# block 1

**Block 1: cells by drive strength**

Scale: 4 px per um.
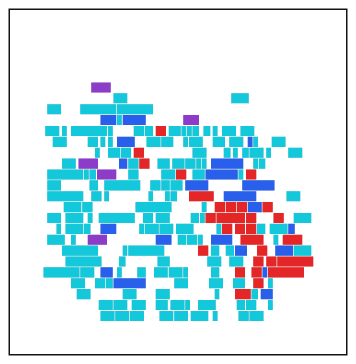

### config.mk
export PLATFORM = sky130hd
export DESIGN_NAME = dma_channel_arbiter
export DESIGN_NICKNAME = d
export VERILOG_FILES = /design/src/rtl/dma_pkg.sv /design/src/rtl/dma_rr_prio_select.sv /design/src/rtl/dma_channel_arbiter.sv
export SDC_FILE = /design/constraint.sdc
export NUM_CORES = 1
export LEC_CHECK = 0
export ABC_CLOCK_PERIOD_IN_PS = 5400
export CAP_MARGIN = 20
export CORE_AREA = 8 8 76 78
export DETAILED_ROUTE_END_ITERATION = 12
export DIE_AREA = 0 0 84 86
export GPL_TIMING_DRIVEN = 1
export SLEW_MARGIN = 5
export SYNTH_ARGS = -nofsm -noshare
export SYNTH_HDL_FRONTEND = slang
export SYNTH_SLANG_ARGS = --single-unit
### constraint.sdc
create_clock -name clk_i -period 5.4 [get_ports clk_i]
set_input_delay 1.08 -clock clk_i [delete_from_list [all_inputs] [get_ports clk_i]]
set_output_delay 1.08 -clock clk_i [all_outputs]
set_load 0.03 [all_outputs]
### src/rtl/dma_pkg.sv
// Shared types for the DMA controller: channel index, priority and arbiter state.
package dma_pkg;

  localparam int DMA_CHANNELS = 4;
  localparam int DMA_PRIO_W   = 2;
  localparam int DMA_CH_W     = (DMA_CHANNELS > 1) ? $clog2(DMA_CHANNELS) : 1;

  typedef logic [DMA_CH_W-1:0]   chan_idx_t;
  typedef logic [DMA_PRIO_W-1:0] prio_t;

  typedef enum logic {
    ARB_IDLE_S,
    ARB_OFFER_S
  } arb_state_t;

endpackage

### src/rtl/dma_rr_prio_select.sv
// Combinational selector: highest priority wins, ties broken round-robin
// starting at rr_ptr_i and wrapping upward. Also reused by bus-side arbitration.
module dma_rr_prio_select
  import dma_pkg::*;
#(
  parameter int CHANNELS_AMOUNT = DMA_CHANNELS,
  parameter int PRIO_W          = DMA_PRIO_W,
  localparam int CH_W           = (CHANNELS_AMOUNT > 1) ? $clog2(CHANNELS_AMOUNT) : 1
) (
  input  logic [CHANNELS_AMOUNT-1:0]        eligible_i,
  input  logic [CHANNELS_AMOUNT*PRIO_W-1:0] priority_i,
  input  logic [CH_W-1:0]                   rr_ptr_i,
  output logic                              found_o,
  output logic [CH_W-1:0]                   channel_o,
  output logic [PRIO_W-1:0]                 priority_o
);

  logic [PRIO_W-1:0] prio_arr [CHANNELS_AMOUNT];
  logic [PRIO_W-1:0] max_prio;
  logic              hit;
  int                idx;

  for (genvar gi = 0; gi < CHANNELS_AMOUNT; gi++) begin : g_unpack
    assign prio_arr[gi] = priority_i[gi*PRIO_W +: PRIO_W];
  end

  always_comb begin
    max_prio = '0;
    for (int i = 0; i < CHANNELS_AMOUNT; i++) begin
      if (eligible_i[i] && (prio_arr[i] > max_prio)) max_prio = prio_arr[i];
    end
  end

  // Scan one full lap from rr_ptr_i; the first eligible channel at max priority wins.
  always_comb begin
    hit       = 1'b0;
    channel_o = '0;
    idx       = 0;
    for (int k = 0; k < CHANNELS_AMOUNT; k++) begin
      idx = int'(rr_ptr_i) + k;
      if (idx >= CHANNELS_AMOUNT) idx = idx - CHANNELS_AMOUNT;
      if (!hit && eligible_i[idx] && (prio_arr[idx] == max_prio)) begin
        hit       = 1'b1;
        channel_o = CH_W'(idx);
      end
    end
  end

  assign found_o    = |eligible_i;
  assign priority_o = max_prio;

endmodule

### src/rtl/dma_channel_arbiter.sv
// Upstream DMA stage: picks a requesting channel, offers it to the engine over
// valid/ready, and keeps it busy until the engine reports the transaction done.
module dma_channel_arbiter
  import dma_pkg::*;
#(
  parameter int CHANNELS_AMOUNT = DMA_CHANNELS,
  parameter int PRIO_W          = DMA_PRIO_W,
  localparam int CH_W           = (CHANNELS_AMOUNT > 1) ? $clog2(CHANNELS_AMOUNT) : 1
) (
  input  logic                              clk_i,
  input  logic                              rst_i,
  input  logic [CHANNELS_AMOUNT-1:0]        request_i,
  input  logic [CHANNELS_AMOUNT-1:0]        ch_enable_i,
  input  logic [CHANNELS_AMOUNT*PRIO_W-1:0] ch_priority_i,
  output logic                              arb_valid_o,
  output logic [CH_W-1:0]                   arb_channel_o,
  output logic [PRIO_W-1:0]                 arb_priority_o,
  input  logic                              arb_ready_i,
  input  logic                              done_valid_i,
  input  logic [CH_W-1:0]                   done_channel_i,
  output logic [CHANNELS_AMOUNT-1:0]        busy_o,
  output logic                              done_err_o
);

  localparam logic [31:0]     CH_COUNT = 32'(CHANNELS_AMOUNT);
  localparam logic [CH_W-1:0] LAST_CH  = CH_W'(CHANNELS_AMOUNT - 1);

  arb_state_t                 state_q, state_d;
  logic [CH_W-1:0]            chan_q, chan_d;
  logic [CH_W-1:0]            rr_q, rr_d;
  logic [PRIO_W-1:0]          prio_q, prio_d;
  logic [CHANNELS_AMOUNT-1:0] busy_q, busy_d;
  logic                       err_q, err_d;

  logic [CHANNELS_AMOUNT-1:0] eligible;
  logic                       sel_found;
  logic [CH_W-1:0]            sel_chan;
  logic [PRIO_W-1:0]          sel_prio;
  logic                       done_in_range;

  assign eligible      = request_i & ch_enable_i & ~busy_q;
  assign done_in_range = (32'(done_channel_i) < CH_COUNT);

  dma_rr_prio_select #(
    .CHANNELS_AMOUNT(CHANNELS_AMOUNT),
    .PRIO_W         (PRIO_W)
  ) u_select (
    .eligible_i(eligible),
    .priority_i(ch_priority_i),
    .rr_ptr_i  (rr_q),
    .found_o   (sel_found),
    .channel_o (sel_chan),
    .priority_o(sel_prio)
  );

  always_comb begin
    state_d = state_q;
    chan_d  = chan_q;
    prio_d  = prio_q;
    rr_d    = rr_q;
    busy_d  = busy_q;
    err_d   = 1'b0;

    // Done is handled first so an accept in the same cycle can still set its own bit.
    if (done_valid_i) begin
      if (done_in_range && busy_q[done_channel_i]) busy_d[done_channel_i] = 1'b0;
      else                                         err_d = 1'b1;
    end

    case (state_q)
      ARB_IDLE_S: begin
        if (sel_found) begin
          chan_d  = sel_chan;
          prio_d  = sel_prio;
          state_d = ARB_OFFER_S;
        end
      end
      ARB_OFFER_S: begin
        if (arb_ready_i) begin
          busy_d[chan_q] = 1'b1;
          rr_d           = (chan_q == LAST_CH) ? '0 : chan_q + CH_W'(1);
          state_d        = ARB_IDLE_S;
        end
      end
      default: state_d = ARB_IDLE_S;
    endcase
  end

  always_ff @(posedge clk_i or posedge rst_i) begin
    if (rst_i) begin
      state_q <= ARB_IDLE_S;
      chan_q  <= '0;
      prio_q  <= '0;
      rr_q    <= '0;
      busy_q  <= '0;
      err_q   <= 1'b0;
    end else begin
      state_q <= state_d;
      chan_q  <= chan_d;
      prio_q  <= prio_d;
      rr_q    <= rr_d;
      busy_q  <= busy_d;
      err_q   <= err_d;
    end
  end

  assign arb_valid_o    = (state_q == ARB_OFFER_S);
  assign arb_channel_o  = chan_q;
  assign arb_priority_o = prio_q;
  assign busy_o         = busy_q;
  assign done_err_o     = err_q;

endmodule

# block 2

===== config.mk =====
export PLATFORM = sky130hd
export DESIGN_NAME = multn_feed
export DESIGN_NICKNAME = d
export VERILOG_FILES = /design/src/rtl/multn_pkg.sv /design/src/rtl/multn_feed_fifo.sv /design/src/rtl/multn_feed.sv
export SDC_FILE = /design/constraint.sdc
export NUM_CORES = 1
export LEC_CHECK = 0
export CORE_MARGIN = 1.5
export CORE_UTILIZATION = 50
export CTS_CLUSTER_DIAMETER = 100
export DETAILED_ROUTE_END_ITERATION = 16
export PLACE_DENSITY = 0.82
export SYNTH_ARGS = -nofsm -noshare
export SYNTH_HDL_FRONTEND = slang
export SYNTH_SLANG_ARGS = --single-unit

===== constraint.sdc =====
create_clock -name clk -period 5.9 [get_ports clk]
set_input_delay 1.77 -clock clk [delete_from_list [all_inputs] [get_ports clk]]
set_output_delay 1.77 -clock clk [all_outputs]
set_load 0.02 [all_outputs]

===== src/rtl/multn_pkg.sv =====
//------------------------------------------------------------------------------
// Module   : multn_pkg
// Brief    : Shared constants and FSM state type for the multn_feed block.
// Revision : 1.0 - initial release
//------------------------------------------------------------------------------
`default_nettype none

package multn_pkg;

  localparam int NBITS_DEF = 8;

  typedef enum logic [1:0] {
    S_IDLE      = 2'd0,
    S_ISSUE     = 2'd1,
    S_WAIT_BUSY = 2'd2,
    S_WAIT_DONE = 2'd3
  } state_t;

endpackage

`default_nettype wire


===== src/rtl/multn_feed_fifo.sv =====
//------------------------------------------------------------------------------
// Module   : multn_feed_fifo
// Brief    : Operand-pair queue, power-of-two depth, show-ahead read port.
// Revision : 1.0 - initial release
//------------------------------------------------------------------------------
`default_nettype none

module multn_feed_fifo #(
  parameter int WIDTH = 16,
  parameter int DEPTH = 2
) (
  input  logic             clk,
  input  logic             rst_b,
  input  logic             i_push,
  input  logic [WIDTH-1:0] i_wdata,
  input  logic             i_pop,
  output logic [WIDTH-1:0] o_rdata,
  output logic             o_full,
  output logic             o_empty
);

  localparam int AW = (DEPTH > 1) ? $clog2(DEPTH) : 1;

  logic [WIDTH-1:0] r_mem [DEPTH];
  logic [AW:0]      r_wr_ptr;
  logic [AW:0]      r_rd_ptr;
  logic             w_push;
  logic             w_pop;

  // A pop in the same cycle frees a slot, so a push is allowed even when full.
  assign w_pop  = i_pop && !o_empty;
  assign w_push = i_push && (!o_full || w_pop);

  assign o_empty = (r_wr_ptr == r_rd_ptr);
  assign o_full  = (r_wr_ptr[AW] != r_rd_ptr[AW]) &&
                   (r_wr_ptr[AW-1:0] == r_rd_ptr[AW-1:0]);
  assign o_rdata = r_mem[r_rd_ptr[AW-1:0]];

  always_ff @(posedge clk or negedge rst_b) begin
    if (!rst_b) begin
      r_wr_ptr <= '0;
      r_rd_ptr <= '0;
    end else begin
      if (w_push) r_wr_ptr <= r_wr_ptr + {{AW{1'b0}}, 1'b1};
      if (w_pop)  r_rd_ptr <= r_rd_ptr + {{AW{1'b0}}, 1'b1};
    end
  end

  always_ff @(posedge clk) begin
    if (w_push) r_mem[r_wr_ptr[AW-1:0]] <= i_wdata;
  end

endmodule

`default_nettype wire


===== src/rtl/multn_feed.sv =====
//------------------------------------------------------------------------------
// Module   : multn_feed
// Brief    : Queues operand pairs and sequences them through an external
//            multiplier; optional zero-operand bypass via MULTN_FEED_ZBYPASS_EN.
// Revision : 1.0 - initial release
//------------------------------------------------------------------------------
`default_nettype none

module multn_feed
  import multn_pkg::*;
#(
  parameter int NBITS      = NBITS_DEF,
  parameter int FIFO_DEPTH = 2
) (
  input  logic               clk,
  input  logic               rst_b,
  input  logic               in_valid,
  output logic               in_ready,
  input  logic [NBITS-1:0]   in_a,
  input  logic [NBITS-1:0]   in_b,
  output logic               mult_start,
  output logic [NBITS-1:0]   mult_a,
  output logic [NBITS-1:0]   mult_b,
  input  logic               mult_ready,
  input  logic [2*NBITS-1:0] mult_z,
  output logic               out_valid,
  input  logic               out_ready,
  output logic [2*NBITS-1:0] out_z,
  output logic               busy
);

  localparam int PW = 2 * NBITS;

  state_t           r_state;
  logic [NBITS-1:0] r_mult_a;
  logic [NBITS-1:0] r_mult_b;
  logic             r_mult_start;
  logic             r_out_valid;
  logic [PW-1:0]    r_out_z;

  logic [PW-1:0]    w_head;
  logic [NBITS-1:0] w_head_a;
  logic [NBITS-1:0] w_head_b;
  logic             w_full;
  logic             w_empty;
  logic             w_push;
  logic             w_pop;
  logic             w_slot_free;
  logic             w_issue;
  logic             w_bypass;

  assign w_push = in_valid && !w_full;

  multn_feed_fifo #(
    .WIDTH (PW),
    .DEPTH (FIFO_DEPTH)
  ) u_fifo (
    .clk     (clk),
    .rst_b   (rst_b),
    .i_push  (w_push),
    .i_wdata ({in_a, in_b}),
    .i_pop   (w_pop),
    .o_rdata (w_head),
    .o_full  (w_full),
    .o_empty (w_empty)
  );

  assign w_head_a = w_head[PW-1:NBITS];
  assign w_head_b = w_head[NBITS-1:0];

  // The result slot counts as free when it is being drained this very cycle.
  assign w_slot_free = !r_out_valid || out_ready;

`ifdef MULTN_FEED_ZBYPASS_EN
  assign w_bypass = (r_state == S_IDLE) && !w_empty && w_slot_free &&
                    ((w_head_a == '0) || (w_head_b == '0));
`else
  assign w_bypass = 1'b0;
`endif

  assign w_issue = (r_state == S_IDLE) && !w_empty && mult_ready &&
                   w_slot_free && !w_bypass;
  assign w_pop   = w_issue || w_bypass;

  always_ff @(posedge clk or negedge rst_b) begin
    if (!rst_b) begin
      r_state      <= S_IDLE;
      r_mult_a     <= '0;
      r_mult_b     <= '0;
      r_mult_start <= 1'b0;
      r_out_valid  <= 1'b0;
      r_out_z      <= '0;
    end else begin
      r_mult_start <= 1'b0;
      if (r_out_valid && out_ready) r_out_valid <= 1'b0;

      case (r_state)
        S_IDLE: begin
          if (w_bypass) begin
            r_out_z     <= '0;
            r_out_valid <= 1'b1;
          end else if (w_issue) begin
            r_mult_a     <= w_head_a;
            r_mult_b     <= w_head_b;
            r_mult_start <= 1'b1;
            r_state      <= S_ISSUE;
          end
        end
        S_ISSUE: begin
          r_state <= S_WAIT_BUSY;
        end
        S_WAIT_BUSY: begin
          if (!mult_ready) r_state <= S_WAIT_DONE;
        end
        S_WAIT_DONE: begin
          if (mult_ready) begin
            r_out_z     <= mult_z;
            r_out_valid <= 1'b1;
            r_state     <= S_IDLE;
          end
        end
        default: begin
          r_state <= S_IDLE;
        end
      endcase
    end
  end

  assign in_ready   = !w_full;
  assign mult_start = r_mult_start;
  assign mult_a     = r_mult_a;
  assign mult_b     = r_mult_b;
  assign out_valid  = r_out_valid;
  assign out_z      = r_out_z;
  assign busy       = (r_state != S_IDLE) || !w_empty;

endmodule

`default_nettype wire


# block 3

$ cat src/rtl/motor_ctrl_pkg.sv
// Shared types and helpers for the motor-control setpoint path.
package motor_ctrl_pkg;

  localparam int unsigned DEFAULT_WIDTH = 16;

  typedef enum logic [1:0] {
    IDLE    = 2'd0,
    RAMP    = 2'd1,
    HOLD    = 2'd2,
    TIMEOUT = 2'd3
  } seq_state_t;

  // Signed add clamped to the range of a w-bit two's complement value.
  function automatic int sat_add(input int a, input int b, input int unsigned w);
    int hi;
    int lo;
    int sum;
    hi  = (1 <<< (w - 1)) - 1;
    lo  = -(1 <<< (w - 1));
    sum = a + b;
    if (sum > hi) begin
      return hi;
    end else if (sum < lo) begin
      return lo;
    end else begin
      return sum;
    end
  endfunction

endpackage

$ cat src/rtl/sync_rise_detect.sv
// Multi-flop synchroniser for an asynchronous level plus a registered
// one-cycle pulse on its rising edge.
module sync_rise_detect #(
  parameter int unsigned STAGES = 2
) (
  input  logic clk,
  input  logic rst_raw,
  input  logic din,
  output logic rise
);

  logic [STAGES-1:0] sync_q;
  logic              last_q;

  // Chain resets to the idle-high level of chip select so reset release
  // with the line idle never looks like a frame end.
  always_ff @(posedge clk or negedge rst_raw) begin
    if (!rst_raw) begin
      sync_q <= '1;
      last_q <= 1'b1;
      rise   <= 1'b0;
    end else begin
      sync_q <= {sync_q[STAGES-2:0], din};
      last_q <= sync_q[STAGES-1];
      rise   <= sync_q[STAGES-1] & ~last_q;
    end
  end

endmodule

$ cat src/rtl/setpoint_sequencer.sv
// Turns captured SPI frames into a rate-limited, watchdog-guarded setpoint
// for the PID loop.
module setpoint_sequencer
  import motor_ctrl_pkg::*;
#(
  parameter int unsigned WIDTH         = DEFAULT_WIDTH,
  parameter int unsigned SYNC_STAGES   = 2,
  parameter int unsigned TICK_DIV      = 6000,
  parameter int unsigned MAX_STEP      = 16,
  parameter int unsigned TIMEOUT_TICKS = 100
) (
  input  logic                    clk,
  input  logic                    rst_raw,
  input  logic                    nss,
  input  logic signed [WIDTH-1:0] spi_word,
  input  logic signed [WIDTH-1:0] position,
  output logic signed [WIDTH-1:0] setpoint,
  output logic                    pid_enable,
  output logic                    fault,
  output logic [7:0]              frame_cnt
);

  localparam int unsigned TICK_W = (TICK_DIV > 1) ? $clog2(TICK_DIV) : 1;
  localparam int unsigned WD_W   = $clog2(TIMEOUT_TICKS + 1);
  localparam logic signed [WIDTH:0]   STEP_D = (WIDTH+1)'(MAX_STEP);
  localparam logic signed [WIDTH-1:0] STEP_N = WIDTH'(MAX_STEP);

  seq_state_t              state;
  seq_state_t              state_nxt;
  logic                    frame_stb;
  logic                    tick;
  logic [TICK_W-1:0]       tick_cnt;
  logic [WD_W-1:0]         wd_cnt;
  logic [WD_W-1:0]         wd_nxt;
  logic signed [WIDTH-1:0] target;
  logic signed [WIDTH-1:0] target_c;
  logic signed [WIDTH-1:0] ramp_c;
  logic signed [WIDTH-1:0] setpoint_nxt;
  logic signed [WIDTH:0]   diff_c;

  sync_rise_detect #(
    .STAGES (SYNC_STAGES)
  ) u_nss_sync (
    .clk     (clk),
    .rst_raw (rst_raw),
    .din     (nss),
    .rise    (frame_stb)
  );

  assign tick = (tick_cnt == TICK_W'(TICK_DIV - 1));

  // Free-running ramp/watchdog time base.
  always_ff @(posedge clk or negedge rst_raw) begin
    if (!rst_raw) begin
      tick_cnt <= '0;
    end else if (tick) begin
      tick_cnt <= '0;
    end else begin
      tick_cnt <= tick_cnt + TICK_W'(1);
    end
  end

  // Commanded target (position minus frame word, saturated) and one ramp step toward it.
  always_comb begin
    target_c = WIDTH'(sat_add(int'(position), -int'(spi_word), WIDTH));
    diff_c   = $signed({target[WIDTH-1], target}) - $signed({setpoint[WIDTH-1], setpoint});
    if (diff_c > STEP_D) begin
      ramp_c = setpoint + STEP_N;
    end else if (diff_c < -STEP_D) begin
      ramp_c = setpoint - STEP_N;
    end else begin
      ramp_c = target;
    end
  end

  // Next state, next setpoint and watchdog; a frame always beats a coincident tick.
  always_comb begin
    state_nxt    = state;
    setpoint_nxt = setpoint;
    wd_nxt       = wd_cnt;
    case (state)
      IDLE, TIMEOUT: begin
        setpoint_nxt = position;
        if (frame_stb) begin
          state_nxt = RAMP;
          wd_nxt    = '0;
        end
      end
      RAMP, HOLD: begin
        if (frame_stb) begin
          wd_nxt = '0;
          if ((state == RAMP) || (target_c != setpoint)) begin
            state_nxt = RAMP;
          end else begin
            state_nxt = HOLD;
          end
        end else if (tick) begin
          if (state == RAMP) begin
            setpoint_nxt = ramp_c;
          end
          if (wd_cnt == WD_W'(TIMEOUT_TICKS - 1)) begin
            state_nxt    = TIMEOUT;
            wd_nxt       = '0;
            setpoint_nxt = position;
          end else begin
            wd_nxt = wd_cnt + WD_W'(1);
            if ((state == RAMP) && (ramp_c == target)) begin
              state_nxt = HOLD;
            end
          end
        end else if ((state == RAMP) && (setpoint == target)) begin
          state_nxt = HOLD;
        end
      end
      default: begin
        state_nxt = IDLE;
      end
    endcase
  end

  // State register.
  always_ff @(posedge clk or negedge rst_raw) begin
    if (!rst_raw) begin
      state <= IDLE;
    end else begin
      state <= state_nxt;
    end
  end

  // Registered datapath and outputs, all derived from the next state.
  always_ff @(posedge clk or negedge rst_raw) begin
    if (!rst_raw) begin
      setpoint   <= '0;
      target     <= '0;
      wd_cnt     <= '0;
      frame_cnt  <= '0;
      pid_enable <= 1'b0;
      fault      <= 1'b0;
    end else begin
      setpoint   <= setpoint_nxt;
      wd_cnt     <= wd_nxt;
      pid_enable <= (state_nxt == RAMP) || (state_nxt == HOLD);
      fault      <= (state_nxt == TIMEOUT);
      if (frame_stb) begin
        target    <= target_c;
        frame_cnt <= frame_cnt + 8'd1;
      end
    end
  end

endmodule

$ cat config.mk
export PLATFORM = sky130hd
export DESIGN_NAME = setpoint_sequencer
export DESIGN_NICKNAME = d
export VERILOG_FILES = /design/src/rtl/motor_ctrl_pkg.sv /design/src/rtl/sync_rise_detect.sv /design/src/rtl/setpoint_sequencer.sv
export SDC_FILE = /design/constraint.sdc
export NUM_CORES = 1
export LEC_CHECK = 0
export CAP_MARGIN = 15
export CORE_UTILIZATION = 45
export CTS_BUF_LIST = sky130_fd_sc_hd__clkbuf_4 sky130_fd_sc_hd__clkbuf_8
export CTS_CLUSTER_SIZE = 40
export DETAILED_ROUTE_END_ITERATION = 10
export GPL_ROUTABILITY_DRIVEN = 0
export PLACE_DENSITY = 0.65
export SYNTH_ARGS = -nofsm -noshare
export SYNTH_HDL_FRONTEND = slang
export SYNTH_SLANG_ARGS = --single-unit
export TNS_END_PERCENT = 1
$ cat constraint.sdc
create_clock -name clk -period 5 [get_ports clk]
set_input_delay 0.5 -clock clk [delete_from_list [all_inputs] [get_ports clk]]
set_output_delay 0.5 -clock clk [all_outputs]
set_load 0.005 [all_outputs]
# block 4

File: src/rtl/m10k_write_sram0.sv
// m10k_write_sram0: packs 16-bit elements into 256-bit words and writes them to SRAM0 at consecutive addresses
module m10k_write_sram0 #(
  parameter int DATA_W = 16,
  parameter int LANES = 16,
  parameter int ADDR_W = 5
) (
  input  logic                    i_clk,
  input  logic                    i_rstn,
  input  logic                    i_write_start,
  input  logic [ADDR_W-1:0]       i_base_addr,
  input  logic                    i_elem_valid,
  input  logic [DATA_W-1:0]       i_elem_data,
  output logic                    o_elem_ready,
  input  logic                    i_flush,
  output logic                    o_write_en,
  output logic [ADDR_W-1:0]       o_write_addr,
  output logic [DATA_W*LANES-1:0] o_write_data,
  output logic [1:0]              o_state,
  output logic                    o_done,
  output logic [ADDR_W:0]         o_words_written,
  output logic                    o_wrap
);
  localparam int LW = $clog2(LANES);
  localparam logic [LW-1:0] LAST = LW'(LANES - 1);
  localparam logic [ADDR_W:0] CAP = {1'b1, {ADDR_W{1'b0}}};
  typedef enum logic [1:0] {IDLE = 2'b00, PACK = 2'b01, WRITE = 2'b10, DONE = 2'b11} state_t;
  state_t state, state_n;
  logic [DATA_W*LANES-1:0] buffer;
  logic [LW-1:0] lane_cnt;
  logic [ADDR_W-1:0] addr;
  logic flush_pend, hs;
  assign hs = i_elem_valid && o_elem_ready;
  assign o_state = state;
  assign o_write_addr = addr;
  assign o_write_data = buffer;
  always_ff @(posedge i_clk or negedge i_rstn)
    if (!i_rstn) state <= IDLE;
    else state <= state_n;
  always_comb begin
    state_n = state;
    o_elem_ready = state == PACK;
    o_write_en = state == WRITE;
    o_done = state == DONE;
    case (state)
      IDLE: state_n = i_write_start ? PACK : IDLE;
      PACK: state_n = (hs && lane_cnt == LAST) || (i_flush && (hs || lane_cnt != '0)) ? WRITE : i_flush ? DONE : PACK;
      WRITE: state_n = flush_pend ? DONE : PACK;
      DONE: state_n = IDLE;
    endcase
  end
  always_ff @(posedge i_clk or negedge i_rstn)
    if (!i_rstn) begin
      buffer <= '0;
      lane_cnt <= '0;
      addr <= '0;
      flush_pend <= 1'b0;
      o_words_written <= '0;
      o_wrap <= 1'b0;
    end else
      case (state)
        IDLE: if (i_write_start) begin
          addr <= i_base_addr;
          lane_cnt <= '0;
          buffer <= '0;
          o_words_written <= '0;
          o_wrap <= 1'b0;
          flush_pend <= 1'b0;
        end
        PACK: begin
          if (hs) begin
            buffer[lane_cnt*DATA_W +: DATA_W] <= i_elem_data;
            lane_cnt <= lane_cnt + 1'b1;
          end
          if (i_flush && (hs || lane_cnt != '0)) flush_pend <= 1'b1;
        end
        WRITE: begin
          addr <= addr + 1'b1;
          if (addr == '1) o_wrap <= 1'b1;
          if (o_words_written != CAP) o_words_written <= o_words_written + 1'b1;
          buffer <= '0;
          lane_cnt <= '0;
        end
        DONE: flush_pend <= 1'b0;
      endcase
endmodule
File: config.mk
export PLATFORM = sky130hd
export DESIGN_NAME = m10k_write_sram0
export DESIGN_NICKNAME = d
export VERILOG_FILES = /design/src/rtl/m10k_write_sram0.sv
export SDC_FILE = /design/constraint.sdc
export NUM_CORES = 1
export LEC_CHECK = 0
export CAP_MARGIN = 20
export CORE_MARGIN = 2
export CORE_UTILIZATION = 31
export DETAILED_ROUTE_END_ITERATION = 10
export PLACE_DENSITY = 0.6
export SYNTH_ARGS = -nofsm -noshare
export SYNTH_HDL_FRONTEND = slang
export SYNTH_SLANG_ARGS = --single-unit
File: constraint.sdc
create_clock -name i_clk -period 6.11 [get_ports i_clk]
set_clock_uncertainty 0.15 [all_clocks]
set_input_delay 1.5275 -clock i_clk [delete_from_list [all_inputs] [get_ports i_clk]]
set_output_delay 1.5275 -clock i_clk [all_outputs]
set_load 0.01 [all_outputs]
**Block 3: I/O nets highlighted**

Scale: 3 px per um.
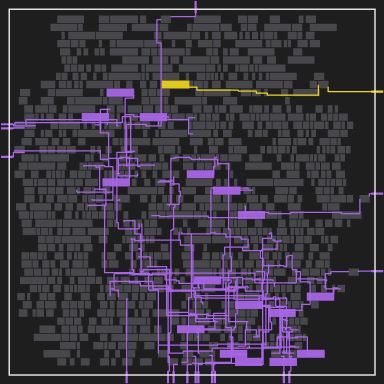
setpoint: shown in purple, direction output, edge 10 bottom, 3 left, 2 right, 1 top, end cells 16, buffers 31, wire 2180 um. fault: shown in yellow, direction output, edge right, end cells 1, buffers 1, wire 65.8 um.

==> metrics.cfg, block 3 <==
[outcome]
outcome=finished, violations left
violations=negative setup slack

[synth]
netlist_instances=812
synthAoiAreaFrac_pct=26.4
avgSynthCellArea_um2=7.90
synth.most_common_cell=nor2_1
ys_ff=68
synth.comb.largest_family=AND-OR/OR-AND gates

[detailed_routing]
drt-initial-drc-count=679
routed_via_density=6.11
drt_pass1_iterations=7
post-route-drc-count=0

[final_timing]
setup_viol=1
final.setup.worst_slack_ns=-0.0523

[power]
peakVddDrop_uv=231

[cells_and_area]
drive_gt1_share_pct=22.5
reg.largest.list=setpoint: 16 flops, target: 16 flops, tick_cnt: 13 flops

[clocking]
cts_tree=built

[floorplanning]
dieArea_um2=14700

[block 3: metal layers]
| layer | vias up | global-route usage (%) |
|---|---|---|
| li1 | 3289 | - |
| met1 | 3386 | 39.7 |
| met2 | 341 | 48.1 |
| met3 | 56 | 5.45 |
| met4 | 0 | 13.2 |
| met5 | - | 0 |
[block 3: area by class of cell]
type | instances | share of cell area, %
clock buffers | 9 | 1.45
clock inverters | 7 | 0.982
inverters | 53 | 2.39
multi-input cells | 651 | 54.4
flip-flops and latches | 68 | 20.0
well taps | 180 | 2.64
repair buffers | 190 | 18.1
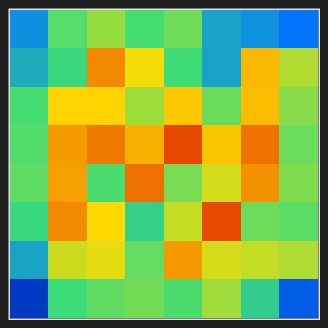
**Above:** block 2 (cell area per tile).
Scale: 4 px per um. 8 x 8 tiles, from dark blue (low) to red (high), 0 to 100% covered.
30% of the tiles are over 75% full. The fullest tile reaches 92%. The mean over all tiles is 61%.

**Block 2: cell placement**

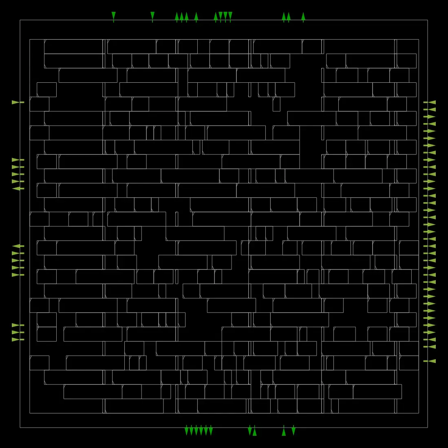
Fill cells: 366
Seq area share: 52.8%

==> metrics.cfg, block 2 <==
[floorplanning]
die_h_um=77.1

[placement]
io_buffers=72

[global_routing]
grt_util_all_layers_pct=17.7
use_met2_pct=30.2

[power]
total_power_mw=2.13
clkPwrFrac_pct=19.2

[synth]
async_reset_ff_share_pct=55.6
ys_sh_adder_pct=1.37
netlist_instances=170
yosysWarnings=0
avgSynthCellArea_um2=16.2

[cells_and_area]
syn_to_final_growth_pct=35.4
final_nets=288
final_cell_mix=71 x clkdlybuf4s50_1, 40 x dfrtp_1, 32 x edfxtp_1
lay_top_count=clkdlybuf4s50_1
comb_area_um2=719

[hold_path]
hold_path_end=u_fifo.r_rd_ptr[1]

[final_timing]
hold_violations=0
worstMarginPinSlew_ns=1.01

[clocking]
cts_resized=0

[detailed_routing]
drt-initial-drc-count=116

[outcome]
outcome=completed

[critical_path]
worstPathRequired_ns=4.13

==> block 2: worst max-delay path: stages (launching register included) <==
cell	delay, ns
dfrtp_1	1.01
xor2_2	0.28
nand2b_1	0.18
clkdlybuf4s50_1	0.61
==> block 2: layout make-up <==
| cell class | count | share of cell area, % |
|---|---|---|
| Clock buffer | 9 | 3.33 |
| Clock inverter | 7 | 2.32 |
| Inverter | 2 | 0.202 |
| Multi-Input combinational cell | 89 | 19.4 |
| Sequential cell | 72 | 52.8 |
| Tap cell | 70 | 2.36 |
| Timing Repair Buffer | 74 | 19.7 |
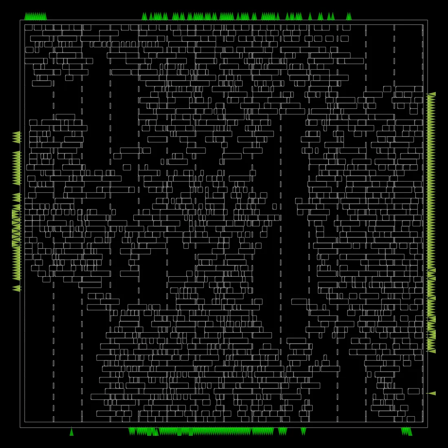
**Above:** block 4 (cell placement).
Finished Core Util: 43.1%
Core Box Area: 37400 um^2

**Block 4: cell area per tile**

Scale: 2 px per um. 20 x 20 tiles, from dark blue (low) to red (high), 0 to 100% covered.
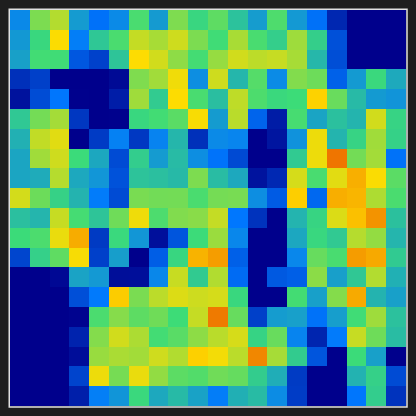
14% of the tiles are nearly empty. 4.5% of the tiles are over 75% full. The emptiest ninth of the die: lower left. The mean over all tiles is 39%.

==> metrics.cfg, block 4 <==
[power]
peakVddDrop_uv=177
seqPwrFrac_pct=39.3
power_clock_mw=1.81

[synth]
yosysWarnings=0
synth.distinct_cells=64
edf_count=0
syn_area_um2=11700
mux_area_share_pct=8.05

[detailed_routing]
vias=9310
post-route-drc-count=0
routed_via_density=4.99

[outcome]
outcome=completed

[cells_and_area]
syn_to_final_growth_pct=37.8

[critical_path]
endpoint_kind=output pin
reg2reg_to=o_write_data[162]

[floorplanning]
dieArea_um2=39300
ios=299

[global_routing]
use_met1_pct=27.9

[clocking]
h-tree-depth=1
cts.sinks=275

==> block 4: registers in the layout, summed over array words and instances, names as in the netlist <==
register         count
flush_pend           1
o_words_written      6
o_wrap               1
o_write_data       256
o_state              2
lane_cnt             4
o_write_addr         5
==> block 4: cell type report <==
cell class	count	area [um^2]	share of cell area [%]
multi-input cells	673	4320	26.8
repair buffers	323	3190	19.8
well taps	511	639	3.97
clock buffers	46	882	5.48
clock inverters	9	95.1	0.591
flip-flops and latches	275	6880	42.7
inverters	27	101	0.629
**Block 1: cell area per tile**

Scale: 4 px per um. 8 x 9 tiles, from dark blue (low) to red (high), 0 to 100% covered.
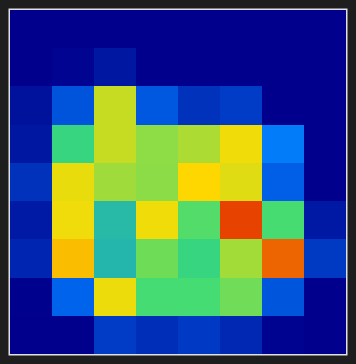
35% of the tiles are nearly empty. The mean over all tiles is 27%. The fullest tile reaches 93%. 5.6% of the tiles are over 75% full.

**Block 1: cell placement**

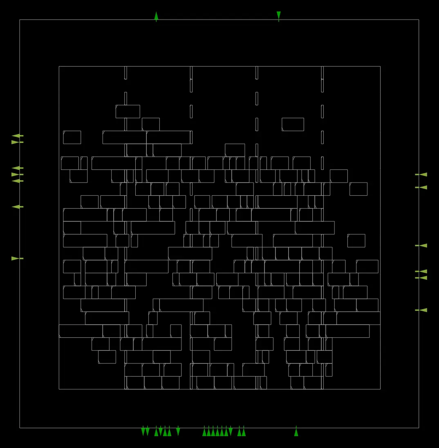
Fill cells: 444
Core Box Area: 4600 um^2
Seq cells: 12
Placement Rows: 25
filler-free cell count of the finished design: 259

Notes on 'cells by drive strength' of block 1 above:
x2: shown in blue, cells 21, share 10%. x1 and smaller: shown in cyan, cells 150, share 73%. x3 and x4: shown in red, cells 29, share 14%. x6 and larger: shown in purple, cells 5, share 2.4%.

==> metrics.cfg, block 1 <==
[detailed_routing]
wl_met3_um=136
ant_nets=0

[synth]
avgSynthCellArea_um2=8.84
ff_type=dfrtp_1
synth_nets=183

[hold_path]
min_from=arb_priority_o[1]

[clocking]
post_cts_buffers=2

[power]
power_clock_mw=0.102
seqPwrFrac_pct=23.7
powerComb_mw=0.594
pwr-share-comb_pct=65.2

[final_timing]
worstMarginPinSlew_ns=0.791

[cells_and_area]
nClkBuffers=4
nNonClkInverters=11
largestClassByArea=multi-input combinational cells
nonClkBufAreaFrac_pct=24.4

[global_routing]
grt_util_all_layers_pct=10.1
grt_pass1_vias=1310

[placement]
gp_congestion=0.756

[critical_path]
endpoint_kind=register
reg2reg_to=arb_channel_o[1]
cpLargestDelayFamily=AND-OR/OR-AND gates
arrival_ns=5.26

[floorplanning]
die_h_um=86
dieArea_um2=7220

[outcome]
outcome=completed

block 1: cell families after synthesis:
family	share of synthesized area, %
flip-flops	22.3
adder cells (fa/ha/maj)	8.38
XOR/XNOR	4.56
AND-OR/OR-AND	18.8
buffers and inverters	4.47
AND/OR/NAND/NOR	22.3
multiplexers	19.1
block 1: metrics by stage:
step,instances,utilization [%],setup TNS [ns],total power [mW]
finish,259,44.1,0,0.912
global route,259,44.1,-0.0347,0.987
CTS,255,41.4,0,0.886
detailed placement,249,39.8,-0.701,0.772
global placement,249,39.8,-0.711,0.772
floorplan,152,-,0,0.580

# block 5

**Block 5: I/O nets highlighted**

Scale: 4 px per um.
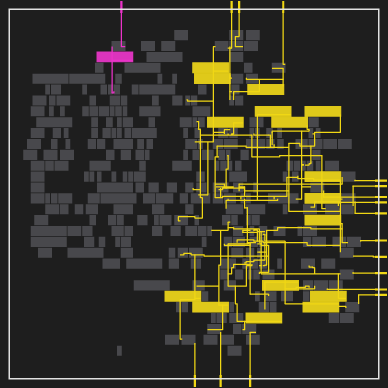

### config.mk
export PLATFORM = sky130hd
export DESIGN_NAME = huff_seq_ctrl
export DESIGN_NICKNAME = d
export VERILOG_FILES = /design/src/rtl/huff_seq_ctrl.sv
export SDC_FILE = /design/constraint.sdc
export NUM_CORES = 1
export LEC_CHECK = 0
export ABC_CLOCK_PERIOD_IN_PS = 3790
export CAP_MARGIN = 10
export CORE_MARGIN = 3
export CORE_UTILIZATION = 29
export DETAILED_ROUTE_END_ITERATION = 7
export MAX_ROUTING_LAYER = met4
export PLACE_DENSITY = 0.59
export REMOVE_ABC_BUFFERS = 1
export SLEW_MARGIN = 20
export SYNTH_ARGS = -nofsm -noshare
export SYNTH_HDL_FRONTEND = slang
export SYNTH_SLANG_ARGS = --single-unit
### constraint.sdc
create_clock -name HCLK -period 3.79 [get_ports HCLK]
set_clock_uncertainty 0.1 [all_clocks]
set_input_delay 0.758 -clock HCLK [delete_from_list [all_inputs] [get_ports HCLK]]
set_output_delay 0.758 -clock HCLK [all_outputs]
set_load 0.05 [all_outputs]
### src/rtl/huff_seq_ctrl.sv
// huff_seq_ctrl: top-level phase sequencer for the Huffman encode pipeline.
// It tracks the bytes still expected in the file and steps through
// ARM -> COUNT -> BUILD -> CODE -> FLUSH -> DONE. Each stage gets a
// single-cycle go pulse. Protocol violations end in ERR with a code.
// Optional feature: define HUFF_SEQ_WDOG_EN to add a per-phase watchdog
// that raises err_code 4 after WDOG_CYCLES cycles spent waiting.
module huff_seq_ctrl #(
    parameter int WDOG_CYCLES = 1024,
    parameter int WDOG_W      = 11
) (
    input  logic        HCLK,
    input  logic        HRESETn,
    input  logic        start,
    input  logic        size_wr,
    input  logic [15:0] file_size,
    input  logic        word_strobe,
    input  logic        stop,
    input  logic        cnt_done,
    input  logic        build_done,
    input  logic        code_done,
    input  logic        flush_done,
    input  logic        ack,
    output logic        cnt_go,
    output logic        build_go,
    output logic        code_go,
    output logic        flush_go,
    output logic        busy,
    output logic        done,
    output logic        err,
    output logic [2:0]  err_code,
    output logic [15:0] bytes_left,
    output logic [2:0]  state_o
);

    typedef enum logic [2:0] {
        S_IDLE  = 3'd0,
        S_ARM   = 3'd1,
        S_COUNT = 3'd2,
        S_BUILD = 3'd3,
        S_CODE  = 3'd4,
        S_FLUSH = 3'd5,
        S_DONE  = 3'd6,
        S_ERR   = 3'd7
    } state_t;

    localparam logic [2:0] E_EMPTY   = 3'd1;
    localparam logic [2:0] E_OVERRUN = 3'd2;
    localparam logic [2:0] E_SHORT   = 3'd3;
    localparam logic [2:0] E_TIMEOUT = 3'd4;

    // The watchdog counter must be able to hold WDOG_CYCLES-1.
    if (WDOG_CYCLES < 1 || (2 ** WDOG_W) <= WDOG_CYCLES) begin : g_bad_wdog_cfg
        $error("huff_seq_ctrl: WDOG_W too narrow for WDOG_CYCLES");
    end

    state_t      r_state;
    logic        r_cnt_go, r_build_go, r_code_go, r_flush_go;
    logic        r_busy, r_done, r_err;
    logic [2:0]  r_err_code;
    logic [15:0] r_bytes_left;
    logic        r_cnt_busy;
    logic        r_stop_seen;

    // Word accounting: a word is legal only with the counter idle and bytes
    // still expected. A final partial word consumes whatever is left (1-3).
    logic        w_word_ok;
    logic [15:0] w_bl_after_word;
    logic [15:0] w_bl_upd;
    logic        w_cnt_busy_upd;
    logic        w_wdog_exp;

    assign w_word_ok       = word_strobe && !r_cnt_busy && (r_bytes_left != 16'd0);
    assign w_bl_after_word = (r_bytes_left >= 16'd4) ? (r_bytes_left - 16'd4) : 16'd0;
    assign w_bl_upd        = w_word_ok ? w_bl_after_word : r_bytes_left;
    assign w_cnt_busy_upd  = w_word_ok || (r_cnt_busy && !cnt_done);

`ifdef HUFF_SEQ_WDOG_EN
    logic [WDOG_W-1:0] r_wdog;
    logic              w_wdog_wait;
    logic              w_any_go;

    // A go pulse marks the first cycle of a wait; its value of r_wdog is stale
    // and masked, so the counter restarts at 1 for the second cycle.
    assign w_any_go    = r_cnt_go || r_build_go || r_code_go || r_flush_go;
    assign w_wdog_wait = (r_state inside {S_BUILD, S_CODE, S_FLUSH}) ||
                         (r_state == S_COUNT && r_cnt_busy);
    assign w_wdog_exp  = w_wdog_wait && !w_any_go &&
                         (r_wdog == WDOG_W'(WDOG_CYCLES - 1));

    // Watchdog: counts cycles spent waiting for the current done handshake.
    always_ff @(posedge HCLK or negedge HRESETn) begin
        if (!HRESETn) begin
            r_wdog <= '0;
        end else if (w_any_go) begin
            r_wdog <= WDOG_W'(1);
        end else if (w_wdog_wait) begin
            r_wdog <= r_wdog + 1'b1;
        end else begin
            r_wdog <= '0;
        end
    end
`else
    assign w_wdog_exp = 1'b0;
`endif

    // Phase sequencer: state, go pulses, status and byte accounting.
    always_ff @(posedge HCLK or negedge HRESETn) begin
        if (!HRESETn) begin
            r_state      <= S_IDLE;
            r_cnt_go     <= 1'b0;
            r_build_go   <= 1'b0;
            r_code_go    <= 1'b0;
            r_flush_go   <= 1'b0;
            r_busy       <= 1'b0;
            r_done       <= 1'b0;
            r_err        <= 1'b0;
            r_err_code   <= 3'd0;
            r_bytes_left <= 16'd0;
            r_cnt_busy   <= 1'b0;
            r_stop_seen  <= 1'b0;
        end else begin
            // NOTE: non-blocking defaults first; a later assignment in the same
            // edge overrides them, so each go pulse lasts exactly one cycle.
            r_cnt_go   <= 1'b0;
            r_build_go <= 1'b0;
            r_code_go  <= 1'b0;
            r_flush_go <= 1'b0;
            case (r_state)
                S_IDLE: begin
                    if (start) begin
                        r_state     <= S_ARM;
                        r_busy      <= 1'b1;
                        r_cnt_busy  <= 1'b0;
                        r_stop_seen <= 1'b0;
                    end
                end
                S_ARM: begin
                    if (size_wr) begin
                        if (file_size == 16'd0) begin
                            r_state <= S_ERR; r_busy <= 1'b0; r_err <= 1'b1; r_err_code <= E_EMPTY;
                        end else begin
                            r_bytes_left <= file_size;
                            r_state      <= S_COUNT;
                        end
                    end else if (stop || word_strobe) begin
                        r_state <= S_ERR; r_busy <= 1'b0; r_err <= 1'b1; r_err_code <= E_SHORT;
                    end
                end
                S_COUNT: begin
                    r_bytes_left <= w_bl_upd;
                    r_cnt_busy   <= w_cnt_busy_upd;
                    r_cnt_go     <= w_word_ok;
                    if (word_strobe && !w_word_ok) begin
                        r_state <= S_ERR; r_busy <= 1'b0; r_err <= 1'b1; r_err_code <= E_OVERRUN;
                    end else if (stop && !r_stop_seen) begin
                        // Stop is judged after this cycle's word has been counted.
                        if (w_bl_upd != 16'd0) begin
                            r_cnt_go <= 1'b0;
                            r_state  <= S_ERR; r_busy <= 1'b0; r_err <= 1'b1; r_err_code <= E_SHORT;
                        end else if (w_cnt_busy_upd) begin
                            r_stop_seen <= 1'b1;
                        end else begin
                            r_state    <= S_BUILD;
                            r_build_go <= 1'b1;
                        end
                    end else if (r_stop_seen && cnt_done) begin
                        r_state    <= S_BUILD;
                        r_build_go <= 1'b1;
                    end else if (w_wdog_exp && !cnt_done) begin
                        r_state <= S_ERR; r_busy <= 1'b0; r_err <= 1'b1; r_err_code <= E_TIMEOUT;
                    end
                end
                // A done level present on the entry cycle (go still high) is ignored.
                S_BUILD: begin
                    if (!r_build_go && build_done) begin
                        r_state   <= S_CODE;
                        r_code_go <= 1'b1;
                    end else if (w_wdog_exp) begin
                        r_state <= S_ERR; r_busy <= 1'b0; r_err <= 1'b1; r_err_code <= E_TIMEOUT;
                    end
                end
                S_CODE: begin
                    if (!r_code_go && code_done) begin
                        r_state    <= S_FLUSH;
                        r_flush_go <= 1'b1;
                    end else if (w_wdog_exp) begin
                        r_state <= S_ERR; r_busy <= 1'b0; r_err <= 1'b1; r_err_code <= E_TIMEOUT;
                    end
                end
                S_FLUSH: begin
                    if (!r_flush_go && flush_done) begin
                        r_state      <= S_DONE;
                        r_busy       <= 1'b0;
                        r_done       <= 1'b1;
                        r_bytes_left <= 16'd0;
                    end else if (w_wdog_exp) begin
                        r_state <= S_ERR; r_busy <= 1'b0; r_err <= 1'b1; r_err_code <= E_TIMEOUT;
                    end
                end
                S_DONE: begin
                    if (ack) begin
                        r_state <= S_IDLE;
                        r_done  <= 1'b0;
                    end
                end
                S_ERR: begin
                    if (ack) begin
                        r_state      <= S_IDLE;
                        r_err        <= 1'b0;
                        r_err_code   <= 3'd0;
                        r_bytes_left <= 16'd0;
                    end
                end
                default: r_state <= S_IDLE;
            endcase
        end
    end

    assign cnt_go     = r_cnt_go;
    assign build_go   = r_build_go;
    assign code_go    = r_code_go;
    assign flush_go   = r_flush_go;
    assign busy       = r_busy;
    assign done       = r_done;
    assign err        = r_err;
    assign err_code   = r_err_code;
    assign bytes_left = r_bytes_left;
    assign state_o    = r_state;

endmodule
# block 6

File: src/rtl/led_chaser.sv
// Running-light generator: a prescaler produces a step tick, and a small
// OFF/RUN FSM advances an N_LED lit-pattern in one of four display modes.
module led_chaser #(
  parameter int N_LED      = 4,
  parameter int DIV        = 50_000_000,
  parameter bit ACTIVE_LOW = 1'b1
) (
  input  logic             clk,
  input  logic             rst_n,
  input  logic             en,
  input  logic [1:0]       mode,
  output logic [N_LED-1:0] led,
  output logic             step
);

  localparam int CW = (DIV > 1) ? $clog2(DIV) : 1;
  localparam logic [CW-1:0] CNT_MAX = CW'(DIV - 1);

  localparam logic [0:0] ST_OFF   = 1'b0;
  localparam logic [0:0] ST_RUN   = 1'b1;
  localparam logic [0:0] DIR_DOWN = 1'b0;
  localparam logic [0:0] DIR_UP   = 1'b1;

  localparam logic [N_LED-1:0] P_TOP = {1'b1, {(N_LED-1){1'b0}}};
  localparam logic [N_LED-1:0] P_ONE = {{(N_LED-1){1'b0}}, 1'b1};

  logic [N_LED-1:0] p_q, p_d;
  logic [CW-1:0]    cnt_q, cnt_d;
  logic [0:0]       st_q, st_d;
  logic [0:0]       dir_q, dir_d;
  logic [1:0]       mode_q, mode_d;
  logic             step_q;
  logic             tick;
  logic [N_LED-1:0] start_p;
  logic [N_LED-1:0] shr, shl;

  assign tick    = en && (cnt_q == CNT_MAX);
  assign start_p = (mode == 2'd1) ? P_ONE : P_TOP;
  assign shr     = p_q >> 1;
  assign shl     = p_q << 1;

  always_comb begin
    cnt_d = cnt_q;
    if (en) begin
      cnt_d = tick ? '0 : cnt_q + 1'b1;
    end
  end

  always_comb begin
    p_d    = p_q;
    st_d   = st_q;
    dir_d  = dir_q;
    mode_d = mode_q;
    if (tick) begin
      // A mode change restarts from the start pattern instead of advancing.
      if (st_q == ST_OFF || mode != mode_q) begin
        p_d    = start_p;
        mode_d = mode;
        dir_d  = DIR_DOWN;
        st_d   = ST_RUN;
      end else begin
        unique case (mode_q)
          2'd0: p_d = {p_q[0], p_q[N_LED-1:1]};
          2'd1: p_d = {p_q[N_LED-2:0], p_q[N_LED-1]};
          2'd2: begin
            if (dir_q == DIR_DOWN) begin
              p_d = shr;
              if (shr[0]) dir_d = DIR_UP;
            end else begin
              p_d = shl;
              if (shl[N_LED-1]) dir_d = DIR_DOWN;
            end
          end
          default: begin
            if (&p_q)           p_d = '0;
            else if (p_q == '0) p_d = P_TOP;
            else                p_d = {1'b1, p_q[N_LED-1:1]};
          end
        endcase
      end
    end
  end

  always_ff @(posedge clk or negedge rst_n) begin
    if (!rst_n) begin
      p_q    <= '0;
      cnt_q  <= '0;
      st_q   <= ST_OFF;
      dir_q  <= DIR_DOWN;
      mode_q <= 2'd0;
      step_q <= 1'b0;
    end else begin
      p_q    <= p_d;
      cnt_q  <= cnt_d;
      st_q   <= st_d;
      dir_q  <= dir_d;
      mode_q <= mode_d;
      step_q <= tick;
    end
  end

  assign led  = ACTIVE_LOW ? ~p_q : p_q;
  assign step = step_q;

endmodule
File: config.mk
export PLATFORM = sky130hd
export DESIGN_NAME = led_chaser
export DESIGN_NICKNAME = d
export VERILOG_FILES = /design/src/rtl/led_chaser.sv
export SDC_FILE = /design/constraint.sdc
export NUM_CORES = 1
export LEC_CHECK = 0
export CAP_MARGIN = 20
export CORE_MARGIN = 2
export CORE_UTILIZATION = 55
export CTS_CLUSTER_DIAMETER = 40
export DETAILED_ROUTE_END_ITERATION = 10
export PLACE_DENSITY = 0.74
export SETUP_SLACK_MARGIN = 0.02
export SYNTH_ARGS = -nofsm -noshare
export SYNTH_HDL_FRONTEND = slang
export SYNTH_SLANG_ARGS = --single-unit
File: constraint.sdc
create_clock -name clk -period 3.5 [get_ports clk]
set_input_delay 0.875 -clock clk [delete_from_list [all_inputs] [get_ports clk]]
set_output_delay 0.875 -clock clk [all_outputs]
set_load 0.02 [all_outputs]
# block 7

==> config.mk <==
export PLATFORM = sky130hd
export DESIGN_NAME = guess_number_core
export DESIGN_NICKNAME = d
export VERILOG_FILES = /design/src/rtl/guess_number_core.sv
export SDC_FILE = /design/constraint.sdc
export NUM_CORES = 1
export LEC_CHECK = 0
export CORE_MARGIN = 2
export CORE_UTILIZATION = 55
export DETAILED_ROUTE_END_ITERATION = 16
export GPL_ROUTABILITY_DRIVEN = 0
export PLACE_DENSITY = 0.82
export SLEW_MARGIN = 20
export SYNTH_ARGS = -nofsm -noshare
export SYNTH_HDL_FRONTEND = slang
export SYNTH_SLANG_ARGS = --single-unit
==> constraint.sdc <==
create_clock -name clk -period 7.5 [get_ports clk]
set_input_delay 1.125 -clock clk [delete_from_list [all_inputs] [get_ports clk]]
set_output_delay 1.125 -clock clk [all_outputs]
set_load 0.02 [all_outputs]
==> src/rtl/guess_number_core.sv <==
// Bulls-and-cows game engine: tick-sampled buttons, LFSR answer generation, A/B scoring.
// Optional macro GUESS_NUMBER_PEEK_EN adds the answer output and the force_ans input.
module guess_number_core #(
  parameter int          DIGITS    = 4,
  parameter int          MAX_TRIES = 10,
  parameter int          TICK_DIV  = 6250000,
  parameter logic [15:0] LFSR_SEED = 16'hACE1
) (
  input  logic                clk,
  input  logic                reset,
  input  logic                plus,
  input  logic                subtract,
  input  logic                sure,
`ifdef GUESS_NUMBER_PEEK_EN
  input  logic                force_ans,
  output logic [4*DIGITS-1:0] answer,
`endif
  output logic [4*DIGITS-1:0] guess,
  output logic [2:0]          cursor,
  output logic [3:0]          score_a,
  output logic [3:0]          score_b,
  output logic [7:0]          tries,
  output logic [2:0]          state
);
  typedef enum logic [2:0] {
    S_IDLE  = 3'd0,
    S_GEN   = 3'd1,
    S_EDIT  = 3'd2,
    S_CHECK = 3'd3,
    S_WIN   = 3'd4,
    S_LOSE  = 3'd5
  } state_t;

  localparam int CW = $clog2(TICK_DIV);

  state_t                  state_q, state_d;
  logic [DIGITS-1:0][3:0]  guess_q, guess_d;
  logic [DIGITS-1:0][3:0]  answer_q, answer_d;
  logic [2:0]              cursor_q, cursor_d;
  logic [3:0]              score_a_q, score_a_d, score_b_q, score_b_d;
  logic [7:0]              tries_q, tries_d;
  logic [CW-1:0]           tick_cnt_q, tick_cnt_d;
  logic [15:0]             lfsr_q, lfsr_d;
  logic [2:0]              btn_q, btn_d;
  logic [15:0]             used_q, used_d;
  logic [2:0]              gen_cnt_q, gen_cnt_d;

  logic       tick, p_sure, p_plus, p_sub, hit, start_gen, enter_edit;
  logic [2:0] btn_now, press;
  logic [3:0] cand, a_cnt, b_cnt;

  function automatic logic [DIGITS-1:0][3:0] init_pattern();
    logic [DIGITS-1:0][3:0] p;
    for (int i = 0; i < DIGITS; i++) p[i] = 4'((i + 1) % 10);
    return p;
  endfunction

  // Buttons are active low; a press is a falling sample between consecutive ticks.
  assign btn_now    = {sure, plus, subtract};
  assign tick       = (tick_cnt_q == CW'(TICK_DIV - 1));
  assign tick_cnt_d = tick ? '0 : tick_cnt_q + CW'(1);
  assign btn_d      = tick ? btn_now : btn_q;
  assign press      = btn_q & ~btn_now & {3{tick}};
  assign p_sure     = press[2];
  assign p_plus     = press[1] & ~press[0];
  assign p_sub      = press[0] & ~press[1];
  assign lfsr_d     = {lfsr_q[0] ^ lfsr_q[2] ^ lfsr_q[3] ^ lfsr_q[5], lfsr_q[15:1]};
  assign cand       = lfsr_q[3:0];

  always_comb begin
    a_cnt = '0;
    b_cnt = '0;
    hit   = 1'b0;
    for (int i = 0; i < DIGITS; i++) begin
      hit = 1'b0;
      if (guess_q[i] == answer_q[i]) a_cnt = a_cnt + 4'd1;
      for (int j = 0; j < DIGITS; j++)
        if (j != i && guess_q[i] == answer_q[j]) hit = 1'b1;
      if (hit) b_cnt = b_cnt + 4'd1;
    end
  end

  always_comb begin
    state_d    = state_q;
    guess_d    = guess_q;
    answer_d   = answer_q;
    cursor_d   = cursor_q;
    score_a_d  = score_a_q;
    score_b_d  = score_b_q;
    tries_d    = tries_q;
    used_d     = used_q;
    gen_cnt_d  = gen_cnt_q;
    start_gen  = 1'b0;
    enter_edit = 1'b0;
    case (state_q)
      S_IDLE: begin
        if (p_sure) start_gen = 1'b1;
`ifdef GUESS_NUMBER_PEEK_EN
        if (force_ans) begin
          start_gen  = 1'b0;
          enter_edit = 1'b1;
          answer_d   = init_pattern();
        end
`endif
      end
      S_GEN: begin
        if (cand <= 4'd9 && !used_q[cand]) begin
          used_d[cand] = 1'b1;
          for (int i = 0; i < DIGITS; i++)
            if (gen_cnt_q == 3'(i)) answer_d[i] = cand;
          if (gen_cnt_q == 3'(DIGITS - 1)) enter_edit = 1'b1;
          else gen_cnt_d = gen_cnt_q + 3'd1;
        end
      end
      S_EDIT: begin
        if (p_sure) begin
          if (cursor_q == 3'(DIGITS - 1)) begin
            cursor_d = '0;
            state_d  = S_CHECK;
          end else begin
            cursor_d = cursor_q + 3'd1;
          end
        end else begin
          for (int i = 0; i < DIGITS; i++) begin
            if (cursor_q == 3'(i)) begin
              if (p_plus)     guess_d[i] = (guess_q[i] == 4'd9) ? 4'd0 : guess_q[i] + 4'd1;
              else if (p_sub) guess_d[i] = (guess_q[i] == 4'd0) ? 4'd9 : guess_q[i] - 4'd1;
            end
          end
        end
      end
      S_CHECK: begin
        score_a_d = a_cnt;
        score_b_d = b_cnt;
        tries_d   = tries_q + 8'd1;
        if (a_cnt == 4'(DIGITS))             state_d = S_WIN;
        else if (tries_d == 8'(MAX_TRIES))   state_d = S_LOSE;
        else                                 state_d = S_EDIT;
      end
      S_WIN, S_LOSE: begin
        if (p_sure) start_gen = 1'b1;
      end
      default: state_d = S_IDLE;
    endcase
    if (start_gen) begin
      state_d   = S_GEN;
      used_d    = '0;
      gen_cnt_d = '0;
    end
    if (enter_edit) begin
      state_d   = S_EDIT;
      cursor_d  = '0;
      tries_d   = '0;
      score_a_d = '0;
      score_b_d = '0;
      guess_d   = init_pattern();
    end
  end

  // Button history loads the live levels in reset so a button held through reset is not a press.
  always_ff @(posedge clk) begin
    if (reset) begin
      state_q    <= S_IDLE;
      guess_q    <= init_pattern();
      cursor_q   <= '0;
      score_a_q  <= '0;
      score_b_q  <= '0;
      tries_q    <= '0;
      tick_cnt_q <= '0;
      lfsr_q     <= LFSR_SEED;
      btn_q      <= btn_now;
      used_q     <= '0;
      gen_cnt_q  <= '0;
    end else begin
      state_q    <= state_d;
      guess_q    <= guess_d;
      cursor_q   <= cursor_d;
      score_a_q  <= score_a_d;
      score_b_q  <= score_b_d;
      tries_q    <= tries_d;
      tick_cnt_q <= tick_cnt_d;
      lfsr_q     <= lfsr_d;
      btn_q      <= btn_d;
      used_q     <= used_d;
      gen_cnt_q  <= gen_cnt_d;
    end
  end

  always_ff @(posedge clk) answer_q <= answer_d;

  always_comb begin
    guess = '0;
    for (int i = 0; i < DIGITS; i++) guess[4*(DIGITS-i)-1 -: 4] = guess_q[i];
  end

`ifdef GUESS_NUMBER_PEEK_EN
  always_comb begin
    answer = '0;
    for (int i = 0; i < DIGITS; i++) answer[4*(DIGITS-i)-1 -: 4] = answer_q[i];
  end
`endif

  assign cursor  = cursor_q;
  assign score_a = score_a_q;
  assign score_b = score_b_q;
  assign tries   = tries_q;
  assign state   = state_q;
endmodule

# block 8

### src/rtl/core_db_pkg.sv
// Shared types and constants for the data-bucket ingress scheduler.
// Router words are {7-bit Hamming codeword, 4-bit IP}; bucket words are {4 data bits, 4-bit IP}.
package core_db_pkg;

  typedef enum logic [1:0] {
    IDLE,
    DECODE,
    SEND
  } db_arb_state_t;

  localparam int RTR_W  = 11;
  localparam int DB_W   = 8;
  localparam int IP_W   = 4;
  localparam int CW_LSB = 4;

  function automatic logic [DB_W-1:0] db_pack(input logic [DB_W-IP_W-1:0] data,
                                              input logic [IP_W-1:0]      ip);
    return {data, ip};
  endfunction

endpackage

### src/rtl/core_db_hamming_dec.sv
// Combinational Hamming(7,4) single-error corrector; double errors are miscorrected as-is.
module core_db_hamming_dec
  import core_db_pkg::*;
(
  input  logic [6:0]             code_i,
  output logic [DB_W-IP_W-1:0]   data_o,
  output logic [2:0]             syndrome_o
);

  logic [2:0] syn;
  logic [6:0] fixed;

  // Syndrome value names the 1-based position of the flipped bit.
  always_comb begin
    syn[0] = code_i[0] ^ code_i[2] ^ code_i[4] ^ code_i[6];
    syn[1] = code_i[1] ^ code_i[2] ^ code_i[5] ^ code_i[6];
    syn[2] = code_i[3] ^ code_i[4] ^ code_i[5] ^ code_i[6];
    fixed  = code_i;
    if (syn != 3'd0) begin
      fixed = code_i ^ (7'd1 << (syn - 3'd1));
    end
    data_o     = {fixed[6], fixed[5], fixed[4], fixed[2]};
    syndrome_o = syn;
  end

endmodule

### src/rtl/core_db_arbiter.sv
// Round-robin scheduler sharing one Hamming corrector and the bucket write port
// among N_PORTS router channels, with a saturating corrected-word counter.
module core_db_arbiter
  import core_db_pkg::*;
#(
  parameter int N_PORTS = 4,
  parameter int CNT_W   = 16
) (
  input  logic                       clk,
  input  logic                       reset,
  input  logic [N_PORTS-1:0]         in_valid,
  input  logic [N_PORTS*RTR_W-1:0]   in_data,
  output logic [N_PORTS-1:0]         in_ready,
  output logic                       out_valid,
  output logic [DB_W-1:0]            out_data,
  output logic [$clog2(N_PORTS)-1:0] out_port,
  output logic                       out_corr,
  input  logic                       out_ready,
  output logic [CNT_W-1:0]           corr_count,
  output logic                       busy
);

  localparam int PW = $clog2(N_PORTS);

  db_arb_state_t         state_q, state_d;
  logic [PW-1:0]         ptr_q, ptr_d;
  logic [PW-1:0]         port_q, port_d;
  logic [RTR_W-1:0]      word_q, word_d;
  logic [DB_W-1:0]       data_q, data_d;
  logic [PW-1:0]         oport_q, oport_d;
  logic                  corr_q, corr_d;
  logic [CNT_W-1:0]      cnt_q, cnt_d;
  logic [PW-1:0]         grant;
  logic [DB_W-IP_W-1:0]  dec_data;
  logic [2:0]            dec_syn;

  // Scan from last+1 upward; iterating backwards lets the nearest requester win.
  function automatic logic [PW-1:0] rr_pick(input logic [N_PORTS-1:0] req,
                                            input logic [PW-1:0]      last);
    logic [PW-1:0] pick;
    int idx;
    pick = '0;
    for (int i = N_PORTS; i >= 1; i--) begin
      idx = (int'(last) + i) % N_PORTS;
      if (req[PW'(idx)]) begin
        pick = PW'(idx);
      end
    end
    return pick;
  endfunction

  core_db_hamming_dec u_dec (
    .code_i     (word_q[RTR_W-1:CW_LSB]),
    .data_o     (dec_data),
    .syndrome_o (dec_syn)
  );

  always_comb begin
    state_d  = state_q;
    ptr_d    = ptr_q;
    port_d   = port_q;
    word_d   = word_q;
    data_d   = data_q;
    oport_d  = oport_q;
    corr_d   = corr_q;
    cnt_d    = cnt_q;
    in_ready = '0;
    grant    = rr_pick(in_valid, ptr_q);
    case (state_q)
      IDLE: begin
        if (|in_valid) begin
          in_ready[grant] = 1'b1;
          word_d          = in_data[int'(grant)*RTR_W +: RTR_W];
          port_d          = grant;
          state_d         = DECODE;
        end
      end
      DECODE: begin
        data_d  = db_pack(dec_data, word_q[IP_W-1:0]);
        corr_d  = (dec_syn != 3'd0);
        oport_d = port_q;
        state_d = SEND;
      end
      SEND: begin
        if (out_ready) begin
          ptr_d   = oport_q;
          state_d = IDLE;
          if (corr_q && (cnt_q != '1)) begin
            cnt_d = cnt_q + 1'b1;
          end
        end
      end
      default: state_d = IDLE;
    endcase
  end

  always_ff @(posedge clk) begin
    if (reset) begin
      state_q <= IDLE;
      ptr_q   <= PW'(N_PORTS - 1);
      port_q  <= '0;
      word_q  <= '0;
      data_q  <= '0;
      oport_q <= '0;
      corr_q  <= 1'b0;
      cnt_q   <= '0;
    end else begin
      state_q <= state_d;
      ptr_q   <= ptr_d;
      port_q  <= port_d;
      word_q  <= word_d;
      data_q  <= data_d;
      oport_q <= oport_d;
      corr_q  <= corr_d;
      cnt_q   <= cnt_d;
    end
  end

  assign out_valid  = (state_q == SEND);
  assign busy       = (state_q != IDLE);
  assign out_data   = data_q;
  assign out_port   = oport_q;
  assign out_corr   = corr_q;
  assign corr_count = cnt_q;

endmodule

### config.mk
export PLATFORM = sky130hd
export DESIGN_NAME = core_db_arbiter
export DESIGN_NICKNAME = d
export VERILOG_FILES = /design/src/rtl/core_db_pkg.sv /design/src/rtl/core_db_hamming_dec.sv /design/src/rtl/core_db_arbiter.sv
export SDC_FILE = /design/constraint.sdc
export NUM_CORES = 1
export LEC_CHECK = 0
export CAP_MARGIN = 5
export CELL_PAD_IN_SITES_DETAIL_PLACEMENT = 0
export CELL_PAD_IN_SITES_GLOBAL_PLACEMENT = 1
export CORE_ASPECT_RATIO = 1.1
export CORE_MARGIN = 10
export CORE_UTILIZATION = 33
export CTS_CLUSTER_SIZE = 12
export DETAILED_ROUTE_END_ITERATION = 7
export GPL_TIMING_DRIVEN = 0
export PLACE_DENSITY_LB_ADDON = 0.1
export SLEW_MARGIN = 20
export SYNTH_ARGS = -nofsm -noshare
export SYNTH_HDL_FRONTEND = slang
export SYNTH_HIERARCHICAL = 1
export SYNTH_SLANG_ARGS = --single-unit
### constraint.sdc
create_clock -name clk -period 2.6 [get_ports clk]
set_clock_uncertainty 0.15 [all_clocks]
set_input_delay 0.39 -clock clk [delete_from_list [all_inputs] [get_ports clk]]
set_output_delay 0.39 -clock clk [all_outputs]
set_load 0.005 [all_outputs]
**Block 8: cell placement**

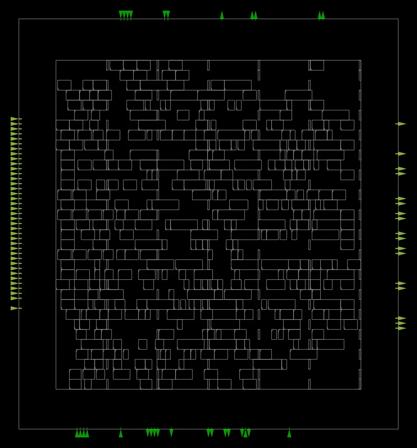
# Taps: 105
Core Box Area: 7470 um^2

==> metrics.cfg, block 8 <==
[outcome]
outcome=completed

[detailed_routing]
routed_via_density=4.77
ant_nets=0

[synth]
ff_type=dfxtp_1
synth.most_common_cell=dfxtp_1
avgSynthCellArea_um2=8.60
ys_chip_area_um2=2540

[placement]
pre_cts_slack_ns=-0.543

[critical_path]
endpoint_kind=output pin
worstSetupStartpoint=in_valid[1]

[floorplanning]
fp-row-count=33
initCoreUtil_pct=33.9

[clocking]
hold_buffers=0
clk_path_buf_depth=2

[power]
powerComb_mw=0.562

[cells_and_area]
nonClkBufAreaFrac_pct=25.2
seq_share_pct=24.2
comb_area_um2=1610

## block 8: tightest hold or removal path, stage by stage (launching register included)
cell     delay, ns
dfxtp_1       0.32
nand2_1       0.05
a21oi_1       0.05
## block 8: kinds of logic after synthesis
family / synth area share (%)
and+or+nand+nor: 26.6
AOI/OAI and AO/OA: 20.1
DFF: 34.7
xor gates and xnor gates: 9.57
buffers and inverters: 3.30
muxes: 4.74
adders and majority gates: 0.987
## block 8: flip-flops by register name, summed over array words and instances (netlist names)
signal / count
corr_count: 16
out_port: 2
out_corr: 1
out_data: 8
state_q: 2
port_q: 2
ptr_q: 2
word_q: 11
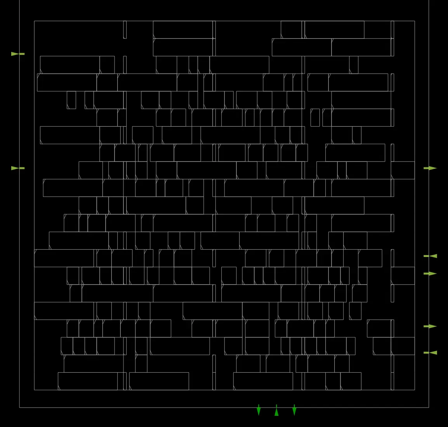
**Above:** block 6 (cell placement).
# Taps: 46
Seq area share: 40.6%

**Block 6: cell area per tile**

Scale: 6 px per um. 6 x 6 tiles, from dark blue (low) to red (high), 0 to 100% covered.
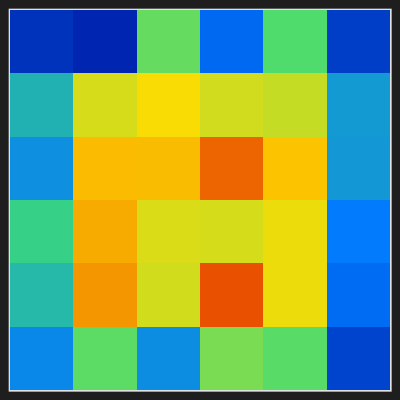
19% of the tiles are over 75% full. The fullest tile reaches 91%. The mean over all tiles is 52%. The densest ninth of the die: centre. The emptiest ninth of the die: upper left.

==> metrics.cfg, block 6 <==
[outcome]
outcome=completed

[global_routing]
grt-ovfl-total=0
use_met2_pct=35.8
antenna_found_initial=0
use_met1_pct=30.2

[synth]
yosysWarnings=0
ys_chip_area_um2=1940
ys_sh_adder_pct=0.646
common_cells=35 x dfrtp_1, 12 x a21oi_1, 12 x nand2_1, 12 x nand4_1, 11 x o21ai_0

[final_timing]
skew_ns=0.0109
rsz0062_at_grt=no

[placement]
hpwl_um=2980
dp.cells=248

[critical_path]
reg2reg_to=cnt_q[17]
worst_setup_path_endpoint=cnt_q[15]
critPathLaunchType=input port
path_depth=5
worstPathRequired_ns=3.75

[detailed_routing]
drt-initial-drc-count=187
ant_nets=0

[cells_and_area]
comb_area_um2=1010
flop_area_um2=876
seq_cell_count=35
stdcell_count=256

[hold_path]
min_from=st_q

[power]
p_leak_nw=0.900

[floorplanning]
fp-row-count=21
die_w_um=63.4

[clocking]
clock_latency_ns=0.35

==> block 6: power groups by stage <==
stage	clock network (mW)	logic [mW]	registers (mW)
2_1_floorplan	0	0.0550	0.473
3_3_place_gp	0	0.0774	0.479
3_5_place_dp	0	0.0798	0.481
4_1_cts	0.300	0.0813	0.474
5_1_grt	0.320	0.0944	0.482
6_report	0.295	0.0804	0.476
==> block 6: sequential cells by signal (all words and copies together), names as in the netlist <==
signal and cells:
cnt_q 26, dir_q 1, mode_q 2, p_q 4, st_q 1, step 1
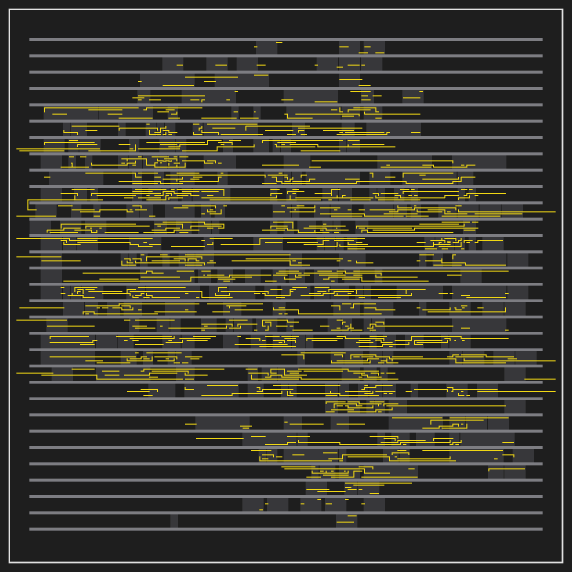
**Above:** block 5 (signal wires on met1).
Scale: 6 px per um. Supply wires on this layer in grey.
304 nets have wire on it. The layer carries 3010 um of wire. The longest straight run is 25.8 um. The wires run mostly horizontal. The layer holds 45% of the routed length.

## Picture notes: 'I/O nets highlighted' of block 5
bytes_left: shown in yellow, direction output, edge 10 right, 3 top, 3 bottom, end cells 16, buffers 16, wire 1070 um. busy: shown in magenta, direction output, edge top, end cells 1, buffers 1, wire 27.3 um.

==> metrics.cfg, block 5 <==
[critical_path]
critPathKind=input port to register
path_depth=9

[cells_and_area]
drive_gt1_share_pct=9.74
comb_area_um2=1300

[placement]
gp_congestion=0.891

[outcome]
outcome=completed

[floorplanning]
taps=96
ios=56

[power]
total_power_mw=2.65
peakVddDrop_uv=456

[global_routing]
grt_pass1_vias=2246

[detailed_routing]
wl_um=6620
drt_pass1_iterations=4

[final_timing]
setup_viol=0
slew_viol_final=0

[synth]
synthXorXnorAreaFrac_pct=3.27

[clocking]
clock_latency_ns=0.28
cts.sinks=30

## block 5: routing by layer
| metal | vias up | GRT usage (%) |
|---|---|---|
| met4 | 0 | 5.32 |
| li1 | 1044 | - |
| met2 | 70 | 25.8 |
| met5 | - | - |
| met3 | 12 | 3.36 |
| met1 | 1066 | 21.9 |
## block 5: cell usage after synthesis (4+ instances only)
master,n
a22o_1,4
xnor2_1,5
o21ai_0,13
dfrtp_1,30
nor4_1,12
a21oi_1,18
nor3_1,9
a221o_1,6
nor2_1,26
clkbuf_1,8
nand3_1,5
inv_1,9
or2_2,6
nand4_1,5
nand2_1,23
nand2b_1,10
**Block 7: cells by drive strength**

Scale: 3 px per um.
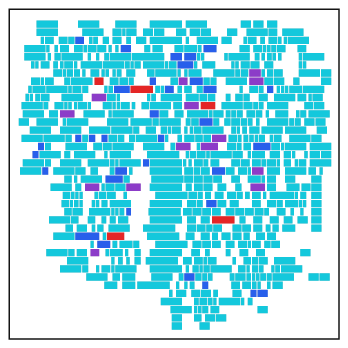
x3 and x4: shown in red, cells 5, share 0.74%. x1 and smaller: shown in cyan, cells 626, share 92%. x2: shown in blue, cells 34, share 5.0%. x6 and larger: shown in purple, cells 14, share 2.1%.

==> metrics.cfg, block 7 <==
[synth]
async_reset_ff_share_pct=0
synth.distinct_cells=69
edf_count=19
synth.most_common_cell=dfxtp_1

[placement]
pre_cts_slack_ns=3.85

[power]
p_sw_share_pct=24.7

[outcome]
outcome=completed

[final_timing]
slew_headroom_pct=39.6
finalSetupTns_ns=0

[detailed_routing]
dr_wl_met2_um=6160

[critical_path]
rrSetupSlack_ns=4.26
critPathLaunchType=register

[clocking]
cts_tree=built

[flow_run]
cap_viol_max_count=0

[cells_and_area]
flop_area_um2=2410

block 7: cells by family after synthesis:
family	Yosys count	synth area share [%]
simple gates	256	22.8
xor+xnor	114	16.6
flops	111	39.5
compound gates	82	9.33
buf+inv	54	4.42
mux	20	3.54
fa+ha+maj	19	3.89
block 7: path summary, 6_finish.rpt:
kind,startpoint,end,cells after the start
worst min register to register,lfsr_q[8],lfsr_q[7],1
worst max register to register,tick_cnt_q[0],guess[13],10
worst max-delay path,tick_cnt_q[0],guess[13],10
worst min-delay path,lfsr_q[8],lfsr_q[7],1


==> notes/layouts.md <==
Pictures saved along the way, in no particular order.

Cell placement.
image #1
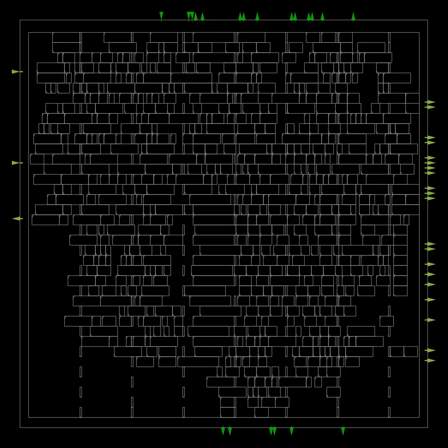
image #2
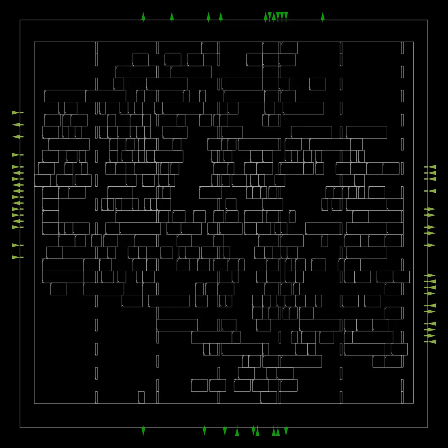
image #3
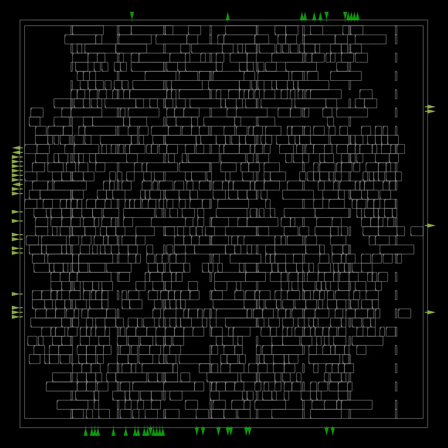
Of these, fewest sequential cells: image #2
Of these, most sequential cells: image #1
block 7 -> image #1
block 5 -> image #2
block 3 -> image #3


==> layout pictures side by side <==
Cell area per tile.
(a)
Scale: 3 px per um. 11 x 11 tiles, from dark blue (low) to red (high), 0 to 100% covered.
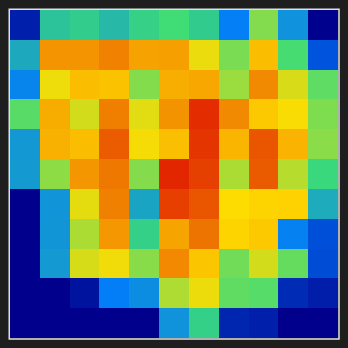
(b)
Scale: 3 px per um. 10 x 11 tiles, from dark blue (low) to red (high), 0 to 100% covered.
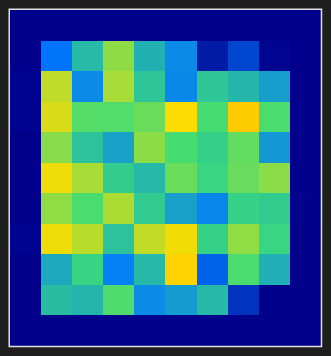
(c)
Scale: 3 px per um. 12 x 12 tiles, from dark blue (low) to red (high), 0 to 100% covered.
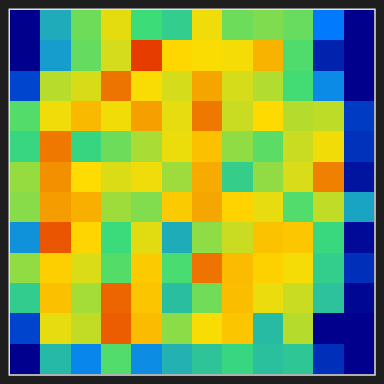
(d)
Scale: 4 px per um. 9 x 9 tiles, from dark blue (low) to red (high), 0 to 100% covered.
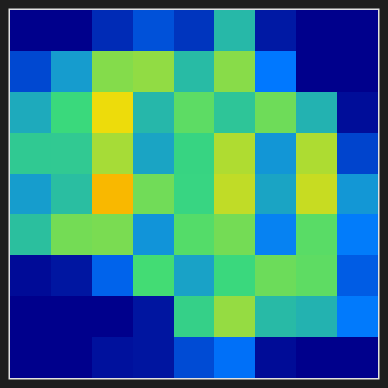
| picture | from |
|---|---|
| (d) | block 5 |
| (b) | block 8 |
| (a) | block 7 |
| (c) | block 3 |
The one with the smallest die is (d).
The one with the largest die is (c).

Key to (c):
The fullest tile reaches 93%. 6.9% of the tiles are nearly empty. 24% of the tiles are over 75% full. The mean over all tiles is 56%.

Power figures rest on the tool's default switching activity, not on a simulated workload.
